==================== instruction_fetch_flat
**config.mk**
```make
export PLATFORM = sky130hd
export DESIGN_NAME = instruction_fetch_flat
export DESIGN_NICKNAME = d
export VERILOG_FILES = /design/src/rtl/instruction_fetch_if.sv /design/src/rtl/instruction_fetch.sv /design/src/flat_wrapper.sv
export SDC_FILE = /design/constraint.sdc
export NUM_CORES = 1
export LEC_CHECK = 0
export CAP_MARGIN = 20
export CORE_MARGIN = 1.5
export CORE_UTILIZATION = 42
export DETAILED_ROUTE_END_ITERATION = 10
export GPL_ROUTABILITY_DRIVEN = 0
export GPL_TIMING_DRIVEN = 0
export PLACE_DENSITY = 0.84
export SETUP_SLACK_MARGIN = 0.5
export SYNTH_ARGS = -nofsm -noshare
export SYNTH_HDL_FRONTEND = slang
export SYNTH_SLANG_ARGS = --single-unit
```
**constraint.sdc**
```tcl
create_clock -name i_clk -period 3.06 [get_ports i_clk]
set_input_delay 0.306 -clock i_clk [delete_from_list [all_inputs] [get_ports i_clk]]
set_output_delay 0.306 -clock i_clk [all_outputs]
set_load 0.05 [all_outputs]
```
**src/rtl/instruction_fetch_if.sv**
```systemverilog
// Fetch-unit bus: instruction-memory port, redirect input and IF/ID handshake.
// master = fetch unit, slave = memory/decoder/control environment.
interface instruction_fetch_if #(
    parameter int unsigned AW = 7
);
    logic          fetch_en;
    logic [AW-1:0] imem_addr;
    logic [31:0]   imem_data;
    logic          redirect_valid;
    logic [AW-1:0] redirect_pc;
    logic          id_valid;
    logic          id_ready;
    logic [31:0]   id_instr;
    logic [AW-1:0] id_pc;
    logic          fetch_fault;

    modport master (
        input  fetch_en, imem_data, redirect_valid, redirect_pc, id_ready,
        output imem_addr, id_valid, id_instr, id_pc, fetch_fault
    );

    modport slave (
        output fetch_en, imem_data, redirect_valid, redirect_pc, id_ready,
        input  imem_addr, id_valid, id_instr, id_pc, fetch_fault
    );
endinterface

```
**src/rtl/instruction_fetch.sv**
```systemverilog
// PC generation and IF/ID register with redirect/flush and valid/ready hand-off to decode.
// Optional FETCH_MISALIGN_TRAP_EN: misaligned redirect sets sticky fetch_fault and freezes fetch.
module instruction_fetch #(
    parameter int unsigned MEM_SIZE  = 128,
    parameter int unsigned RESET_PC  = 0,
    parameter logic [31:0] NOP_INSTR = 32'h0000_0013
) (
    input  logic                i_clk,
    input  logic                i_rst,
    instruction_fetch_if.master bus
);
    localparam int unsigned AW = $clog2(MEM_SIZE);
    localparam logic [AW-1:0] RESET_ADDR = AW'(RESET_PC);

    logic [AW-1:0] r_pc;
    logic          r_id_valid;
    logic [31:0]   r_id_instr;
    logic [AW-1:0] r_id_pc;
    logic          r_fault;

    logic [AW-1:0] w_pc_next;
    logic          w_id_valid_next;
    logic [31:0]   w_id_instr_next;
    logic [AW-1:0] w_id_pc_next;
    logic          w_fault_next;

    logic [AW-1:0] w_redirect_pc;
    logic          w_redirect_misaligned;
    logic          w_frozen;
    logic          w_advance;

`ifdef FETCH_MISALIGN_TRAP_EN
    assign w_redirect_pc         = bus.redirect_pc;
    assign w_redirect_misaligned = bus.redirect_valid & (bus.redirect_pc[1:0] != 2'b00);
    assign w_frozen              = r_fault;
`else
    // Low address bits dropped so the PC can never become misaligned.
    assign w_redirect_pc         = bus.redirect_pc & ~AW'(3);
    assign w_redirect_misaligned = 1'b0;
    assign w_frozen              = 1'b0;
`endif

    assign w_advance = bus.fetch_en & ~w_frozen & (~r_id_valid | bus.id_ready);

    always_comb begin
        w_pc_next       = r_pc;
        w_id_valid_next = r_id_valid;
        w_id_instr_next = r_id_instr;
        w_id_pc_next    = r_id_pc;
        w_fault_next    = r_fault;
        if (bus.redirect_valid) begin
            // Redirect wins over advance; an instruction accepted this cycle is still consumed.
            w_pc_next       = w_redirect_pc;
            w_id_valid_next = 1'b0;
            w_id_instr_next = NOP_INSTR;
            w_fault_next    = r_fault | w_redirect_misaligned;
        end else if (w_advance) begin
            w_pc_next       = r_pc + AW'(4);
            w_id_valid_next = 1'b1;
            w_id_instr_next = bus.imem_data;
            w_id_pc_next    = r_pc;
        end else if (r_id_valid && bus.id_ready) begin
            w_id_valid_next = 1'b0;
        end
    end

    always_ff @(posedge i_clk) begin
        if (i_rst) begin
            r_pc       <= RESET_ADDR;
            r_id_valid <= 1'b0;
            r_id_instr <= NOP_INSTR;
            r_id_pc    <= '0;
            r_fault    <= 1'b0;
        end else begin
            r_pc       <= w_pc_next;
            r_id_valid <= w_id_valid_next;
            r_id_instr <= w_id_instr_next;
            r_id_pc    <= w_id_pc_next;
            r_fault    <= w_fault_next;
        end
    end

    assign bus.imem_addr   = r_pc;
    assign bus.id_valid    = r_id_valid;
    assign bus.id_instr    = r_id_instr;
    assign bus.id_pc       = r_id_pc;
    assign bus.fetch_fault = r_fault;
endmodule

```
**src/flat_wrapper.sv**
```systemverilog
// flat-port wrapper written by rule: the top's interface ports become plain ports
module instruction_fetch_flat 
#(
    parameter int unsigned MEM_SIZE  = 128,
    parameter int unsigned RESET_PC  = 0,
    parameter logic [31:0] NOP_INSTR = 32'h0000_0013
)
  (i_clk, i_rst, bus_fetch_en, bus_imem_data, bus_redirect_valid, bus_redirect_pc, bus_id_ready, bus_imem_addr, bus_id_valid, bus_id_instr, bus_id_pc, bus_fetch_fault);
  instruction_fetch_if #(.AW((7))) bus_i ();
  input  logic i_clk;
  input  logic i_rst;
  input wire logic [$bits(bus_i.fetch_en)-1:0] bus_fetch_en;
  input wire logic [$bits(bus_i.imem_data)-1:0] bus_imem_data;
  input wire logic [$bits(bus_i.redirect_valid)-1:0] bus_redirect_valid;
  input wire logic [$bits(bus_i.redirect_pc)-1:0] bus_redirect_pc;
  input wire logic [$bits(bus_i.id_ready)-1:0] bus_id_ready;
  output wire logic [$bits(bus_i.imem_addr)-1:0] bus_imem_addr;
  output wire logic [$bits(bus_i.id_valid)-1:0] bus_id_valid;
  output wire logic [$bits(bus_i.id_instr)-1:0] bus_id_instr;
  output wire logic [$bits(bus_i.id_pc)-1:0] bus_id_pc;
  output wire logic [$bits(bus_i.fetch_fault)-1:0] bus_fetch_fault;
  assign bus_i.fetch_en = bus_fetch_en;
  assign bus_i.imem_data = bus_imem_data;
  assign bus_i.redirect_valid = bus_redirect_valid;
  assign bus_i.redirect_pc = bus_redirect_pc;
  assign bus_i.id_ready = bus_id_ready;
  assign bus_imem_addr = bus_i.imem_addr;
  assign bus_id_valid = bus_i.id_valid;
  assign bus_id_instr = bus_i.id_instr;
  assign bus_id_pc = bus_i.id_pc;
  assign bus_fetch_fault = bus_i.fetch_fault;
  instruction_fetch #(.MEM_SIZE(MEM_SIZE), .RESET_PC(RESET_PC), .NOP_INSTR(NOP_INSTR)) u_core (.i_clk(i_clk), .i_rst(i_rst), .bus(bus_i));
endmodule
```
==================== mem_stage_lsu
--- src/rtl/riscv_pkg.sv ---
// Shared encodings for the MEM stage: writeback source select, load/store size codes
// and the LSU FSM state type.
package riscv_pkg;

  localparam logic [1:0] WSEL_ALU   = 2'b00;
  localparam logic [1:0] WSEL_MEM   = 2'b01;
  localparam logic [1:0] WSEL_WDATA = 2'b10;
  localparam logic [1:0] WSEL_RSV   = 2'b11;

  localparam logic [2:0] FUNCT3_B  = 3'b000;
  localparam logic [2:0] FUNCT3_H  = 3'b001;
  localparam logic [2:0] FUNCT3_W  = 3'b010;
  localparam logic [2:0] FUNCT3_BU = 3'b100;
  localparam logic [2:0] FUNCT3_HU = 3'b101;

  typedef enum logic {IDLE, BUSY} lsu_state_e;

endpackage

--- src/rtl/mem_lsu_align.sv ---
// Combinational lane handling for the data bus: store byte enables, store data
// replication and load lane extraction with sign/zero extension.
module mem_lsu_align
  import riscv_pkg::*;
(
  input  logic        i_store,
  input  logic [2:0]  i_funct3,
  input  logic [1:0]  i_addr,
  input  logic [31:0] i_wdata,
  input  logic [31:0] i_rdata,
  output logic [3:0]  o_be,
  output logic [31:0] o_wdata,
  output logic [31:0] o_ldata
);

  logic [7:0]  w_byte;
  logic [15:0] w_half;

  assign w_byte = i_rdata[{i_addr, 3'b000} +: 8];
  assign w_half = i_addr[1] ? i_rdata[31:16] : i_rdata[15:0];

  always_comb begin
    o_be    = '1;
    o_wdata = i_wdata;
    if (i_store) begin
      case (i_funct3[1:0])
        2'b00: begin
          o_be    = 4'b0001 << i_addr;
          o_wdata = {4{i_wdata[7:0]}};
        end
        2'b01: begin
          o_be    = i_addr[1] ? 4'b1100 : 4'b0011;
          o_wdata = {2{i_wdata[15:0]}};
        end
        default: o_be = '1;
      endcase
    end
  end

  always_comb begin
    o_ldata = i_rdata;
    case (i_funct3)
      FUNCT3_B:  o_ldata = {{24{w_byte[7]}}, w_byte};
      FUNCT3_BU: o_ldata = {24'd0, w_byte};
      FUNCT3_H:  o_ldata = {{16{w_half[15]}}, w_half};
      FUNCT3_HU: o_ldata = {16'd0, w_half};
      default:   o_ldata = i_rdata;
    endcase
  end

endmodule

--- src/rtl/mem_stage_lsu.sv ---
// MEM stage: req/ack data-bus access with upstream stall, writeback select and MEM/WB register.
// Optional misaligned-access trap enabled by defining MISALIGN_TRAP_EN.
module mem_stage_lsu
  import riscv_pkg::*;
#(
  parameter int ADDR_W = 32,
  parameter int DATA_W = 32
) (
  input  logic              clk,
  input  logic              rst_n,
  input  logic              rf_we,
  input  logic [1:0]        rf_wsel,
  input  logic              ram_we,
  input  logic [2:0]        mem_funct3,
  input  logic [DATA_W-1:0] rf_rdata2,
  input  logic [4:0]        rf_waddr,
  input  logic [DATA_W-1:0] rf_wdata,
  input  logic [DATA_W-1:0] alu_c,
  output logic              stall,
  output logic              dm_req,
  output logic              dm_we,
  output logic [ADDR_W-1:0] dm_addr,
  output logic [3:0]        dm_be,
  output logic [DATA_W-1:0] dm_wdata,
  input  logic              dm_ack,
  input  logic [DATA_W-1:0] dm_rdata,
  output logic              wb_we,
  output logic [4:0]        wb_waddr,
  output logic [DATA_W-1:0] wb_wdata,
  output logic              misalign
);

  lsu_state_e        r_state, w_next;
  logic              w_mem_op, w_mis, w_go;
  logic [DATA_W-1:0] w_ldata, w_wbval;

  assign w_mem_op = ram_we | (rf_we & (rf_wsel == WSEL_MEM));

`ifdef MISALIGN_TRAP_EN
  assign w_mis = w_mem_op &
                 (((mem_funct3[1:0] == 2'b01) & alu_c[0]) |
                  ((mem_funct3[1:0] == 2'b10) & (alu_c[1:0] != 2'b00)));
`else
  assign w_mis = 1'b0;
`endif

  assign w_go     = w_mem_op & ~w_mis;
  assign dm_we    = dm_req & ram_we;
  assign dm_addr  = {alu_c[ADDR_W-1:2], 2'b00};

  mem_lsu_align u_align (
    .i_store  (ram_we),
    .i_funct3 (mem_funct3),
    .i_addr   (alu_c[1:0]),
    .i_wdata  (rf_rdata2),
    .i_rdata  (dm_rdata),
    .o_be     (dm_be),
    .o_wdata  (dm_wdata),
    .o_ldata  (w_ldata)
  );

  // Zero-wait ack completes in IDLE without ever entering BUSY
  always_comb begin
    w_next = r_state;
    dm_req = 1'b0;
    stall  = 1'b0;
    case (r_state)
      IDLE: begin
        if (w_go) begin
          dm_req = 1'b1;
          if (!dm_ack) begin
            stall  = 1'b1;
            w_next = BUSY;
          end
        end
      end
      BUSY: begin
        dm_req = 1'b1;
        stall  = ~dm_ack;
        if (dm_ack) w_next = IDLE;
      end
      default: w_next = IDLE;
    endcase
  end

  always_comb begin
    case (rf_wsel)
      WSEL_MEM:   w_wbval = w_ldata;
      WSEL_WDATA: w_wbval = rf_wdata;
      default:    w_wbval = alu_c;
    endcase
  end

  always_ff @(posedge clk) begin
    if (!rst_n) begin
      r_state  <= IDLE;
      wb_we    <= 1'b0;
      wb_waddr <= '0;
      wb_wdata <= '0;
    end else begin
      r_state <= w_next;
      if (stall) begin
        wb_we <= 1'b0;
      end else begin
        wb_we    <= rf_we & ~ram_we & ~w_mis & (rf_waddr != 5'd0);
        wb_waddr <= rf_waddr;
        wb_wdata <= w_wbval;
      end
    end
  end

`ifdef MISALIGN_TRAP_EN
  logic r_mis;
  always_ff @(posedge clk) begin
    if (!rst_n) r_mis <= 1'b0;
    else        r_mis <= w_mis & (r_state == IDLE);
  end
  assign misalign = r_mis;
`else
  assign misalign = 1'b0;
`endif

endmodule

--- config.mk ---
export PLATFORM = sky130hd
export DESIGN_NAME = mem_stage_lsu
export DESIGN_NICKNAME = d
export VERILOG_FILES = /design/src/rtl/riscv_pkg.sv /design/src/rtl/mem_lsu_align.sv /design/src/rtl/mem_stage_lsu.sv
export SDC_FILE = /design/constraint.sdc
export NUM_CORES = 1
export LEC_CHECK = 0
export CAP_MARGIN = 10
export CORE_UTILIZATION = 35
export DETAILED_ROUTE_END_ITERATION = 7
export PLACE_DENSITY = 0.83
export SLEW_MARGIN = 20
export SYNTH_ARGS = -nofsm -noshare
export SYNTH_HDL_FRONTEND = slang
export SYNTH_SLANG_ARGS = --single-unit
--- constraint.sdc ---
create_clock -name clk -period 2.2 [get_ports clk]
set_input_delay 0.44 -clock clk [delete_from_list [all_inputs] [get_ports clk]]
set_output_delay 0.44 -clock clk [all_outputs]
set_load 0.005 [all_outputs]
### Cells by drive strength, instruction_fetch_flat

Scale bar: 20 um.
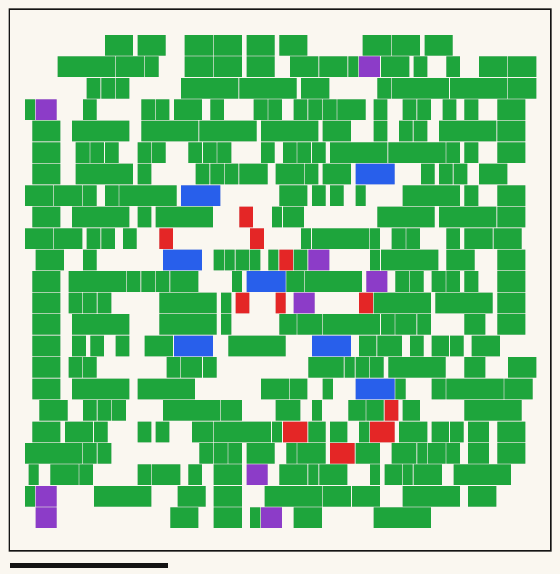
x3 and x4: marked purple, cells 9, share 2.9%. x1 and smaller: marked green, cells 284, share 91%. x2: marked red, cells 11, share 3.5%. x6 and larger: marked blue, cells 7, share 2.3%.

==> impl_metrics.yaml, instruction_fetch_flat <==
# physical design summary
clock_tree:
  h-tree-depth: 2
  cts-resized-gates: 0
  cts_tree: "yes"
worst_hold_path:
  min_to: "u_core.bus.imem_addr[4]"
  hp-class: "in2reg"
  hold_path_depth: 3
  hp-start: "bus_fetch_en"
yosys:
  ys_top_logic_family: "AND-OR/OR-AND gates"
  ys_seq_share: 0.479
  avgSynthCellArea_um2: 8.31
  mux_share: 0
  synth-seq-cells: 43
final_layout:
  nets: 355
  final_cells: 361
  num_antenna_cells: 0
  fin_util: 0.691
  n_fill_cell: 360
  layout.cells.most_common_list: "clkdlybuf4s50_1, dfxtp_1, a21oi_1"
flow_run:
  openroad.warnings: 28
  cap_violations: 0
power:
  totalPowerFinal_mw: 1.26
  p_comb_uw: 280
  switching_share: 0.283
  leakagePower_nw: 1.03
  powerClk_uw: 384
  pwr-share-clk: 0.305
sta:
  fin_skew_ps: 2.80
  fin_crit_sh: 0.610
  fin_crit_ps: 1870
  setup_ws_ps: 1190
  whs_ps: 403
  slew_headroom: 0.656
global_route:
  grt_overflow: 0
  grt_max_degree: 13
  use_met2: 0.395
  top_usage_layer: "met2"
critical_path:
  cp_top_family: "buffers and inverters"
  cp.depth: 1
  cp.buffers_inverters: 1
  r2r_end: "u_core.bus.imem_addr[6]"
floorplanning:
  core_um2: 4060
outcome:
  status: "completed"
detailed_routing:
  routed_wl_um: 5080
instruction_fetch_flat: final cells by class:
type	instances	area, um2	share of cell area
tap	50	62.6	0.0223
multi-input combinational	143	779	0.278
clock buffer	8	100	0.0357
buffer	29	151	0.0540
sequential	43	861	0.307
inverter	5	18.8	0.00669
timing repair buffer	83	831	0.296
instruction_fetch_flat: synth_stat cells:
library cell / n / area [um2]
buf_2: 7 / 35.0
a21oi_1: 35 / 175
inv_2: 1 / 3.75
o31ai_1: 5 / 37.5
a31o_2: 3 / 26.3
conb_1: 1 / 3.75
nand4_1: 8 / 50.1
nand3_1: 33 / 165
and3_1: 2 / 12.5
dfxtp_1: 43 / 861
nand2b_1: 1 / 6.26
clkbuf_1: 13 / 48.8
nor2_1: 5 / 18.8
o21ai_0: 33 / 165
and2b_1: 1 / 7.51
buf_4: 9 / 67.6
o21ai_1: 1 / 5.00
or2_1: 1 / 6.26
a311oi_1: 5 / 43.8
inv_1: 4 / 15.0
nand3b_1: 3 / 22.5
ha_1: 1 / 12.5
or3_1: 1 / 6.26
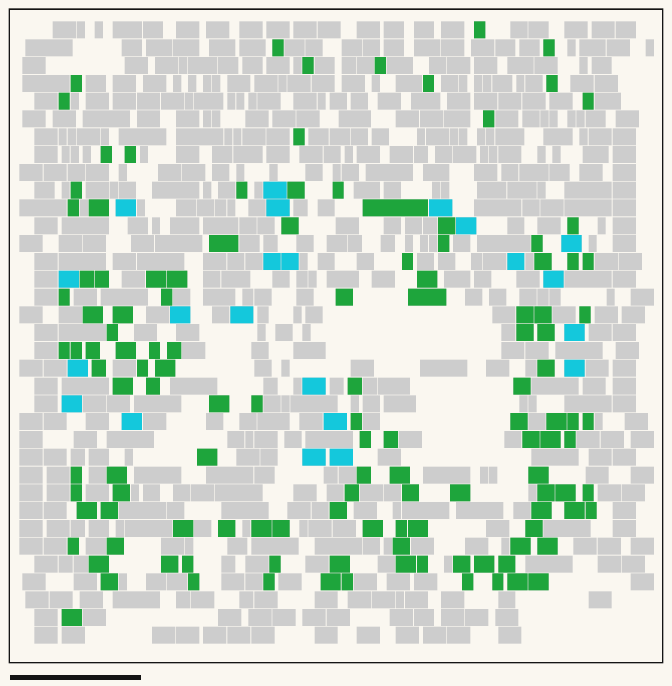
*Selected gate families, mem_stage_lsu*
Scale bar: 20 um.
non-inverting ao/oa cells: marked cyan, cells 22, most used a22o_1. aoi and oai cells: marked green, cells 127, most used a21oi_1, where spread over the die.

==> impl_metrics.yaml, mem_stage_lsu <==
# physical design summary
final_layout:
  inverters: 13
  area_dominant_class: "non-clock buffers"
  comb_share: 0.328
  nets: 844
  area_growth_pct: 89.5
  flops: 39
clock_tree:
  cts_root_buf: "clkbuf_8"
  cts_hold_buf: 0
sta:
  max_freq_mhz: 466
global_route:
  grt_max_degree: 22
  grt_overflow: 0
power:
  peakVddDrop_v: 0.000296
critical_path:
  crit_arrival_ps: 1710
  worstSetupEndpointType: "primary output"
outcome:
  status: "completed"
detailed_routing:
  wl_met2_um: 7990
-- mem_stage_lsu: sequential cells by signal, indices dropped and copies added (netlist names) --
register,flops
wb_we,1
wb_wdata,32
wb_waddr,5
r_state,1
-- mem_stage_lsu: where the power goes --
group          leakage, nW  internal, mW  total (mW)  switching, mW
sequential           0.323         0.777       0.817         0.0403
clock               0.0484         0.258       0.537          0.280
combinational         2.29         0.747        1.24          0.495
total                 2.66          1.78        2.60          0.815
-- mem_stage_lsu: kinds of logic after synthesis --
family / Yosys count / share of synthesized area
AND-OR/OR-AND: 149 / 0.326
buffers and inverters: 89 / 0.153
flip-flops: 39 / 0.234
multiplexers: 29 / 0.0942
AND/OR/NAND/NOR: 128 / 0.184
other: 1 / 0.00112
adder cells (fa/ha/maj): 2 / 0.00750
-- mem_stage_lsu: path summary, 6_finish.rpt --
check	startpoint	end	slack [ps]	cells after the start
max	mem_funct3[0]	dm_wdata[12]	50	6
min	wb_waddr[4]	wb_waddr[4]	450	2
max reg2reg	r_state	wb_wdata[7]	420	7
min reg2reg	wb_waddr[4]	wb_waddr[4]	450	2

==================== md_arbiter_flat
### Cells by drive strength, md_arbiter_flat

Scale bar: 50 um.
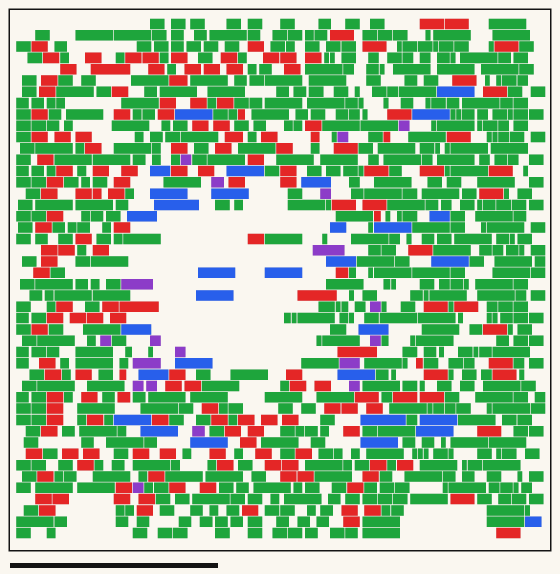

--- config.mk ---
export PLATFORM = sky130hd
export DESIGN_NAME = md_arbiter_flat
export DESIGN_NICKNAME = d
export VERILOG_FILES = /design/src/rtl/md_arbiter_if.sv /design/src/rtl/md_arbiter.sv /design/src/flat_wrapper.sv
export SDC_FILE = /design/constraint.sdc
export NUM_CORES = 1
export LEC_CHECK = 0
export CORE_UTILIZATION = 43
export CTS_CLUSTER_SIZE = 25
export DETAILED_ROUTE_END_ITERATION = 6
export PLACE_DENSITY = 0.81
export SLEW_MARGIN = 25
export SYNTH_ARGS = -nofsm -noshare
export SYNTH_HDL_FRONTEND = slang
export SYNTH_SLANG_ARGS = --single-unit
--- constraint.sdc ---
create_clock -name clk -period 2.45 [get_ports clk]
set_input_delay 0.49 -clock clk [delete_from_list [all_inputs] [get_ports clk]]
set_output_delay 0.49 -clock clk [all_outputs]
set_load 0.02 [all_outputs]
--- src/rtl/md_arbiter_if.sv ---
// md_arbiter_if: two requester ports plus the shared single-port memory bus
interface md_arbiter_if;
  logic        req0, we0, ack0, err0;
  logic [31:0] addr0, wdata0, rdata0;
  logic        req1, we1, ack1, err1;
  logic [31:0] addr1, wdata1, rdata1;
  logic [1:0]  gnt;
  logic [31:0] AM, DM_, DM;
  logic        EW;
  modport slave (
    input  req0, we0, addr0, wdata0, req1, we1, addr1, wdata1, DM,
    output ack0, err0, rdata0, ack1, err1, rdata1, gnt, AM, DM_, EW
  );
  modport master (
    output req0, we0, addr0, wdata0, req1, we1, addr1, wdata1, DM,
    input  ack0, err0, rdata0, ack1, err1, rdata1, gnt, AM, DM_, EW
  );
endinterface

--- src/rtl/md_arbiter.sv ---
// md_arbiter: round-robin two-port arbiter sequencing single-word accesses to the data memory
module md_arbiter #(
  parameter int DEPTH = 32,
  parameter int AW    = $clog2(DEPTH)
) (
  input logic         clk,
  input logic         rst_n,
  md_arbiter_if.slave bus
);
  typedef enum logic [1:0] {IDLE, ACCESS, RESP} state_t;
  state_t      state_q;
  logic        win_q, we_q, last_q;
  logic [31:0] addr_q, wdata_q, rdata0_q, rdata1_q;
  logic        ack0_q, ack1_q, err0_q, err1_q;
  logic        win_d, acc, in_range;
  logic [31:0] rd_val;
  // tie goes to the port that was not served last
  assign win_d    = (bus.req0 && bus.req1) ? ~last_q : bus.req1;
  assign acc      = state_q == ACCESS;
  assign in_range = addr_q[31:AW] == '0;
  assign rd_val   = in_range ? bus.DM : '0;
  assign bus.AM   = acc ? addr_q : '0;
  assign bus.DM_  = acc ? wdata_q : '0;
  assign bus.EW   = acc && we_q && in_range;
  assign bus.gnt  = acc ? (win_q ? 2'b10 : 2'b01) : 2'b00;
  assign bus.ack0   = ack0_q;
  assign bus.ack1   = ack1_q;
  assign bus.err0   = err0_q;
  assign bus.err1   = err1_q;
  assign bus.rdata0 = rdata0_q;
  assign bus.rdata1 = rdata1_q;
  // IDLE latches the winner, ACCESS captures memory data, RESP pulses ack
  always_ff @(posedge clk or negedge rst_n) begin
    if (!rst_n) begin
      state_q  <= IDLE;
      win_q    <= 1'b0;
      we_q     <= 1'b0;
      last_q   <= 1'b1;
      addr_q   <= '0;
      wdata_q  <= '0;
      rdata0_q <= '0;
      rdata1_q <= '0;
      ack0_q   <= 1'b0;
      ack1_q   <= 1'b0;
      err0_q   <= 1'b0;
      err1_q   <= 1'b0;
    end else begin
      case (state_q)
        IDLE: if (bus.req0 || bus.req1) begin
          win_q   <= win_d;
          last_q  <= win_d;
          we_q    <= win_d ? bus.we1 : bus.we0;
          addr_q  <= win_d ? bus.addr1 : bus.addr0;
          wdata_q <= win_d ? bus.wdata1 : bus.wdata0;
          state_q <= ACCESS;
        end
        ACCESS: begin
          if (win_q) begin
            rdata1_q <= rd_val;
            ack1_q   <= 1'b1;
            err1_q   <= !in_range;
          end else begin
            rdata0_q <= rd_val;
            ack0_q   <= 1'b1;
            err0_q   <= !in_range;
          end
          state_q <= RESP;
        end
        default: begin
          ack0_q  <= 1'b0;
          ack1_q  <= 1'b0;
          err0_q  <= 1'b0;
          err1_q  <= 1'b0;
          state_q <= IDLE;
        end
      endcase
    end
  end
endmodule

--- src/flat_wrapper.sv ---
// flat-port wrapper written by rule: the top's interface ports become plain ports
module md_arbiter_flat 
#(
  parameter int DEPTH = 32,
  parameter int AW    = $clog2(DEPTH)
)
  (clk, rst_n, bus_req0, bus_we0, bus_addr0, bus_wdata0, bus_req1, bus_we1, bus_addr1, bus_wdata1, bus_DM, bus_ack0, bus_err0, bus_rdata0, bus_ack1, bus_err1, bus_rdata1, bus_gnt, bus_AM, bus_DM_, bus_EW);
  md_arbiter_if bus_i ();
  input logic clk;
  input logic rst_n;
  input wire logic [$bits(bus_i.req0)-1:0] bus_req0;
  input wire logic [$bits(bus_i.we0)-1:0] bus_we0;
  input wire logic [$bits(bus_i.addr0)-1:0] bus_addr0;
  input wire logic [$bits(bus_i.wdata0)-1:0] bus_wdata0;
  input wire logic [$bits(bus_i.req1)-1:0] bus_req1;
  input wire logic [$bits(bus_i.we1)-1:0] bus_we1;
  input wire logic [$bits(bus_i.addr1)-1:0] bus_addr1;
  input wire logic [$bits(bus_i.wdata1)-1:0] bus_wdata1;
  input wire logic [$bits(bus_i.DM)-1:0] bus_DM;
  output wire logic [$bits(bus_i.ack0)-1:0] bus_ack0;
  output wire logic [$bits(bus_i.err0)-1:0] bus_err0;
  output wire logic [$bits(bus_i.rdata0)-1:0] bus_rdata0;
  output wire logic [$bits(bus_i.ack1)-1:0] bus_ack1;
  output wire logic [$bits(bus_i.err1)-1:0] bus_err1;
  output wire logic [$bits(bus_i.rdata1)-1:0] bus_rdata1;
  output wire logic [$bits(bus_i.gnt)-1:0] bus_gnt;
  output wire logic [$bits(bus_i.AM)-1:0] bus_AM;
  output wire logic [$bits(bus_i.DM_)-1:0] bus_DM_;
  output wire logic [$bits(bus_i.EW)-1:0] bus_EW;
  assign bus_i.req0 = bus_req0;
  assign bus_i.we0 = bus_we0;
  assign bus_i.addr0 = bus_addr0;
  assign bus_i.wdata0 = bus_wdata0;
  assign bus_i.req1 = bus_req1;
  assign bus_i.we1 = bus_we1;
  assign bus_i.addr1 = bus_addr1;
  assign bus_i.wdata1 = bus_wdata1;
  assign bus_i.DM = bus_DM;
  assign bus_ack0 = bus_i.ack0;
  assign bus_err0 = bus_i.err0;
  assign bus_rdata0 = bus_i.rdata0;
  assign bus_ack1 = bus_i.ack1;
  assign bus_err1 = bus_i.err1;
  assign bus_rdata1 = bus_i.rdata1;
  assign bus_gnt = bus_i.gnt;
  assign bus_AM = bus_i.AM;
  assign bus_DM_ = bus_i.DM_;
  assign bus_EW = bus_i.EW;
  md_arbiter #(.DEPTH(DEPTH), .AW(AW)) u_core (.clk(clk), .rst_n(rst_n), .bus(bus_i));
endmodule
==================== novacoreblaster_nios2_gen2_cpu_oci_dct_packer
--- src/rtl/novacore_oci_dct_pkg.sv ---
// Shared constants and state encoding for the OCI DCT trace packer.
// Used by the packer top and its output holding register.
package novacore_oci_dct_pkg;

   localparam int SYM_W   = 2;
   localparam int NUM_SYM = 15;
   localparam int BUF_W   = SYM_W * NUM_SYM;
   localparam int CNT_W   = 4;

   typedef enum logic [1:0] {
      DCT_RUN   = 2'd0,
      DCT_DRAIN = 2'd1,
      DCT_ENDED = 2'd2
   } dct_state_e;

endpackage

--- src/rtl/novacore_oci_dct_outreg.sv ---
// Valid/ready holding register for packed DCT words. A load always wins over
// a transfer; after a plain transfer the word and count stay visible with valid low.
module novacore_oci_dct_outreg
   import novacore_oci_dct_pkg::*;
(
   input  logic             i_clk,
   input  logic             i_reset_n,
   input  logic             i_load,
   input  logic [BUF_W-1:0] i_buf,
   input  logic [CNT_W-1:0] i_cnt,
   input  logic             i_ready,
   output logic             o_free,
   output logic             o_transfer,
   output logic             o_valid,
   output logic [BUF_W-1:0] o_buf,
   output logic [CNT_W-1:0] o_cnt
);

   logic             r_valid;
   logic [BUF_W-1:0] r_buf;
   logic [CNT_W-1:0] r_cnt;

   assign o_free     = ~r_valid | i_ready;
   assign o_transfer = r_valid & i_ready;
   assign o_valid    = r_valid;
   assign o_buf      = r_buf;
   assign o_cnt      = r_cnt;

   always_ff @(posedge i_clk or negedge i_reset_n) begin
      if (!i_reset_n) begin
         r_valid <= 1'b0;
         r_buf   <= '0;
         r_cnt   <= '0;
      end else if (i_load) begin
         r_valid <= 1'b1;
         r_buf   <= i_buf;
         r_cnt   <= i_cnt;
      end else if (o_transfer) begin
         r_valid <= 1'b0;
      end
   end

endmodule

--- src/rtl/novacore_nios2_gen2_cpu_oci_dct_packer.sv ---
// Packs 2-bit trace symbols into 30-bit DCT words and sequences end-of-test drain.
// Optional feature: define NOVACORE_DCT_OVF_CNT_EN to build the saturating drop counter.
//
// state     | meaning
// DCT_RUN   | accepting symbols, words handed off when full or flushed
// DCT_DRAIN | symbols ignored, partial word forced out, waiting for consumer
// DCT_ENDED | drain complete, test_has_ended high, everything frozen
module novacoreblaster_nios2_gen2_cpu_oci_dct_packer
   import novacore_oci_dct_pkg::*;
(
   input  logic             i_clk,
   input  logic             i_reset_n,
   input  logic             i_sym_valid,
   input  logic [SYM_W-1:0] i_sym_data,
   input  logic             i_flush,
   input  logic             i_test_ending,
   output logic [BUF_W-1:0] o_dct_buffer,
   output logic [CNT_W-1:0] o_dct_count,
   output logic             o_dct_valid,
   input  logic             i_dct_ready,
   output logic             o_test_has_ended,
   output logic             o_overflow,
   output logic [15:0]      o_ovf_count
);

   dct_state_e       r_state, w_state_nxt;
   logic [BUF_W-1:0] r_acc_buf, w_acc_buf_nxt;
   logic [CNT_W-1:0] r_acc_cnt, w_acc_cnt_nxt;
   logic             r_flush_pending, w_flush_nxt;
   logic             r_overflow;

   logic             w_out_free, w_transfer;
   logic             w_accept, w_acc_full, w_acc_empty, w_flush_eff;
   logic             w_handoff, w_drop, w_store;
   logic [CNT_W-1:0] w_idx;

   assign w_accept    = (r_state == DCT_RUN) & i_sym_valid;
   assign w_acc_full  = (r_acc_cnt == CNT_W'(NUM_SYM));
   assign w_acc_empty = (r_acc_cnt == '0);
   assign w_flush_eff = r_flush_pending | (r_state == DCT_DRAIN);
   assign w_handoff   = (r_state != DCT_ENDED) & w_out_free &
                        (w_acc_full | (w_flush_eff & ~w_acc_empty));
   assign w_drop      = w_accept & w_acc_full & ~w_handoff;
   assign w_store     = w_accept & (w_handoff | ~w_acc_full);
   assign w_idx       = w_handoff ? '0 : r_acc_cnt;

   // a flush against an empty accumulator is dropped rather than parked
   assign w_flush_nxt = ~w_acc_empty &
                        ((i_flush & (r_state == DCT_RUN)) | (r_flush_pending & ~w_handoff));

   always_comb begin
      w_acc_buf_nxt = w_handoff ? '0 : r_acc_buf;
      w_acc_cnt_nxt = w_idx;
      if (w_store) begin
         for (int k = 0; k < NUM_SYM; k++) begin
            if (CNT_W'(k) == w_idx) w_acc_buf_nxt[k*SYM_W +: SYM_W] = i_sym_data;
         end
         w_acc_cnt_nxt = w_idx + CNT_W'(1);
      end
   end

   always_comb begin
      w_state_nxt = r_state;
      case (r_state)
         DCT_RUN:   if (i_test_ending) w_state_nxt = DCT_DRAIN;
         DCT_DRAIN: if (w_acc_empty & (~o_dct_valid | w_transfer)) w_state_nxt = DCT_ENDED;
         default:   w_state_nxt = r_state;
      endcase
   end

   always_ff @(posedge i_clk or negedge i_reset_n) begin
      if (!i_reset_n) begin
         r_state         <= DCT_RUN;
         r_acc_buf       <= '0;
         r_acc_cnt       <= '0;
         r_flush_pending <= 1'b0;
         r_overflow      <= 1'b0;
      end else begin
         r_state         <= w_state_nxt;
         r_acc_buf       <= w_acc_buf_nxt;
         r_acc_cnt       <= w_acc_cnt_nxt;
         r_flush_pending <= w_flush_nxt;
         if (w_drop) r_overflow <= 1'b1;
      end
   end

`ifdef NOVACORE_DCT_OVF_CNT_EN
   logic [15:0] r_ovf_count;

   always_ff @(posedge i_clk or negedge i_reset_n) begin
      if (!i_reset_n)
         r_ovf_count <= '0;
      else if (w_drop && (r_ovf_count != 16'hFFFF))
         r_ovf_count <= r_ovf_count + 16'd1;
   end

   assign o_ovf_count = r_ovf_count;
`else
   assign o_ovf_count = '0;
`endif

   novacore_oci_dct_outreg u_outreg (
      .i_clk      (i_clk),
      .i_reset_n  (i_reset_n),
      .i_load     (w_handoff),
      .i_buf      (r_acc_buf),
      .i_cnt      (r_acc_cnt),
      .i_ready    (i_dct_ready),
      .o_free     (w_out_free),
      .o_transfer (w_transfer),
      .o_valid    (o_dct_valid),
      .o_buf      (o_dct_buffer),
      .o_cnt      (o_dct_count)
   );

   assign o_test_has_ended = (r_state == DCT_ENDED);
   assign o_overflow       = r_overflow;

endmodule
--- config.mk ---
export PLATFORM = sky130hd
export DESIGN_NAME = novacoreblaster_nios2_gen2_cpu_oci_dct_packer
export DESIGN_NICKNAME = d
export VERILOG_FILES = /design/src/rtl/novacore_oci_dct_pkg.sv /design/src/rtl/novacore_oci_dct_outreg.sv /design/src/rtl/novacore_nios2_gen2_cpu_oci_dct_packer.sv
export SDC_FILE = /design/constraint.sdc
export NUM_CORES = 1
export LEC_CHECK = 0
export CAP_MARGIN = 20
export CELL_PAD_IN_SITES_DETAIL_PLACEMENT = 1
export CELL_PAD_IN_SITES_GLOBAL_PLACEMENT = 2
export CORE_ASPECT_RATIO = 1.25
export CORE_UTILIZATION = 36
export CTS_BUF_LIST = sky130_fd_sc_hd__clkbuf_4
export CTS_CLUSTER_SIZE = 24
export DETAILED_ROUTE_END_ITERATION = 6
export PLACE_DENSITY = 0.85
export RECOVER_POWER = 25
export SYNTH_ARGS = -nofsm -noshare
export SYNTH_HDL_FRONTEND = slang
export SYNTH_SLANG_ARGS = --single-unit
--- constraint.sdc ---
create_clock -name i_clk -period 2.8 [get_ports i_clk]
set_input_delay 0.56 -clock i_clk [delete_from_list [all_inputs] [get_ports i_clk]]
set_output_delay 0.56 -clock i_clk [all_outputs]
set_load 0.01 [all_outputs]
==================== fifo_burst_reader
==> src/rtl/fifo_pkg.sv <==
// Shared definitions for the 32x8 FIFO read-side logic.
//   FIFO_DEPTH : FIFO entries (also the largest legal burst)
//   DATA_W     : FIFO data width
//   LEN_W      : burst-length counter width
//   rd_state_t : burst reader controller states
package fifo_pkg;

  localparam int unsigned FIFO_DEPTH = 32;
  localparam int unsigned DATA_W     = 8;
  localparam int unsigned LEN_W      = 6;

  typedef enum logic [1:0] {
    IDLE,
    READ,
    FLUSH,
    DONE
  } rd_state_t;

endpackage

==> src/rtl/rd_skid_buf.sv <==
// Two-entry, order-preserving output buffer for the burst reader.
//   clk, rst    : clock, synchronous active-high reset
//   push        : write push_data behind the current contents
//   push_data   : byte to store
//   pop         : drop the head entry (ignored when empty)
//   head_data   : current head entry
//   occupancy   : entries held, 0..2
module rd_skid_buf #(
  parameter int unsigned DATA_W = 8
) (
  input  logic              clk,
  input  logic              rst,
  input  logic              push,
  input  logic [DATA_W-1:0] push_data,
  input  logic              pop,
  output logic [DATA_W-1:0] head_data,
  output logic [1:0]        occupancy
);

  logic [DATA_W-1:0] slot0;  // head
  logic [DATA_W-1:0] slot1;
  logic [1:0]        count;
  logic              do_pop;

  assign do_pop    = pop && (count != 2'd0);
  assign head_data = slot0;
  assign occupancy = count;

  always_ff @(posedge clk) begin
    if (rst) begin
      slot0 <= '0;
      slot1 <= '0;
      count <= '0;
    end else begin
      unique case ({push, do_pop})
        2'b10: begin
          if (count == 2'd0) slot0 <= push_data;
          else               slot1 <= push_data;
          count <= count + 2'd1;
        end
        2'b01: begin
          slot0 <= slot1;
          count <= count - 2'd1;
        end
        2'b11: begin
          // Simultaneous push/pop: the new byte lands behind whatever survives the pop.
          if (count == 2'd1) begin
            slot0 <= push_data;
          end else begin
            slot0 <= slot1;
            slot1 <= push_data;
          end
        end
        default: ;
      endcase
    end
  end

  a_no_overflow: assert property (@(posedge clk) disable iff (rst)
    !(push && !do_pop && (count == 2'd2)));

endmodule

==> src/rtl/fifo_burst_reader.sv <==
// Read-side controller for the 32x8 synchronous FIFO: on start, pops burst_len
// bytes from the FIFO and re-presents them as a valid/ready byte stream.
//   clk, rst      : clock, synchronous active-high reset
//   start         : 1-cycle pulse, begins a burst when idle
//   burst_len     : bytes to transfer (0..32), sampled with start
//   fifo_empty    : FIFO empty flag
//   fifo_wr_en    : FIFO write enable snoop (a colliding read is dropped)
//   fifo_data_op  : FIFO registered read data (valid one cycle after a read)
//   fifo_rd_en    : FIFO read request
//   m_data/m_valid/m_ready : output byte stream
//   busy          : burst in progress
//   done          : 1-cycle pulse after the last byte is accepted downstream
module fifo_burst_reader #(
  parameter int unsigned DATA_W = fifo_pkg::DATA_W,
  parameter int unsigned LEN_W  = fifo_pkg::LEN_W
) (
  input  logic              clk,
  input  logic              rst,
  input  logic              start,
  input  logic [LEN_W-1:0]  burst_len,
  input  logic              fifo_empty,
  input  logic              fifo_wr_en,
  input  logic [DATA_W-1:0] fifo_data_op,
  output logic              fifo_rd_en,
  output logic [DATA_W-1:0] m_data,
  output logic              m_valid,
  input  logic              m_ready,
  output logic              busy,
  output logic              done
);

  import fifo_pkg::*;

  rd_state_t        state, state_nxt;
  logic [LEN_W-1:0] issue_left;
  logic [LEN_W-1:0] out_left;
  logic             inflight;
  logic [1:0]       occupancy;
  logic [1:0]       used;
  logic [1:0]       credit;
  logic             rd_accept;
  logic             xfer;

  assign m_valid = (occupancy != 2'd0);
  assign xfer    = m_valid && m_ready;
  assign busy    = (state == READ) || (state == FLUSH);
  assign done    = (state == DONE);

  // A byte leaving this cycle frees a slot, so the buffer can sustain one
  // byte per cycle despite the one-cycle read latency.
  assign used   = occupancy + {1'b0, inflight};
  assign credit = 2'd2 + {1'b0, xfer};

  always_comb begin
    fifo_rd_en = (state == READ) && (issue_left != '0) && !fifo_empty && (used < credit);
    rd_accept  = fifo_rd_en && !fifo_empty && !fifo_wr_en;
  end

  always_comb begin
    state_nxt = state;
    unique case (state)
      IDLE:  if (start) state_nxt = (burst_len == '0) ? DONE : READ;
      READ:  if (issue_left == '0) state_nxt = FLUSH;
      FLUSH: if ((out_left == '0) || ((out_left == LEN_W'(1)) && xfer)) state_nxt = DONE;
      DONE:  state_nxt = IDLE;
      default: state_nxt = IDLE;
    endcase
  end

  always_ff @(posedge clk) begin
    if (rst) begin
      state      <= IDLE;
      issue_left <= '0;
      out_left   <= '0;
      inflight   <= 1'b0;
    end else begin
      state    <= state_nxt;
      inflight <= rd_accept;
      if ((state == IDLE) && start) begin
        issue_left <= burst_len;
        out_left   <= burst_len;
      end else begin
        if (rd_accept && (issue_left != '0)) issue_left <= issue_left - LEN_W'(1);
        if (xfer && (out_left != '0))        out_left   <= out_left - LEN_W'(1);
      end
    end
  end

  rd_skid_buf #(
    .DATA_W(DATA_W)
  ) u_buf (
    .clk      (clk),
    .rst      (rst),
    .push     (inflight),
    .push_data(fifo_data_op),
    .pop      (xfer),
    .head_data(m_data),
    .occupancy(occupancy)
  );

  a_burst_len_legal: assert property (@(posedge clk) disable iff (rst)
    ((state == IDLE) && start) |-> (burst_len <= LEN_W'(FIFO_DEPTH)));

endmodule

==> config.mk <==
export PLATFORM = sky130hd
export DESIGN_NAME = fifo_burst_reader
export DESIGN_NICKNAME = d
export VERILOG_FILES = /design/src/rtl/fifo_pkg.sv /design/src/rtl/rd_skid_buf.sv /design/src/rtl/fifo_burst_reader.sv
export SDC_FILE = /design/constraint.sdc
export NUM_CORES = 1
export LEC_CHECK = 0
export ABC_CLOCK_PERIOD_IN_PS = 2900
export CORE_MARGIN = 4
export CORE_UTILIZATION = 30
export DETAILED_ROUTE_END_ITERATION = 8
export HOLD_SLACK_MARGIN = 0.15
export MAX_ROUTING_LAYER = met4
export PLACE_DENSITY = 0.62
export REMOVE_ABC_BUFFERS = 1
export SYNTH_ARGS = -nofsm -noshare
export SYNTH_HDL_FRONTEND = slang
export SYNTH_SLANG_ARGS = --single-unit
==> constraint.sdc <==
create_clock -name clk -period 2.9 [get_ports clk]
set_input_delay 0.87 -clock clk [delete_from_list [all_inputs] [get_ports clk]]
set_output_delay 0.87 -clock clk [all_outputs]
set_load 0.02 [all_outputs]
==================== alu_seq
<file path="src/rtl/alu_seq.sv">
// Registered W-bit ALU with valid/ready handshakes, one operation in flight.
// Arith/logic/shift ops finish in one cycle; MUL iterates shift-add for W cycles.
module alu_seq #(
    parameter int unsigned W = 8
) (
    input  logic         clk,
    input  logic         rst,
    input  logic         in_valid,
    output logic         in_ready,
    input  logic [1:0]   mode,
    input  logic [2:0]   op,
    input  logic [W-1:0] a,
    input  logic [W-1:0] b,
    output logic         out_valid,
    input  logic         out_ready,
    output logic [W-1:0] result,
    output logic         overflow,
    output logic         zero,
    output logic         illegal
);

    localparam int unsigned LW = $clog2(W);
    localparam int unsigned CW = LW + 1;
    localparam logic [CW-1:0] CNT_LAST = CW'(W - 1);

    typedef enum logic [1:0] {
        S_IDLE = 2'd0,
        S_MUL  = 2'd1,
        S_DONE = 2'd2
    } state_e;

    state_e         state_q, state_d;
    logic           accept;
    logic           is_mul;
    logic           mul_last;

    logic [W-1:0]   alu_res;
    logic           alu_ov;
    logic           alu_ill;
    logic [LW-1:0]  shamt;
    logic [W:0]     sum_ab;
    logic [W:0]     sum_anb;
    logic [W-1:0]   rol_res;

    logic [2*W-1:0] acc_q, acc_d;
    logic [2*W-1:0] mcand_q, mcand_d;
    logic [2*W-1:0] acc_step;
    logic [W-1:0]   mplier_q, mplier_d;
    logic [CW-1:0]  cnt_q, cnt_d;
    logic [W-1:0]   result_q, result_d;
    logic           ov_q, ov_d;
    logic           ill_q, ill_d;

    assign accept   = in_valid & in_ready;
    assign is_mul   = (mode == 2'b10) && (op == 3'b000);
    assign mul_last = (cnt_q == CNT_LAST);

    // State register
    always_ff @(posedge clk) begin
        if (rst) begin
            state_q <= S_IDLE;
        end else begin
            state_q <= state_d;
        end
    end

    // Next-state logic; DONE can hand straight over to a newly accepted op
    always_comb begin
        state_d = state_q;
        case (state_q)
            S_IDLE: if (accept) state_d = is_mul ? S_MUL : S_DONE;
            S_MUL:  if (mul_last) state_d = S_DONE;
            S_DONE: begin
                if (accept) begin
                    state_d = is_mul ? S_MUL : S_DONE;
                end else if (out_ready) begin
                    state_d = S_IDLE;
                end
            end
            default: state_d = S_IDLE;
        endcase
    end

    // Handshake outputs decoded from state
    always_comb begin
        in_ready  = 1'b0;
        out_valid = 1'b0;
        case (state_q)
            S_IDLE: in_ready = 1'b1;
            S_DONE: begin
                in_ready  = out_ready;
                out_valid = 1'b1;
            end
            default: ;
        endcase
    end

    assign shamt   = b[LW-1:0];
    assign sum_ab  = {1'b0, a} + {1'b0, b};
    assign sum_anb = {1'b0, a} + {1'b0, ~b};
    // A shift by exactly W (shamt == 0) yields zero, leaving a unrotated
    assign rol_res = (a << shamt) | (a >> (CW'(W) - {1'b0, shamt}));

    // Single-cycle operations
    always_comb begin
        alu_res = '0;
        alu_ov  = 1'b0;
        alu_ill = 1'b0;
        case (mode)
            2'b00: begin
                case (op)
                    3'b000: begin alu_res = sum_ab[W-1:0];  alu_ov = sum_ab[W];  end
                    3'b001: begin alu_res = a - b;          alu_ov = (a < b);    end
                    3'b010: begin alu_res = sum_anb[W-1:0]; alu_ov = sum_anb[W]; end
                    3'b011: begin alu_res = a - ~b;         alu_ov = (a < ~b);   end
                    3'b100: begin alu_res = a + W'(1);      alu_ov = &a;         end
                    3'b101: begin alu_res = a - W'(1);      alu_ov = (a == '0);  end
                    3'b110: begin alu_res = b + W'(1);      alu_ov = &b;         end
                    default: begin alu_res = b - W'(1);     alu_ov = (b == '0);  end
                endcase
            end
            2'b01: begin
                case (op)
                    3'b000:  alu_res = a & b;
                    3'b001:  alu_res = ~a;
                    3'b010:  alu_res = ~b;
                    3'b011:  alu_res = a | b;
                    3'b100:  alu_res = a ^ b;
                    3'b101:  alu_res = ~(a & b);
                    3'b110:  alu_res = a;
                    default: alu_res = b;
                endcase
            end
            2'b10: begin
                case (op)
                    3'b000:  ;
                    3'b001:  alu_res = a << shamt;
                    3'b010:  alu_res = a >> shamt;
                    3'b011:  alu_res = rol_res;
                    default: alu_ill = 1'b1;
                endcase
            end
            default: alu_ill = 1'b1;
        endcase
    end

    assign acc_step = acc_q + (mplier_q[0] ? mcand_q : '0);

    // Datapath next-state: latch at accept, step the multiplier while in MUL
    always_comb begin
        acc_d    = acc_q;
        mcand_d  = mcand_q;
        mplier_d = mplier_q;
        cnt_d    = cnt_q;
        result_d = result_q;
        ov_d     = ov_q;
        ill_d    = ill_q;
        if (accept) begin
            if (is_mul) begin
                acc_d    = '0;
                mcand_d  = {{W{1'b0}}, a};
                mplier_d = b;
                cnt_d    = '0;
            end else begin
                result_d = alu_res;
                ov_d     = alu_ov;
                ill_d    = alu_ill;
            end
        end else if (state_q == S_MUL) begin
            acc_d    = acc_step;
            mcand_d  = mcand_q << 1;
            mplier_d = mplier_q >> 1;
            cnt_d    = cnt_q + CW'(1);
            if (mul_last) begin
                result_d = acc_step[W-1:0];
                ov_d     = |acc_step[2*W-1:W];
                ill_d    = 1'b0;
            end
        end
    end

    always_ff @(posedge clk) begin
        if (rst) begin
            acc_q    <= '0;
            mcand_q  <= '0;
            mplier_q <= '0;
            cnt_q    <= '0;
            result_q <= '0;
            ov_q     <= 1'b0;
            ill_q    <= 1'b0;
        end else begin
            acc_q    <= acc_d;
            mcand_q  <= mcand_d;
            mplier_q <= mplier_d;
            cnt_q    <= cnt_d;
            result_q <= result_d;
            ov_q     <= ov_d;
            ill_q    <= ill_d;
        end
    end

    assign result   = result_q;
    assign overflow = ov_q;
    assign illegal  = ill_q;
    assign zero     = (result_q == '0);

endmodule

</file>
<file path="config.mk">
export PLATFORM = sky130hd
export DESIGN_NAME = alu_seq
export DESIGN_NICKNAME = d
export VERILOG_FILES = /design/src/rtl/alu_seq.sv
export SDC_FILE = /design/constraint.sdc
export NUM_CORES = 1
export LEC_CHECK = 0
export CORE_MARGIN = 2
export CORE_UTILIZATION = 57
export CTS_BUF_LIST = sky130_fd_sc_hd__clkbuf_4
export CTS_CLUSTER_DIAMETER = 50
export DETAILED_ROUTE_END_ITERATION = 12
export GPL_TIMING_DRIVEN = 0
export PLACE_DENSITY = 0.8
export SYNTH_ARGS = -nofsm -noshare
export SYNTH_HDL_FRONTEND = slang
export SYNTH_SLANG_ARGS = --single-unit
</file>
<file path="constraint.sdc">
create_clock -name clk -period 4 [get_ports clk]
set_clock_uncertainty 0.1 [all_clocks]
set_input_delay 0.8 -clock clk [delete_from_list [all_inputs] [get_ports clk]]
set_output_delay 0.8 -clock clk [all_outputs]
set_load 0.02 [all_outputs]
</file>
### Register map, names as in the netlist, alu_seq

Scale bar: 20 um. Other sequential cells in the stronger grey, the rest of the logic in the fainter grey.
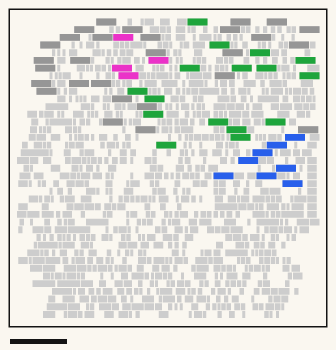
`result`: marked blue, flops 8, where east. `acc_q`: marked green, flops 16. `cnt_q`: marked magenta, flops 4.

==> impl_metrics.yaml, alu_seq <==
# physical design summary
final_layout:
  num_antenna_cells: 0
  n_fill_cell: 1077
  design_area_um2: 7230
  regArea_um2: 1120
  fin_util: 0.636
  nets: 1034
  area_growth_pct: 9.45
clock_tree:
  cts_hold_buf: 0
  clk_pin_slew_ps: 160
power:
  power_density_nw_per_um2: 201
  switching_share: 0.403
  pwr-share-clk: 0.168
  peakVddDrop_v: 0.000142
  comb_power_share: 0.436
sta:
  fin_crit_sh: 0.972
worst_hold_path:
  hp-start: "illegal"
  hp-class: "reg2reg"
yosys:
  ys_warn_count: 0
  yosys-top-cells-count: "nand2_1, a21oi_1, nor2_1, dfxtp_1, o21ai_0"
  ys_types: 73
detailed_routing:
  routed_wl_um: 23200
  routed-wl-met3_um: 3060
  wl_met1_um: 9920
placement:
  dp_hpwl_um: 17800
  io_buffers: 35
critical_path:
  cp_cell_sequence: "clkdlybuf4s50_1 > clkbuf_2 > inv_1 > ha_1 > clkbuf_2 > nand4_1 > o221ai_1 > mux2_2 > nor3b_1 > o211ai_1 > o211ai_1 > a211oi_1"
  start_kind: "input pin"
  cp.depth: 12
  r2r_end: "overflow"
outcome:
  status: "completed"
global_route:
  top_usage_layer: "met1"
floorplanning:
  core_um2: 11400
[alu_seq: layout make-up]
cell class	count	share of cell area
timing repair buffer	35	0.0481
clock buffer	5	0.00519
clock inverter	2	0.00173
inverter	41	0.0215
buffer	72	0.0485
sequential	56	0.155
tap	143	0.0247
multi-input combinational	747	0.695
[alu_seq: state kept, by name (all words and copies together), names as in the netlist]
name      cells
illegal       1
overflow      1
acc_q        16
result        8
mplier_q      8
state_q       2
mcand_q      16
cnt_q         4
[alu_seq: cells by family (layout without fill, tap and decap cells)]
kind of cell	count (synthesis)	count (layout)	synth area share
compound gates	277	277	0.281
buf+inv	115	155	0.0729
flops	56	56	0.170
xor+xnor	34	34	0.0462
simple gates	344	344	0.248
mux	41	41	0.0801
fa+ha+maj	51	51	0.102
[alu_seq: layout by cell type (no fill, tap or decap), types with 14 or more instances in the layout]
cell / instances
and2_1: 18
mux2i_1: 27
clkbuf_1: 37
a311oi_1: 19
clkdlybuf4s50_1: 30
a21oi_1: 81
buf_2: 20
nor3_1: 27
a211oi_1: 19
ha_1: 45
inv_1: 38
dfxtp_1: 56
o211ai_1: 14
nand3_1: 35
o21ai_0: 52
xnor2_1: 22
nor2_1: 78
nand2_1: 112
nor2b_1: 14
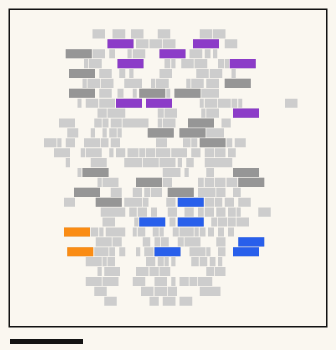
*Register map, names as in the netlist, fifo_burst_reader*
Scale bar: 20 um. Other sequential cells in the stronger grey, the rest of the logic in the fainter grey.
`u_buf.head_data`: marked purple, flops 8, where north. `state`: marked orange, flops 2. `issue_left`: marked blue, flops 6.

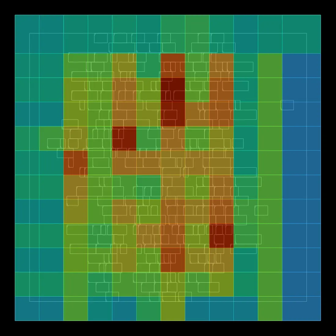
*Congestion heat map, fifo_burst_reader*
met1 usage: 0.163
fin util: 0.412
grt peak-use layer: met2

==> impl_metrics.yaml, fifo_burst_reader <==
# physical design summary
final_layout:
  nets: 286
  drive_gt1_frac: 0.127
  design_area_um2: 2470
  lay_top_count: "dfxtp_1"
  num_antenna_cells: 0
  area_growth_pct: 32.4
  n_fill_cell: 583
  final_cells: 326
worst_hold_path:
  hold_path_depth: 2
  min_to: "u_buf.head_data[0]"
yosys:
  ys_types: 45
  ys_warn_count: 0
  ys_sh_aoi: 0.183
  mux_share: 0.0604
  syn_inst: 206
  ys_seq_share: 0.355
  ys_cells: 206
  yosys-top-cells-count: "dfxtp_1, nor2_1, nor3_1, ha_1, inv_1"
  yosys_area_um2: 1860
  simple_gate_area_frac: 0.227
  edf_count: 0
  ys.flop_type: "dfxtp_1"
  area_leaders: "dfxtp_1, ha_1, mux2i_1"
  synth_area_um2: 1860
global_route:
  grt_max_degree: 19
  grt_overflow: 0
outcome:
  status: "completed"
sta:
  tns_ps: 0
  whs_ps: 492
  fin_crit_ps: 2600
  hold_violations: 0
  fin_skew_ps: 3.24
  tightest_slew_ps: 508
  setup_ws_ps: 302
  drv_slew: 0
  setup_viol_count_final: 0
placement:
  dp.cells: 318
  io_buffers: 31
detailed_routing:
  vias: 1673
  viasPerCell: 5.13
  dr.pass1.iters: 5
  drtAntennaViolNets: 0
  drt_iter0_drc: 141
  routed_wl_um: 4390
critical_path:
  critical_path_required_ps: 2030
  rr_worst_depth: 9
  r2r_end: "u_buf.head_data[1]"
  critPathLaunch: "u_buf.occupancy[0]"
floorplanning:
  io-pin-count: 32
  core_um2: 5990
clock_tree:
  clk_path_buf_depth: 2
flow_run:
  cap_violations: 0
  openroad.warnings: 35
fifo_burst_reader: worst max-delay path: stages (launching register included):
cell and delay [ps]:
dfxtp_1 400, inv_1 70, ha_1 290, inv_1 80, clkdlybuf4s50_1 600
fifo_burst_reader: layout make-up:
class                   instances  area [um2]  share of cell area
repair buffers                 44         420               0.170
clock buffers                   7        96.3              0.0391
multi-input cells             151        1130               0.460
well taps                      75        93.8              0.0381
clock inverters                 1        5.00             0.00203
inverters                      15        56.3              0.0228
flip-flops and latches         33         661               0.268
fifo_burst_reader: power by group:
| group | internal (mW) | switching, mW | total (mW) | leakage [nW] |
|---|---|---|---|---|
| Clock | 0.214 | 0.159 | 0.373 | 0.0542 |
| Combinational | 0.508 | 0.582 | 1.09 | 0.689 |
| Sequential | 0.570 | 0.100 | 0.670 | 0.270 |
fifo_burst_reader: registers in the layout (all words and copies together) (netlist names):
name	flops
issue_left	6
u_buf.slot1	8
inflight	1
u_buf.occupancy	2
u_buf.head_data	8
out_left	6
state	2
fifo_burst_reader: layer usage:
layer  global-route usage  share of wire  vias up
met3               0.0181          0.029        2
met5                    -              0        -
li1                     -              -      852
met1                0.163           0.46      787
met2                0.196           0.51       32
met4               0.0453         0.0018        0
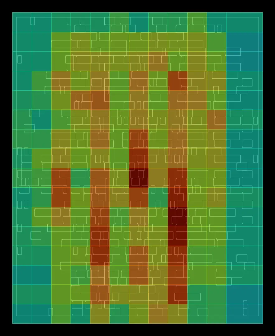
*Congestion heat map, novacoreblaster_nios2_gen2_cpu_oci_dct_packer*
GRT met3 Usage: 0.0336
post-DR wirelength/cell: 15.8 um
grt peak-use layer: met2
grt met2 use: 0.254
fin util: 0.441

==> impl_metrics.yaml, novacoreblaster_nios2_gen2_cpu_oci_dct_packer <==
# physical design summary
outcome:
  status: "completed"
global_route:
  met1_usage: 0.210
  grt_max_degree: 52
  antenna_found_initial: 1
  grt.total_usage: 0.164
yosys:
  yosys-top-cells-count: "dfrtp_1, nand3_1, nor2_1, mux2_4"
critical_path:
  rrSetupSlack_ps: 480
  worstSetupEndpointType: "primary output"
final_layout:
  layout.cells.most_common_list: "dfrtp_1, clkdlybuf4s50_1, nand3_1"
  n_fill_cell: 1013
power:
  peakVddDrop_v: 0.000258
  leakagePower_nw: 1.97
sta:
  hold_violations: 0
detailed_routing:
  routed-wl-met3_um: 214
floorplanning:
  die_h_um: 111
  placementRows: 39
placement:
  dp.cells: 435
flow_run:
  openroad.warnings: 29
## novacoreblaster_nios2_gen2_cpu_oci_dct_packer: where the power goes
part | leakage, nW | switching (mW) | internal (mW)
sequential | 1.00 | 0.111 | 1.17
combinational | 0.887 | 0.283 | 0.253
clock | 0.0785 | 0.363 | 0.291
total | 1.97 | 0.757 | 1.71
## novacoreblaster_nios2_gen2_cpu_oci_dct_packer: state kept, by name (all words and copies together) (netlist names)
name              count
r_acc_cnt             4
r_flush_pending       1
u_outreg.o_cnt        4
r_state               2
o_overflow            1
u_outreg.o_buf       30
r_acc_buf            30
u_outreg.o_valid      1
## novacoreblaster_nios2_gen2_cpu_oci_dct_packer: cell type report
type,instances,area (um2),share of cell area
antenna,1,2.50,0.000622
clock buffer,11,82.6,0.0205
clock inverter,5,56.3,0.0140
inverter,6,22.5,0.00559
multi-input combinational,184,1400,0.348
sequential,73,1830,0.454
tap,123,154,0.0382
timing repair buffer,49,482,0.120
## novacoreblaster_nios2_gen2_cpu_oci_dct_packer: worst max-delay path: cells and delay by family, from the launching register on
kind	cells	cell delay (ps)
buf+inv	2	690
simple gates	1	230
flops	1	450
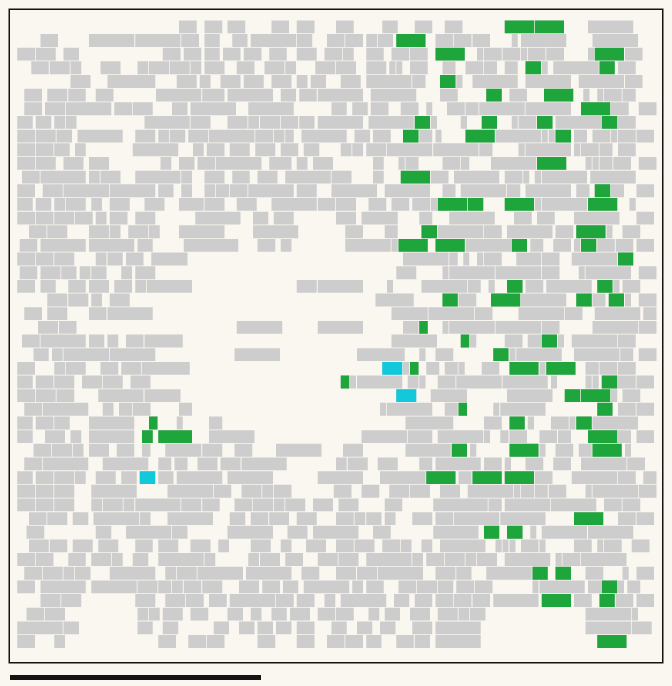
*Selected gate families, md_arbiter_flat*
Scale bar: 50 um.
aoi and oai cells: marked green, cells 72, most used o41ai_1. non-inverting ao/oa cells: marked cyan, cells 3, most used o41a_1.

About 'Cells by drive strength' of md_arbiter_flat:
x3 and x4: marked purple, cells 19, share 2.2%. x2: marked red, cells 174, share 20%. x6 and larger: marked blue, cells 31, share 3.5%. x1 and smaller: marked green, cells 654, share 74%.

==> impl_metrics.yaml, md_arbiter_flat <==
# physical design summary
placement:
  dp.cells: 1059
  pre_cts_slack_ps: 119
clock_tree:
  cts_hold_buf: 0
  clk_path_buf_depth: 2
final_layout:
  buf_share: 0.292
  final-clk-cell-share: 0.0536
  final_cells: 1094
  comb_share: 0.311
yosys:
  ys_types: 28
power:
  p_switching_mw: 4.31
  powerClk_mw: 2.52
  switching_share: 0.375
global_route:
  use_met2: 0.434
outcome:
  status: "completed"
critical_path:
  cp.depth: 4
  critPathLaunch: "u_core.state_q[1]"
  r2r_end: "u_core.bus.err0"
  critPathKind: "reg2out"
detailed_routing:
  dr.pass1.iters: 6
sta:
  max_freq_mhz: 419
floorplanning:
  placementRows: 46
  io-pin-count: 301
## md_arbiter_flat: registers in the layout, summed over array words and instances, names as in the netlist
signal             cells
u_core.addr_q         32
u_core.bus.rdata0     32
u_core.bus.rdata1     32
u_core.wdata_q        32
u_core.state_q         2
u_core.bus.ack0        1
u_core.bus.ack1        1
u_core.bus.err0        1
u_core.bus.err1        1
u_core.last_q          1
u_core.we_q            1
u_core.win_q           1
## md_arbiter_flat: placed cells by master (no fill, tap or decap), types with 2 or more instances in the layout
master and count:
buf_12 6, dfrtp_2 3, clkinvlp_4 3, clkdlybuf4s50_1 233
nor4_2 2, and2_1 64, nor2_1 2, dlygate4sd2_1 64
dfrtp_1 133, o41ai_1 35, nor4_4 2, a21oi_1 3
clkbuf_8 2, o41a_1 2, nor4_1 3, clkinv_2 5
buf_6 2, nand3b_1 33, clkbuf_16 19, mux2_2 130
buf_4 10, nand2_1 67, clkinv_4 2, inv_1 6
o41ai_2 29, o21ai_0 3, bufinv_16 2
## md_arbiter_flat: per-layer routing
layer | vias up | routed length [um]
met2 | 282 | 10800
met5 | - | 0
met1 | 2919 | 8270
met4 | 0 | 726
met3 | 47 | 1600
li1 | 2682 | -

==================== command_queue_ctrl
### Cells by drive strength, command_queue_ctrl

Scale bar: 50 um.
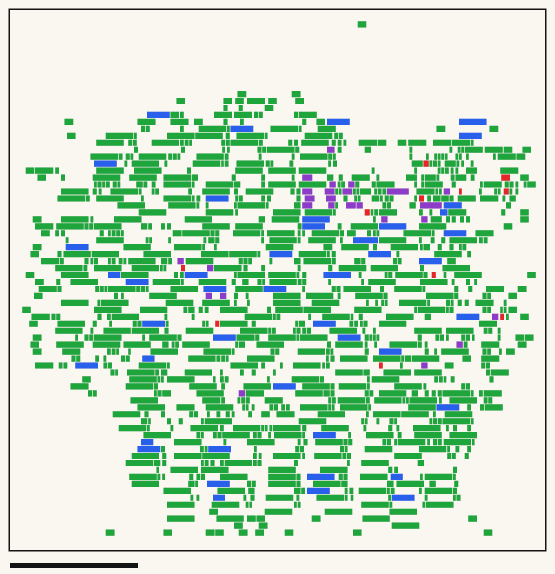

**config.mk**
```make
export PLATFORM = sky130hd
export DESIGN_NAME = command_queue_ctrl
export DESIGN_NICKNAME = d
export VERILOG_FILES = /design/src/rtl/command_queue_ctrl.sv
export SDC_FILE = /design/constraint.sdc
export NUM_CORES = 1
export LEC_CHECK = 0
export ABC_AREA = 1
export CAP_MARGIN = 20
export CORE_AREA = 3 3 206 208
export DETAILED_ROUTE_END_ITERATION = 10
export DIE_AREA = 0 0 209 211
export GPL_TIMING_DRIVEN = 1
export PLACE_DENSITY = 0.51
export SYNTH_ARGS = -nofsm -noshare
export SYNTH_HDL_FRONTEND = slang
export SYNTH_SLANG_ARGS = --single-unit
```
**constraint.sdc**
```tcl
create_clock -name gpuClk -period 7.5 [get_ports gpuClk]
set_clock_uncertainty 0.2 [all_clocks]
set_input_delay 0.75 -clock gpuClk [delete_from_list [all_inputs] [get_ports gpuClk]]
set_output_delay 0.75 -clock gpuClk [all_outputs]
set_load 0.005 [all_outputs]
```
**src/rtl/command_queue_ctrl.sv**
```systemverilog
// Command FIFO and issue sequencer between the host command port and the GPU controller.
// Filters no-ops, flushes on reset-all, holds issue across frame updates.
module command_queue_ctrl #(
    parameter int DATA_WIDTH   = 16,
    parameter int FIFO_DEPTH   = 8,
    parameter int READY_MARGIN = 2
) (
    input  logic                        gpuClk,
    input  logic                        rst,
    input  logic                        cmdValid,
    input  logic [15:0]                 cmdIn,
    input  logic [DATA_WIDTH-1:0]       dataIn,
    input  logic                        gpuBusyController,
    input  logic                        frameRendering,
    output logic                        readyBusy,
    output logic                        gpuCmdValid,
    output logic [15:0]                 gpuCommand,
    output logic [DATA_WIDTH-1:0]       gpuData,
    output logic [$clog2(FIFO_DEPTH):0] fillLevel,
    output logic                        overflowErr
);

    localparam int AW = $clog2(FIFO_DEPTH);
    localparam int CW = AW + 1;
    localparam int EW = 16 + DATA_WIDTH;
    localparam logic [CW-1:0] FULL_LEVEL  = CW'(FIFO_DEPTH);
    localparam logic [CW-1:0] READY_LIMIT = CW'(FIFO_DEPTH - READY_MARGIN);

    localparam logic [1:0] IDLE       = 2'd0;
    localparam logic [1:0] GUARD      = 2'd1;
    localparam logic [1:0] FRAME_HOLD = 2'd2;

    logic [EW-1:0]   mem [FIFO_DEPTH];
    logic [AW-1:0]   wrPtr;
    logic [AW-1:0]   rdPtr;
    logic [CW-1:0]   count;
    logic [CW-1:0]   countNext;
    logic [1:0]      state;
    logic [1:0]      stateNext;
    logic            armed;
    logic            armedNext;
    logic            isNoop;
    logic            isResetAll;
    logic            full;
    logic            canIssue;
    logic            pushNorm;
    logic            flushPush;
    logic            overflowSet;
    logic            readyNext;
    logic [EW-1:0]   head;

    assign isNoop     = (cmdIn == 16'h0000);
    assign isResetAll = (cmdIn[15:14] == 2'b11) && (cmdIn[13:11] == 3'b000);
    assign full       = (count == FULL_LEVEL);
    assign canIssue   = (state == IDLE) && (count != '0)
                        && !gpuBusyController && !frameRendering;
    assign pushNorm   = cmdValid && !isNoop && !isResetAll && !full;
    assign flushPush  = cmdValid && isResetAll;
    assign overflowSet = cmdValid && !isNoop && !isResetAll && full;
    assign head       = mem[rdPtr];
    assign fillLevel  = count;

    always_comb begin
        if (flushPush)
            countNext = CW'(1);
        else
            countNext = count + CW'(pushNorm) - CW'(canIssue);
    end

    always_comb begin
        stateNext = state;
        armedNext = armed;
        unique case (state)
            IDLE: begin
                if (canIssue)
                    stateNext = GUARD;
            end
            GUARD: begin
                // gpuCommand still holds the command issued one cycle ago
                stateNext = (gpuCommand == 16'h0001) ? FRAME_HOLD : IDLE;
                armedNext = 1'b0;
            end
            FRAME_HOLD: begin
                if (!armed) begin
                    if (frameRendering)
                        armedNext = 1'b1;
                end else if (!frameRendering) begin
                    stateNext = IDLE;
                    armedNext = 1'b0;
                end
            end
            default: begin
                stateNext = IDLE;
                armedNext = 1'b0;
            end
        endcase
    end

    assign readyNext = (countNext < READY_LIMIT) && (stateNext != FRAME_HOLD);

    always_ff @(posedge gpuClk) begin
        if (!rst) begin
            wrPtr       <= '0;
            rdPtr       <= '0;
            count       <= '0;
            state       <= IDLE;
            armed       <= 1'b0;
            readyBusy   <= 1'b0;
            gpuCmdValid <= 1'b0;
            gpuCommand  <= '0;
            gpuData     <= '0;
            overflowErr <= 1'b0;
        end else begin
            count       <= countNext;
            state       <= stateNext;
            armed       <= armedNext;
            readyBusy   <= readyNext;
            gpuCmdValid <= canIssue;
            if (pushNorm || flushPush)
                wrPtr <= wrPtr + AW'(1);
            // a flush drops everything behind the reset-all entry
            if (flushPush)
                rdPtr <= wrPtr;
            else if (canIssue)
                rdPtr <= rdPtr + AW'(1);
            if (canIssue) begin
                gpuCommand <= head[EW-1:DATA_WIDTH];
                gpuData    <= head[DATA_WIDTH-1:0];
            end
            if (overflowSet)
                overflowErr <= 1'b1;
        end
    end

    always_ff @(posedge gpuClk) begin
        if (rst && (pushNorm || flushPush))
            mem[wrPtr] <= {cmdIn, dataIn};
    end

endmodule

```
==================== sprite_rom_arbiter_flat
==> src/rtl/sprite_rom_arbiter_if.sv <==
// Sprite ROM arbiter bus: requester side, ROM port,
// response strobe and per-frame stall statistics.
interface sprite_rom_arbiter_if #(
  parameter int NREQ = 4,
  parameter int AW   = 12,
  parameter int DW   = 8
);
  localparam int IDW = (NREQ > 1) ? $clog2(NREQ) : 1;

  logic [NREQ-1:0]    req;
  logic [NREQ*AW-1:0] addr;
  logic [NREQ-1:0]    gnt;
  logic               rom_en;
  logic [AW-1:0]      rom_addr;
  logic [DW-1:0]      rom_data;
  logic               frame_start;
  logic               rsp_valid;
  logic [IDW-1:0]     rsp_id;
  logic [DW-1:0]      rsp_data;
  logic [15:0]        stall_cnt;

  modport master (
    output req, addr, rom_data, frame_start,
    input  gnt, rom_en, rom_addr,
    input  rsp_valid, rsp_id, rsp_data, stall_cnt
  );

  modport slave (
    input  req, addr, rom_data, frame_start,
    output gnt, rom_en, rom_addr,
    output rsp_valid, rsp_id, rsp_data, stall_cnt
  );
endinterface

==> src/rtl/sprite_rom_arbiter.sv <==
// Shares one sync-read sprite ROM port: requester 0 (VGA) has
// strict priority, the others split leftover cycles round-robin.
module sprite_rom_arbiter #(
  parameter int NREQ    = 4,
  parameter int AW      = 12,
  parameter int DW      = 8,
  parameter int ROM_LAT = 1
) (
  input logic clk,
  input logic reset,
  sprite_rom_arbiter_if.slave bus
);
  localparam int IDW = (NREQ > 1) ? $clog2(NREQ) : 1;

  logic [NREQ-1:0] lp_req;
  logic [NREQ-1:0] hi_req;
  logic [NREQ-1:0] pick_set;
  logic [NREQ-1:0] gnt;
  logic [IDW-1:0]  gid;
  logic [AW-1:0]   raddr;
  logic [IDW-1:0]  rr_ptr;
  logic            stall_now;
  logic [15:0]     live;
  logic [15:0]     stall_q;
  logic [ROM_LAT-1:0] vld;
  logic [IDW-1:0]  pid [ROM_LAT];

  assign lp_req = {bus.req[NREQ-1:1], 1'b0};

  // Prefer requests at or above rr_ptr; else wrap to the lowest one.
  always_comb begin
    hi_req = '0;
    for (int i = 1; i < NREQ; i++)
      hi_req[i] = lp_req[i] && (i >= int'(rr_ptr));
    pick_set = (|hi_req) ? hi_req : lp_req;
  end

  always_comb begin
    gnt = '0;
    gid = '0;
    if (bus.req[0]) begin
      gnt[0] = 1'b1;
    end else begin
      for (int i = NREQ - 1; i >= 1; i--) begin
        if (pick_set[i]) begin
          gnt    = '0;
          gnt[i] = 1'b1;
          gid    = IDW'(i);
        end
      end
    end
  end

  always_comb begin
    raddr = '0;
    for (int i = 0; i < NREQ; i++)
      if (gnt[i]) raddr = bus.addr[i*AW +: AW];
  end

  assign stall_now = |(lp_req & ~gnt);

  always_ff @(posedge clk or posedge reset) begin
    if (reset) begin
      rr_ptr <= IDW'(1);
    end else if (|gnt && !gnt[0]) begin
      rr_ptr <= (int'(gid) == NREQ - 1) ?
                IDW'(1) : gid + IDW'(1);
    end
  end

  // A stall in the frame_start cycle belongs to the new frame.
  always_ff @(posedge clk or posedge reset) begin
    if (reset) begin
      live    <= '0;
      stall_q <= '0;
    end else if (bus.frame_start) begin
      stall_q <= live;
      live    <= {15'd0, stall_now};
    end else if (stall_now && live != 16'hFFFF) begin
      live <= live + 16'd1;
    end
  end

  always_ff @(posedge clk or posedge reset) begin
    if (reset) begin
      vld <= '0;
      for (int k = 0; k < ROM_LAT; k++) pid[k] <= '0;
    end else begin
      vld[0] <= |gnt;
      pid[0] <= gid;
      for (int k = 1; k < ROM_LAT; k++) begin
        vld[k] <= vld[k-1];
        pid[k] <= pid[k-1];
      end
    end
  end

  assign bus.gnt       = gnt;
  assign bus.rom_en    = |gnt;
  assign bus.rom_addr  = raddr;
  assign bus.rsp_valid = vld[ROM_LAT-1];
  assign bus.rsp_id    = pid[ROM_LAT-1];
  assign bus.rsp_data  = vld[ROM_LAT-1] ? bus.rom_data : '0;
  assign bus.stall_cnt = stall_q;
endmodule
==> src/flat_wrapper.sv <==
// flat-port wrapper written by rule: the top's interface ports become plain ports
module sprite_rom_arbiter_flat 
#(
  parameter int NREQ    = 4,
  parameter int AW      = 12,
  parameter int DW      = 8,
  parameter int ROM_LAT = 1
)
  (clk, reset, bus_req, bus_addr, bus_rom_data, bus_frame_start, bus_gnt, bus_rom_en, bus_rom_addr, bus_rsp_valid, bus_rsp_id, bus_rsp_data, bus_stall_cnt);
  sprite_rom_arbiter_if #(.NREQ(NREQ), .AW(AW), .DW(DW)) bus_i ();
  input logic clk;
  input logic reset;
  input wire logic [$bits(bus_i.req)-1:0] bus_req;
  input wire logic [$bits(bus_i.addr)-1:0] bus_addr;
  input wire logic [$bits(bus_i.rom_data)-1:0] bus_rom_data;
  input wire logic [$bits(bus_i.frame_start)-1:0] bus_frame_start;
  output wire logic [$bits(bus_i.gnt)-1:0] bus_gnt;
  output wire logic [$bits(bus_i.rom_en)-1:0] bus_rom_en;
  output wire logic [$bits(bus_i.rom_addr)-1:0] bus_rom_addr;
  output wire logic [$bits(bus_i.rsp_valid)-1:0] bus_rsp_valid;
  output wire logic [$bits(bus_i.rsp_id)-1:0] bus_rsp_id;
  output wire logic [$bits(bus_i.rsp_data)-1:0] bus_rsp_data;
  output wire logic [$bits(bus_i.stall_cnt)-1:0] bus_stall_cnt;
  assign bus_i.req = bus_req;
  assign bus_i.addr = bus_addr;
  assign bus_i.rom_data = bus_rom_data;
  assign bus_i.frame_start = bus_frame_start;
  assign bus_gnt = bus_i.gnt;
  assign bus_rom_en = bus_i.rom_en;
  assign bus_rom_addr = bus_i.rom_addr;
  assign bus_rsp_valid = bus_i.rsp_valid;
  assign bus_rsp_id = bus_i.rsp_id;
  assign bus_rsp_data = bus_i.rsp_data;
  assign bus_stall_cnt = bus_i.stall_cnt;
  sprite_rom_arbiter #(.NREQ(NREQ), .AW(AW), .DW(DW), .ROM_LAT(ROM_LAT)) u_core (.clk(clk), .reset(reset), .bus(bus_i));
endmodule
==> config.mk <==
export PLATFORM = sky130hd
export DESIGN_NAME = sprite_rom_arbiter_flat
export DESIGN_NICKNAME = d
export VERILOG_FILES = /design/src/rtl/sprite_rom_arbiter_if.sv /design/src/rtl/sprite_rom_arbiter.sv /design/src/flat_wrapper.sv
export SDC_FILE = /design/constraint.sdc
export NUM_CORES = 1
export LEC_CHECK = 0
export ABC_AREA = 1
export CORE_MARGIN = 5
export CORE_UTILIZATION = 35
export CTS_BUF_LIST = sky130_fd_sc_hd__clkbuf_2 sky130_fd_sc_hd__clkbuf_4 sky130_fd_sc_hd__clkbuf_8
export DETAILED_ROUTE_END_ITERATION = 12
export PLACE_DENSITY_LB_ADDON = 0.08
export RECOVER_POWER = 100
export SLEW_MARGIN = 20
export SYNTH_ARGS = -nofsm -noshare
export SYNTH_HDL_FRONTEND = slang
export SYNTH_SLANG_ARGS = --single-unit
export TNS_END_PERCENT = 50
==> constraint.sdc <==
create_clock -name clk -period 6.6 [get_ports clk]
set_clock_uncertainty 0.2 [all_clocks]
set_input_delay 1.98 -clock clk [delete_from_list [all_inputs] [get_ports clk]]
set_output_delay 1.98 -clock clk [all_outputs]
set_load 0.01 [all_outputs]
==================== io_unit
--- config.mk ---
export PLATFORM = sky130hd
export DESIGN_NAME = io_unit
export DESIGN_NICKNAME = d
export VERILOG_FILES = /design/src/rtl/mycpu_pkg.sv /design/src/rtl/fifo_4x16.sv /design/src/rtl/io_unit.sv
export SDC_FILE = /design/constraint.sdc
export NUM_CORES = 1
export LEC_CHECK = 0
export ABC_CLOCK_PERIOD_IN_PS = 2000
export CORE_MARGIN = 10
export CORE_UTILIZATION = 49
export CTS_CLUSTER_SIZE = 12
export DETAILED_ROUTE_END_ITERATION = 16
export GPL_ROUTABILITY_DRIVEN = 0
export PLACE_DENSITY = 0.76
export SLEW_MARGIN = 20
export SYNTH_ARGS = -nofsm -noshare
export SYNTH_HDL_FRONTEND = slang
export SYNTH_SLANG_ARGS = --single-unit
--- constraint.sdc ---
create_clock -name clk -period 2 [get_ports clk]
set_input_delay 0.3 -clock clk [delete_from_list [all_inputs] [get_ports clk]]
set_output_delay 0.3 -clock clk [all_outputs]
set_load 0.1 [all_outputs]
--- src/rtl/mycpu_pkg.sv ---
// Shared constants for the CPU IO block.
// Register offsets are decoded from a_in[2:0]. STAT bit positions describe
// the status word returned at IO_STAT.
package mycpu_pkg;

  localparam int unsigned IoDataW = 16;

  // Register offsets within the 8-word IO window
  localparam logic [2:0] IO_GPO  = 3'd0;
  localparam logic [2:0] IO_GPI  = 3'd1;
  localparam logic [2:0] IO_CNT  = 3'd2;
  localparam logic [2:0] IO_PER  = 3'd3;
  localparam logic [2:0] IO_STAT = 3'd4;
  localparam logic [2:0] IO_QDAT = 3'd5;

  // STAT bit positions
  localparam int unsigned STAT_WRAP    = 0;
  localparam int unsigned STAT_EMPTY   = 1;
  localparam int unsigned STAT_FULL    = 2;
  localparam int unsigned STAT_LVL_LSB = 3;
  localparam int unsigned STAT_LVL_W   = 3;
  localparam int unsigned STAT_OVF     = 6;

endpackage

--- src/rtl/fifo_4x16.sv ---
// 4-entry, 16-bit first-in first-out queue.
// Ports:
//   clk, rst_n   clock and asynchronous active-low reset
//   push, din    write request and data (ignored when full unless popping)
//   pop          read request (ignored when empty)
//   dout         head entry
//   full, empty  occupancy flags
//   level        number of stored entries, 0..4
module fifo_4x16
  import mycpu_pkg::*;
(
  input  logic               clk,
  input  logic               rst_n,
  input  logic               push,
  input  logic               pop,
  input  logic [IoDataW-1:0] din,
  output logic [IoDataW-1:0] dout,
  output logic               full,
  output logic               empty,
  output logic [2:0]         level
);

  logic [IoDataW-1:0] mem_q [4];
  logic [1:0]         wr_ptr_q, wr_ptr_d;
  logic [1:0]         rd_ptr_q, rd_ptr_d;
  logic [2:0]         level_q, level_d;
  logic               do_push, do_pop;

  assign empty = (level_q == 3'd0);
  assign full  = (level_q == 3'd4);
  assign level = level_q;
  assign dout  = mem_q[rd_ptr_q];

  assign do_pop  = pop && !empty;
  // A full queue can still accept data when the head leaves on the same edge
  assign do_push = push && (!full || do_pop);

  always_comb begin
    wr_ptr_d = wr_ptr_q;
    rd_ptr_d = rd_ptr_q;
    level_d  = level_q;
    if (do_push) wr_ptr_d = wr_ptr_q + 2'd1;
    if (do_pop)  rd_ptr_d = rd_ptr_q + 2'd1;
    case ({do_push, do_pop})
      2'b10:   level_d = level_q + 3'd1;
      2'b01:   level_d = level_q - 3'd1;
      default: level_d = level_q;
    endcase
  end

  always_ff @(posedge clk or negedge rst_n) begin
    if (!rst_n) begin
      wr_ptr_q <= 2'd0;
      rd_ptr_q <= 2'd0;
      level_q  <= 3'd0;
    end else begin
      wr_ptr_q <= wr_ptr_d;
      rd_ptr_q <= rd_ptr_d;
      level_q  <= level_d;
    end
  end

  // Storage carries no reset; contents are only observed while level > 0
  always_ff @(posedge clk) begin
    if (do_push) mem_q[wr_ptr_q] <= din;
  end

endmodule

--- src/rtl/io_unit.sv ---
// CPU IO block: output port, synchronised input port, interval timer and a
// transmit queue, mapped onto an 8-word register window that aliases across
// the whole IO space.
// Ports:
//   clk, rst_n                 clock and asynchronous active-low reset
//   a_in, d_in, wen_in, iom_in CPU bus (writes need wen_in and iom_in high)
//   io_out                     combinational read data
//   gpi_in                     asynchronous input pins
//   gpo_out                    output port register
//   q_data_out, q_valid_out,
//   q_ready_in                 transmit queue stream
module io_unit
  import mycpu_pkg::*;
(
  input  logic               clk,
  input  logic               rst_n,
  input  logic [15:0]        a_in,
  input  logic [IoDataW-1:0] d_in,
  input  logic               wen_in,
  input  logic               iom_in,
  output logic [IoDataW-1:0] io_out,
  input  logic [IoDataW-1:0] gpi_in,
  output logic [IoDataW-1:0] gpo_out,
  output logic [IoDataW-1:0] q_data_out,
  output logic               q_valid_out,
  input  logic               q_ready_in
);

  logic [2:0] addr;
  logic       unused_addr_hi;
  logic       wr;
  logic       wr_gpo, wr_cnt, wr_per, wr_stat, wr_qdat;

  logic [IoDataW-1:0] gpo_q, gpo_d;
  logic [IoDataW-1:0] sync1_q, sync2_q;
  logic [IoDataW-1:0] cnt_q, cnt_d;
  logic [IoDataW-1:0] per_q, per_d;
  logic               wrap_q, wrap_d;
  logic               ovf_q, ovf_d;
  logic               match;

  logic               q_push, q_pop, q_full, q_empty;
  logic [2:0]         q_level;
  logic [IoDataW-1:0] stat;

  // Only the low three address bits decode; the rest alias
  assign addr           = a_in[2:0];
  assign unused_addr_hi = ^a_in[15:3];

  assign wr      = wen_in && iom_in;
  assign wr_gpo  = wr && (addr == IO_GPO);
  assign wr_cnt  = wr && (addr == IO_CNT);
  assign wr_per  = wr && (addr == IO_PER);
  assign wr_stat = wr && (addr == IO_STAT);
  assign wr_qdat = wr && (addr == IO_QDAT);

  // Queue handshake
  assign q_valid_out = !q_empty;
  assign q_pop       = q_valid_out && q_ready_in;
  assign q_push      = wr_qdat && (!q_full || q_pop);

  fifo_4x16 u_fifo (
    .clk   (clk),
    .rst_n (rst_n),
    .push  (q_push),
    .pop   (q_pop),
    .din   (d_in),
    .dout  (q_data_out),
    .full  (q_full),
    .empty (q_empty),
    .level (q_level)
  );

  // A zero period freezes the timer; a count above the period runs on through
  // 0xFFFF -> 0 until it meets the period.
  assign match = (per_q != '0) && (cnt_q == per_q);

  always_comb begin
    gpo_d = wr_gpo ? d_in : gpo_q;
    per_d = wr_per ? d_in : per_q;

    cnt_d = cnt_q;
    if (per_q != '0) cnt_d = match ? '0 : cnt_q + 16'd1;
    // A CPU load overrides the timer, but a coincident match still flags wrap
    if (wr_cnt) cnt_d = d_in;

    // Set beats W1C when both land on the same edge
    wrap_d = wrap_q;
    if (wr_stat && d_in[STAT_WRAP]) wrap_d = 1'b0;
    if (match) wrap_d = 1'b1;

    ovf_d = ovf_q;
    if (wr_stat && d_in[STAT_OVF]) ovf_d = 1'b0;
    if (wr_qdat && !q_push) ovf_d = 1'b1;
  end

  always_ff @(posedge clk or negedge rst_n) begin
    if (!rst_n) begin
      gpo_q   <= '0;
      sync1_q <= '0;
      sync2_q <= '0;
      cnt_q   <= '0;
      per_q   <= '0;
      wrap_q  <= 1'b0;
      ovf_q   <= 1'b0;
    end else begin
      gpo_q   <= gpo_d;
      sync1_q <= gpi_in;
      sync2_q <= sync1_q;
      cnt_q   <= cnt_d;
      per_q   <= per_d;
      wrap_q  <= wrap_d;
      ovf_q   <= ovf_d;
    end
  end

  assign gpo_out = gpo_q;

  always_comb begin
    stat                                   = '0;
    stat[STAT_WRAP]                        = wrap_q;
    stat[STAT_EMPTY]                       = q_empty;
    stat[STAT_FULL]                        = q_full;
    stat[STAT_LVL_LSB +: STAT_LVL_W]       = q_level;
    stat[STAT_OVF]                         = ovf_q;
  end

  // Read path has no dependence on wen_in/iom_in
  always_comb begin
    io_out = '0;
    case (addr)
      IO_GPO:  io_out = gpo_q;
      IO_GPI:  io_out = sync2_q;
      IO_CNT:  io_out = cnt_q;
      IO_PER:  io_out = per_q;
      IO_STAT: io_out = stat;
      default: io_out = '0;
    endcase
  end

endmodule
==================== alu_op_sequencer_flat
[src/rtl/alu_op_sequencer_if.sv]
// alu_op_sequencer_if: request, ALU and response signals of the sequencer
interface alu_op_sequencer_if;
    logic        req_valid;
    logic        req_ready;
    logic [31:0] req_a;
    logic [31:0] req_b;
    logic [3:0]  req_op;
    logic        flush;
    logic [31:0] alu_a;
    logic [31:0] alu_b;
    logic [3:0]  alu_op;
    logic [63:0] alu_result;
    logic        rsp_valid;
    logic        rsp_ready;
    logic [31:0] rsp_hi;
    logic [31:0] rsp_lo;
    logic        rsp_err;
    modport master (
        output req_valid, req_a, req_b, req_op, flush, rsp_ready, alu_result,
        input  req_ready, alu_a, alu_b, alu_op, rsp_valid, rsp_hi, rsp_lo, rsp_err
    );
    modport slave (
        input  req_valid, req_a, req_b, req_op, flush, rsp_ready, alu_result,
        output req_ready, alu_a, alu_b, alu_op, rsp_valid, rsp_hi, rsp_lo, rsp_err
    );
endinterface

[src/rtl/alu_op_sequencer.sv]
// alu_op_sequencer: IDLE/EXEC/DONE sequencer for a combinational ALU with per-op latency.
// Define ALU_SEQ_DIV0_TRAP_EN to turn divide-by-zero into an immediate error response.
module alu_op_sequencer #(
    parameter int MUL_LAT = 4,
    parameter int DIV_LAT = 32
) (
    input logic clk,
    input logic reset_n,
    alu_op_sequencer_if.slave bus
);
    typedef enum logic [1:0] {IDLE, EXEC, DONE} state_t;
    state_t     state;
    logic [5:0] cnt;
    logic [5:0] lat;
    logic       trap;
    always_comb lat = bus.req_op == 4'd4 ? 6'(MUL_LAT - 1) : bus.req_op == 4'd5 ? 6'(DIV_LAT - 1) : 6'd0;
`ifdef ALU_SEQ_DIV0_TRAP_EN
    always_comb trap = bus.req_op >= 4'd13 || (bus.req_op == 4'd5 && bus.req_b == 32'd0);
`else
    always_comb trap = bus.req_op >= 4'd13;
`endif
    always_ff @(posedge clk or negedge reset_n) begin
        if (!reset_n) begin
            state         <= IDLE;
            cnt           <= '0;
            bus.alu_a     <= '0;
            bus.alu_b     <= '0;
            bus.alu_op    <= '0;
            bus.rsp_hi    <= '0;
            bus.rsp_lo    <= '0;
            bus.rsp_err   <= 1'b0;
            bus.rsp_valid <= 1'b0;
            bus.req_ready <= 1'b1;
        end else if (bus.flush) begin
            state         <= IDLE;
            cnt           <= '0;
            bus.rsp_valid <= 1'b0;
            bus.req_ready <= 1'b1;
        end else begin
            case (state)
                IDLE: if (bus.req_valid) begin
                    bus.alu_a     <= bus.req_a;
                    bus.alu_b     <= bus.req_b;
                    bus.alu_op    <= bus.req_op;
                    bus.req_ready <= 1'b0;
                    if (trap) begin
                        state         <= DONE;
                        bus.rsp_hi    <= '0;
                        bus.rsp_lo    <= '0;
                        bus.rsp_err   <= 1'b1;
                        bus.rsp_valid <= 1'b1;
                    end else begin
                        state <= EXEC;
                        cnt   <= lat;
                    end
                end
                EXEC: if (cnt == 6'd0) begin
                    state         <= DONE;
                    bus.rsp_hi    <= bus.alu_result[63:32];
                    bus.rsp_lo    <= bus.alu_result[31:0];
                    bus.rsp_err   <= 1'b0;
                    bus.rsp_valid <= 1'b1;
                end else begin
                    cnt <= cnt - 6'd1;
                end
                DONE: if (bus.rsp_ready) begin
                    state         <= IDLE;
                    bus.rsp_valid <= 1'b0;
                    bus.req_ready <= 1'b1;
                end
                default: state <= IDLE;
            endcase
        end
    end
endmodule

[src/flat_wrapper.sv]
// flat-port wrapper written by rule: the top's interface ports become plain ports
module alu_op_sequencer_flat 
#(
    parameter int MUL_LAT = 4,
    parameter int DIV_LAT = 32
)
  (clk, reset_n, bus_req_valid, bus_req_a, bus_req_b, bus_req_op, bus_flush, bus_rsp_ready, bus_alu_result, bus_req_ready, bus_alu_a, bus_alu_b, bus_alu_op, bus_rsp_valid, bus_rsp_hi, bus_rsp_lo, bus_rsp_err);
  alu_op_sequencer_if bus_i ();
  input logic clk;
  input logic reset_n;
  input wire logic [$bits(bus_i.req_valid)-1:0] bus_req_valid;
  input wire logic [$bits(bus_i.req_a)-1:0] bus_req_a;
  input wire logic [$bits(bus_i.req_b)-1:0] bus_req_b;
  input wire logic [$bits(bus_i.req_op)-1:0] bus_req_op;
  input wire logic [$bits(bus_i.flush)-1:0] bus_flush;
  input wire logic [$bits(bus_i.rsp_ready)-1:0] bus_rsp_ready;
  input wire logic [$bits(bus_i.alu_result)-1:0] bus_alu_result;
  output wire logic [$bits(bus_i.req_ready)-1:0] bus_req_ready;
  output wire logic [$bits(bus_i.alu_a)-1:0] bus_alu_a;
  output wire logic [$bits(bus_i.alu_b)-1:0] bus_alu_b;
  output wire logic [$bits(bus_i.alu_op)-1:0] bus_alu_op;
  output wire logic [$bits(bus_i.rsp_valid)-1:0] bus_rsp_valid;
  output wire logic [$bits(bus_i.rsp_hi)-1:0] bus_rsp_hi;
  output wire logic [$bits(bus_i.rsp_lo)-1:0] bus_rsp_lo;
  output wire logic [$bits(bus_i.rsp_err)-1:0] bus_rsp_err;
  assign bus_i.req_valid = bus_req_valid;
  assign bus_i.req_a = bus_req_a;
  assign bus_i.req_b = bus_req_b;
  assign bus_i.req_op = bus_req_op;
  assign bus_i.flush = bus_flush;
  assign bus_i.rsp_ready = bus_rsp_ready;
  assign bus_i.alu_result = bus_alu_result;
  assign bus_req_ready = bus_i.req_ready;
  assign bus_alu_a = bus_i.alu_a;
  assign bus_alu_b = bus_i.alu_b;
  assign bus_alu_op = bus_i.alu_op;
  assign bus_rsp_valid = bus_i.rsp_valid;
  assign bus_rsp_hi = bus_i.rsp_hi;
  assign bus_rsp_lo = bus_i.rsp_lo;
  assign bus_rsp_err = bus_i.rsp_err;
  alu_op_sequencer #(.MUL_LAT(MUL_LAT), .DIV_LAT(DIV_LAT)) u_core (.clk(clk), .reset_n(reset_n), .bus(bus_i));
endmodule
[config.mk]
export PLATFORM = sky130hd
export DESIGN_NAME = alu_op_sequencer_flat
export DESIGN_NICKNAME = d
export VERILOG_FILES = /design/src/rtl/alu_op_sequencer_if.sv /design/src/rtl/alu_op_sequencer.sv /design/src/flat_wrapper.sv
export SDC_FILE = /design/constraint.sdc
export NUM_CORES = 1
export LEC_CHECK = 0
export CORE_ASPECT_RATIO = 1.2
export CORE_MARGIN = 2
export CORE_UTILIZATION = 40
export CTS_BUF_LIST = sky130_fd_sc_hd__clkbuf_16
export DETAILED_ROUTE_END_ITERATION = 10
export PLACE_DENSITY_LB_ADDON = 0.3
export SKIP_CTS_REPAIR_TIMING = 1
export SYNTH_ARGS = -nofsm -noshare
export SYNTH_HDL_FRONTEND = slang
export SYNTH_SLANG_ARGS = --single-unit
[constraint.sdc]
create_clock -name clk -period 2.3 [get_ports clk]
set_input_delay 0.345 -clock clk [delete_from_list [all_inputs] [get_ports clk]]
set_output_delay 0.345 -clock clk [all_outputs]
set_load 0.02 [all_outputs]

==> notes/layouts.md <==
Pictures saved along the way, in no particular order.

Congestion heat map.
panel A
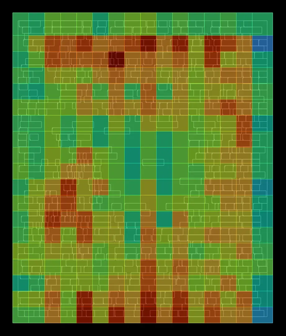
panel B
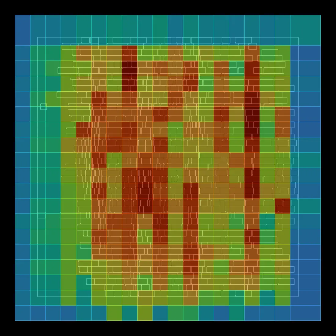
panel C
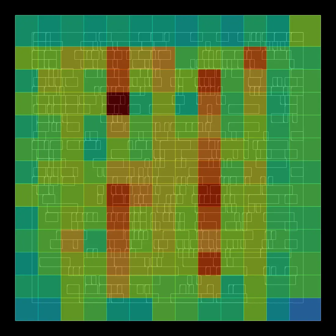
panel D
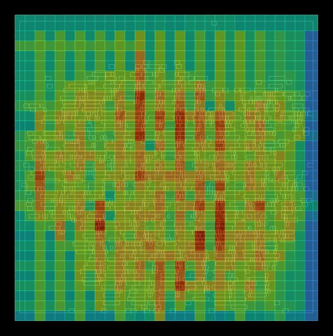
panel C: sprite_rom_arbiter_flat
panel B: io_unit
panel D: command_queue_ctrl
panel A: alu_op_sequencer_flat
Of these, lowest track usage: panel D
Of these, most wire per cell: panel B

### Cells by drive strength, sprite_rom_arbiter_flat

Scale bar: 20 um.
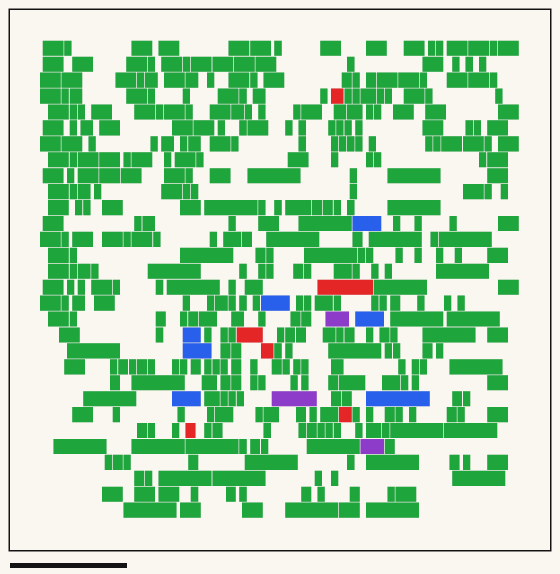
x1 and smaller: marked green, cells 427, share 96%. x6 and larger: marked blue, cells 7, share 1.6%. x2: marked red, cells 6, share 1.4%. x3 and x4: marked purple, cells 3, share 0.68%.

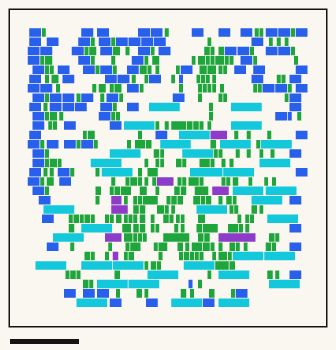
*Placed cells, one colour a class, sprite_rom_arbiter_flat*
Scale bar: 20 um.
sequential cells: marked cyan, cells 37, share of their area 27%. clock drivers and dummy loads: marked purple, cells 8, share of their area 3.3%. remaining buffers and delay cells: marked blue, cells 109, share of their area 31%. remaining logic cells: marked green, cells 289, share of their area 38%.

==> impl_metrics.yaml, sprite_rom_arbiter_flat <==
# physical design summary
yosys:
  ys.flop_type: "dfrtp_1"
  avgSynthCellArea_um2: 6.94
  yosys-top-cells-count: "nand2_1, dfrtp_1, inv_1, nor2_1, nand3_1"
critical_path:
  critPathSlowestCell: "dlygate4sd3_1"
  critical_path_required_ps: 4420
final_layout:
  seq_share: 0.263
  fin_util: 0.528
outcome:
  violations: "capacitance limit, slew limit"
  status: "finished, violations left"
flow_run:
  cap_violations: 1
detailed_routing:
  top_layer_used: "met4"
  dr.pass1.iters: 4
clock_tree:
  h-tree-depth: 2
  clk_latency_ps: 290
  cts_tree: "yes"
sta:
  drv_slew: 38
  fin_crit_ps: 6400
power:
  power_density_nw_per_um2: 175
placement:
  dp_hpwl_um: 5210
floorplanning:
  fp.dieArea_um2: 8500
-- sprite_rom_arbiter_flat: cell families after synthesis --
kind of cell,synth area share
xor gates and xnor gates,0.0296
and+or+nand+nor,0.418
buffers and inverters,0.103
adders and majority gates,0.0106
DFF,0.392
AOI/OAI and AO/OA,0.0465
-- sprite_rom_arbiter_flat: cell usage in the layout (no fill, tap or decap), drive strengths merged, types with 6 or more instances in the layout --
cell type and count:
nand2 142, clkdlybuf4s50 67, dlygate4sd3 39, dfrtp 36, inv 35, nor2 30, nand3 22, nand4 19
o21ai 17, xor2 8, clkbuf 8, nor3 6
-- sprite_rom_arbiter_flat: how the worst min path moves through the flow --
stage | from | endpoint | slack (ps)
6_report | u_core.bus.stall_cnt[13] | u_core.bus.stall_cnt[13] | 270
5_1_grt | u_core.bus.stall_cnt[9] | u_core.bus.stall_cnt[9] | 320
4_1_cts | u_core.bus.stall_cnt[13] | u_core.bus.stall_cnt[13] | 280
3_5_place_dp | u_core.bus.stall_cnt[13] | u_core.bus.stall_cnt[13] | 260
3_3_place_gp | u_core.bus.stall_cnt[14] | u_core.bus.stall_cnt[14] | 250
2_1_floorplan | u_core.rr_ptr[0] | u_core.rr_ptr[0] | 270
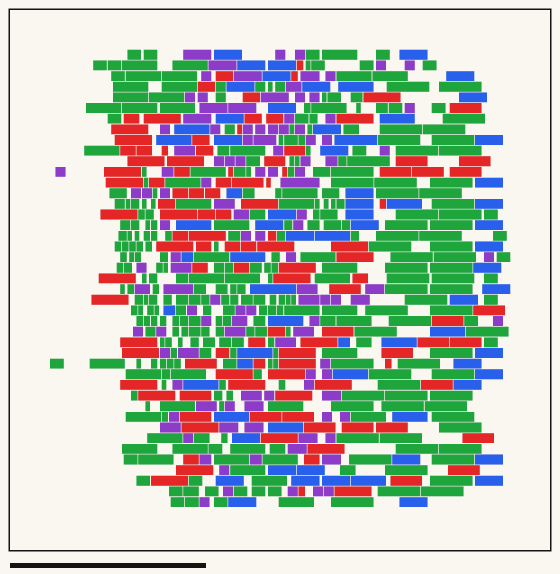
*Cells by drive strength, io_unit*
Scale bar: 50 um.
x2: marked red, cells 110, share 18%. x1 and smaller: marked green, cells 330, share 53%. x3 and x4: marked purple, cells 116, share 19%. x6 and larger: marked blue, cells 69, share 11%.

==> impl_metrics.yaml, io_unit <==
# physical design summary
outcome:
  status: "finished, violations left"
  violations: "setup timing"
yosys:
  async_flop_share: 0.582
  area_leaders: "dfrtp_1, edfxtp_1, mux4_2"
  most_common_cell: "dfrtp_1"
  syn_inst: 465
  top_cell_area_share: 0.327
  synth_area_um2: 6810
sta:
  setup_viol_count_final: 16
  max_freq_mhz: 481
  setup_ws_ps: -80.6
final_layout:
  buf_share: 0.196
  final_cells: 805
  num-multi-input-gates: 272
  flops: 153
power:
  seq_power_mw: 4.22
  p_switching_mw: 5.80
  pwr-share-clk: 0.219
  leakagePower_nw: 3.76
critical_path:
  critical_path_required_ps: 1700
  rr_worst_depth: 10
detailed_routing:
  wl_per_cell_um: 22.4
  dr.pass1.iters: 5
floorplanning:
  core_um2: 13800
global_route:
  met1_usage: 0.246
-- io_unit: worst max-delay path, cell delays in order (launching register included) --
cell	delay, ps
dfrtp_2	430
clkbuf_16	190
mux4_2	540
buf_12	190
-- io_unit: registers in the layout, indices dropped and copies added (netlist names) --
register         count
cnt_q               16
gpo_out             16
ovf_q                1
per_q               16
sync1_q             16
sync2_q             16
u_fifo.level         3
u_fifo.mem_q        64
u_fifo.rd_ptr_q      2
u_fifo.wr_ptr_q      2
wrap_q               1
-- io_unit: metrics by stage --
stage | TNS [ps] | instance area [um2] | setup WS, ps | util
global route | -1970 | 9540 | -131 | 0.693
floorplan | -13.8 | 7020 | -13.8 | -
detailed placement | -23290 | 8600 | -383 | 0.624
CTS | -975 | 9340 | -77.8 | 0.678
global placement | -18770 | 8600 | -290 | 0.624
finish | -1030 | 9540 | -80.6 | 0.693
-- io_unit: cell usage in the layout, fill, tap and decap left out, drive strengths merged, types with 9 or more instances in the layout --
cell           count
a21oi             22
a22oi             14
buf              121
clkbuf            18
clkdlybuf4s50     35
dfrtp             89
edfxtp            64
inv               14
mux2              39
mux4              25
nand2             17
nand3             12
nor2              24
nor2b             11
nor3               9
nor4              11
o21ai             10
xor2              19
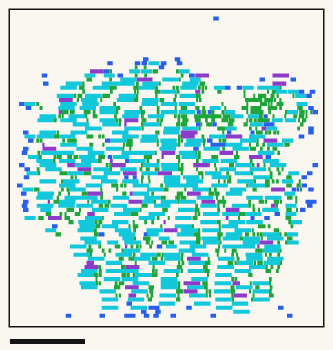
*Placed cells, one colour a class, command_queue_ctrl*
Scale bar: 50 um.
remaining logic cells: marked green, cells 683, share of their area 24%. clock drivers and dummy loads: marked purple, cells 57, share of their area 7.7%. remaining buffers and delay cells: marked blue, cells 91, share of their area 6.4%. sequential cells: marked cyan, cells 304, share of their area 62%.

Notes on 'Cells by drive strength' of command_queue_ctrl above:
x6 and larger: marked blue, cells 44, share 3.9%. x2: marked red, cells 11, share 0.97%. x3 and x4: marked purple, cells 26, share 2.3%. x1 and smaller: marked green, cells 1054, share 93%.

==> impl_metrics.yaml, command_queue_ctrl <==
# physical design summary
final_layout:
  fin_util: 0.358
  area_dominant_class: "sequential cells"
  n_clock_buffer: 40
  lay_top_count: "edfxtp_1"
  seq_share: 0.593
  comb_area_um2: 2740
  buffers: 91
  num_antenna_cells: 0
  nets: 1157
  buf_share: 0.0615
detailed_routing:
  top_layer_used: "met4"
  routed_wl_um: 27600
  wl_met1_um: 12800
  dr.pass1.iters: 5
  viasPerCell: 4.54
sta:
  whs_ps: 263
  tns_ps: 0
  tightest_slew_ps: 996
  slew_headroom: 0.336
  drv_slew: 0
critical_path:
  critical_path_required_ps: 7510
  path_max_fanout: 19
  cp.buffers_inverters: 2
yosys:
  synth_area_um2: 12200
  ys_cells: 1048
  ys_top_logic_family: "AND-OR/OR-AND gates"
  ys_warn_count: 0
  synth-seq-cells: 304
  syn_nets: 1094
  syn_inst: 1048
placement:
  place_congestion: 0.716
  dp_hpwl_um: 15800
  dp.cells: 1608
floorplanning:
  io-pin-count: 76
  fp_util: 0.300
outcome:
  status: "completed"
worst_hold_path:
  hp-start: "overflowErr"
global_route:
  grt_pass1_vias: 7446
  top_usage_layer: "met2"
power:
  leakagePower_nw: 5.19
  switching_share: 0.257
  p_switching_mw: 1.10
clock_tree:
  h-tree-depth: 1
  cts_made_buffers: 31
  cts_root_buf: "clkbuf_16"
==> command_queue_ctrl: flip-flops by register name, summed over array words and instances, names as in the netlist, 2 cells and up <==
name,count
gpuCommand,16
fillLevel,4
gpuData,16
wrPtr,3
state,2
rdPtr,3
mem,256
==> command_queue_ctrl: synthesized netlist by cell type <==
library cell	n	area [um2]
inv_2	1	3.75
nand3_2	1	10.0
nor2_2	1	6.26
o21a_1	1	7.51
ha_1	8	100
xor2_1	2	17.5
buf_1	3	11.3
fa_1	1	20.0
or2_2	2	12.5
edfxtp_1	256	7690
o21ai_1	32	160
nor2_1	41	154
buf_4	8	60.1
nand3_1	45	225
o21ai_0	130	651
buf_6	6	67.6
a21oi_1	136	681
dfxtp_1	48	961
clkbuf_1	25	93.8
nand2_1	93	349
buf_2	19	95.1
nor4_1	1	6.26
inv_1	151	567
nor3_1	1	5.00
xnor2_1	1	8.76
nand2_2	1	6.26
o211ai_1	34	255
==> command_queue_ctrl: power by group through the flow <==
stage               sequential, mW  combinational, mW  clock, mW
detailed placement            2.06              0.647          0
global placement              2.06              0.643          0
floorplan                     2.01              0.446          0
finish                        2.00              0.676       1.60
global route                  2.01              0.780       1.71
CTS                           2.03              0.650       1.64
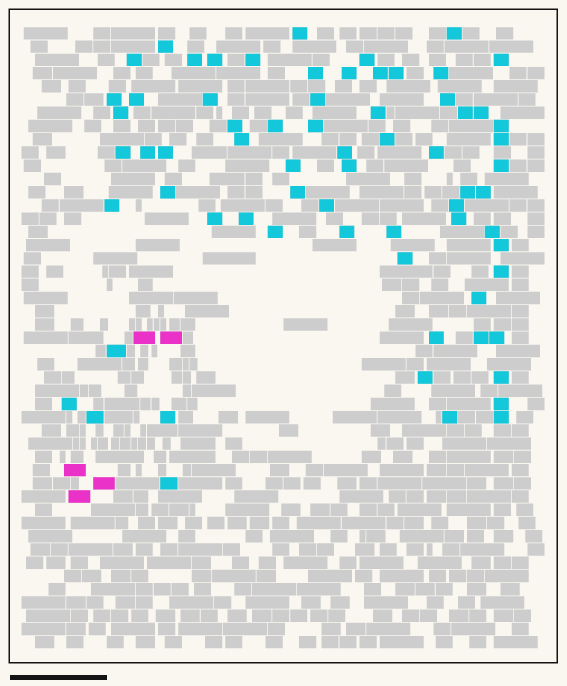
*Selected gate families, alu_op_sequencer_flat*
Scale bar: 20 um.
non-inverting ao/oa cells: marked cyan, cells 69, most used a22o_1. fa/ha/maj cells: marked magenta, cells 5, most used ha_1.

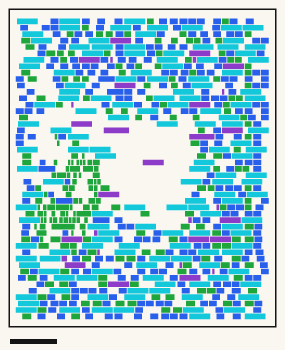
*Placed cells, one colour a class, alu_op_sequencer_flat*
Scale bar: 20 um.
sequential cells: marked cyan, cells 143, share of their area 40%. clock drivers and dummy loads: marked purple, cells 30, share of their area 6.0%. remaining logic cells: marked green, cells 212, share of their area 21%. remaining buffers and delay cells: marked blue, cells 281, share of their area 32%.

==> impl_metrics.yaml, alu_op_sequencer_flat <==
# physical design summary
power:
  intPower_mw: 8.47
  pwr-share-clk: 0.195
  p_switching_mw: 4.52
  peakVddDrop_v: 0.000810
yosys:
  edf_count: 0
  async_flop_share: 1.00
  ys.flop_type: "dfrtp_1"
  top_cell_area_share: 0.631
  yosys_area_um2: 5630
  yosysTopAreaCell: "dfrtp_1"
  ys_cells: 378
global_route:
  grt_pass1_wl_um: 24900
  use_met2: 0.376
critical_path:
  cpPeakStageDelay_ps: 430
  cp_cell_sequence: "inv_1 > ha_1 > nand2_1 > o21ai_1 > nand3_4 > buf_12 > a22o_1"
  rrSetupSlack_ps: 200
  crit_arrival_ps: 2400
  critPathSlowestCell: "ha_1"
sta:
  rsz0062_at_grt: "no"
  tns_ps: 0
  tightest_slew_ps: 508
  hold_violations: 0
  slew_headroom: 0.661
placement:
  dp.cells: 806
  place_area_um2: 8520
clock_tree:
  clk_latency_ps: 420
  h-tree-depth: 4
  cts_made_buffers: 17
final_layout:
  final_cells: 837
  design_area_um2: 9060
  area_growth_pct: 60.9
floorplanning:
  placementRows: 47
outcome:
  status: "completed"
detailed_routing:
  dr.pass1.iters: 4
## alu_op_sequencer_flat: kinds of logic (layout without fill, tap and decap cells)
| logic type | count (synthesis) | in the layout | share of synthesized area |
|---|---|---|---|
| AND-OR/OR-AND | 96 | 96 | 0.142 |
| adder cells (fa/ha/maj) | 5 | 5 | 0.0111 |
| buffers and inverters | 29 | 317 | 0.0366 |
| flip-flops | 143 | 143 | 0.635 |
| multiplexers | 69 | 69 | 0.138 |
| AND/OR/NAND/NOR | 36 | 36 | 0.0369 |
## alu_op_sequencer_flat: registers in the layout, summed over array words and instances (netlist names)
register	cells
u_core.bus.alu_a	32
u_core.bus.rsp_valid	1
u_core.state	2
u_core.bus.req_ready	1
u_core.bus.rsp_hi	32
u_core.bus.rsp_err	1
u_core.cnt	6
u_core.bus.rsp_lo	32
u_core.bus.alu_op	4
u_core.bus.alu_b	32
## alu_op_sequencer_flat: area by class of cell
class	count	share of cell area
clock buffers	17	0.0469
well taps	171	0.0236
multi-input cells	206	0.205
inverters	6	0.00248
repair buffers	281	0.315
flip-flops and latches	143	0.395
clock inverters	13	0.0120


==> notes/layouts.md <==
Pictures saved along the way, in no particular order.

Placed cells, one colour a class.
Plate I
Scale bar: 20 um.
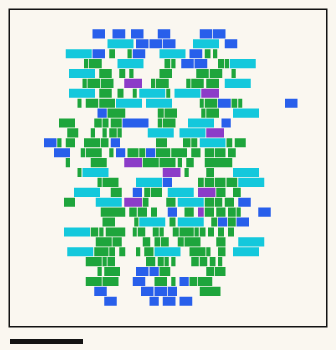
Plate II
Scale bar: 20 um.
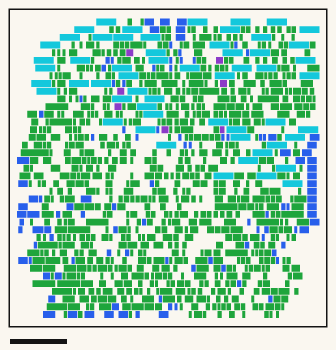
Plate III
Scale bar: 50 um.
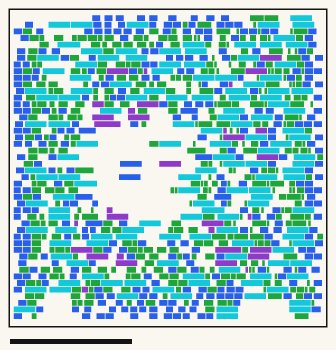
Plate IV
Scale bar: 50 um.
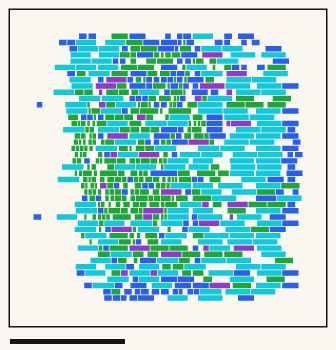
Plate V
Scale bar: 20 um.
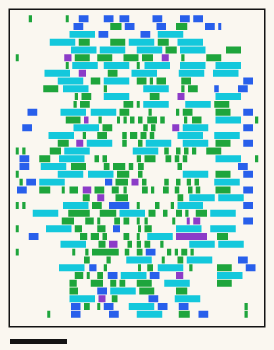
Plate VI
Scale bar: 20 um.
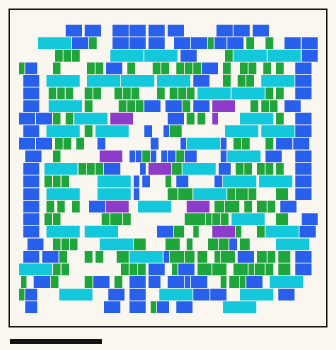
Plate VI comes from instruction_fetch_flat.
Plate I comes from fifo_burst_reader.
Plate III comes from md_arbiter_flat.
Plate IV comes from io_unit.
Plate II comes from alu_seq.
Plate V comes from novacoreblaster_nios2_gen2_cpu_oci_dct_packer.
- fewest sequential cells: Plate I


==> layout pictures side by side <==
Register map, names as in the netlist.
picture 1
Scale bar: 20 um. Other sequential cells in the stronger grey, the rest of the logic in the fainter grey.
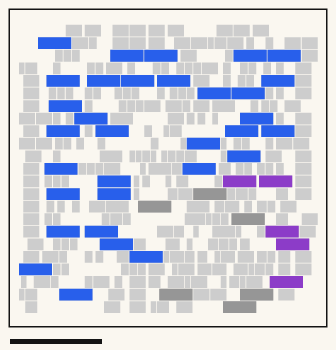
picture 2
Scale bar: 20 um. Other sequential cells in the stronger grey, the rest of the logic in the fainter grey.
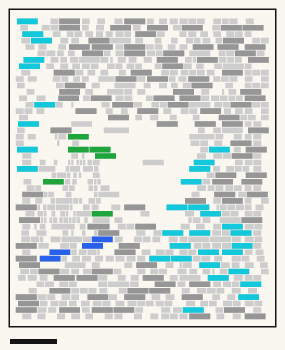
picture 3
Scale bar: 50 um. Other sequential cells in the stronger grey, the rest of the logic in the fainter grey.
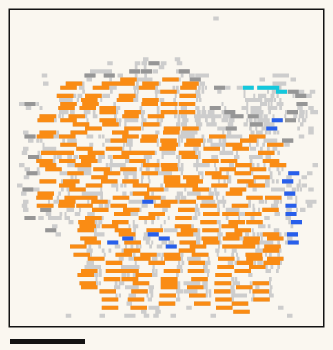
picture 4
Scale bar: 20 um. Other sequential cells in the stronger grey, the rest of the logic in the fainter grey.
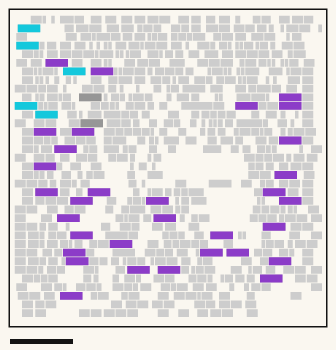
picture 5
Scale bar: 20 um. Other sequential cells in the stronger grey, the rest of the logic in the fainter grey.
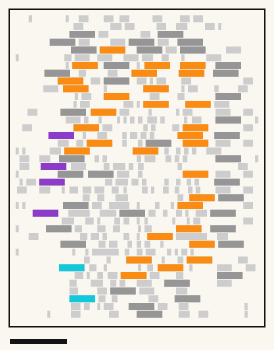
picture 6
Scale bar: 50 um. Other sequential cells in the stronger grey, the rest of the logic in the fainter grey.
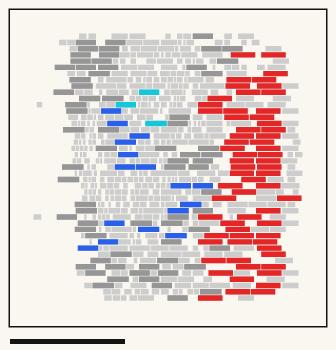
Of these, most cells: picture 3
Of these, fewest cells: picture 1
Picture 5 comes from novacoreblaster_nios2_gen2_cpu_oci_dct_packer.
Picture 4 comes from mem_stage_lsu.
Picture 1 comes from instruction_fetch_flat.
Picture 2 comes from alu_op_sequencer_flat.
Picture 3 comes from command_queue_ctrl.
Picture 6 comes from io_unit.

Key to picture 2:
`u_core.cnt`: marked green, flops 6. `u_core.bus.alu_op`: marked blue, flops 4, where south-west. `u_core.bus.alu_a`: marked cyan, flops 32, where spread over the die.

Power figures rest on the tool's default switching activity, not on a simulated workload.
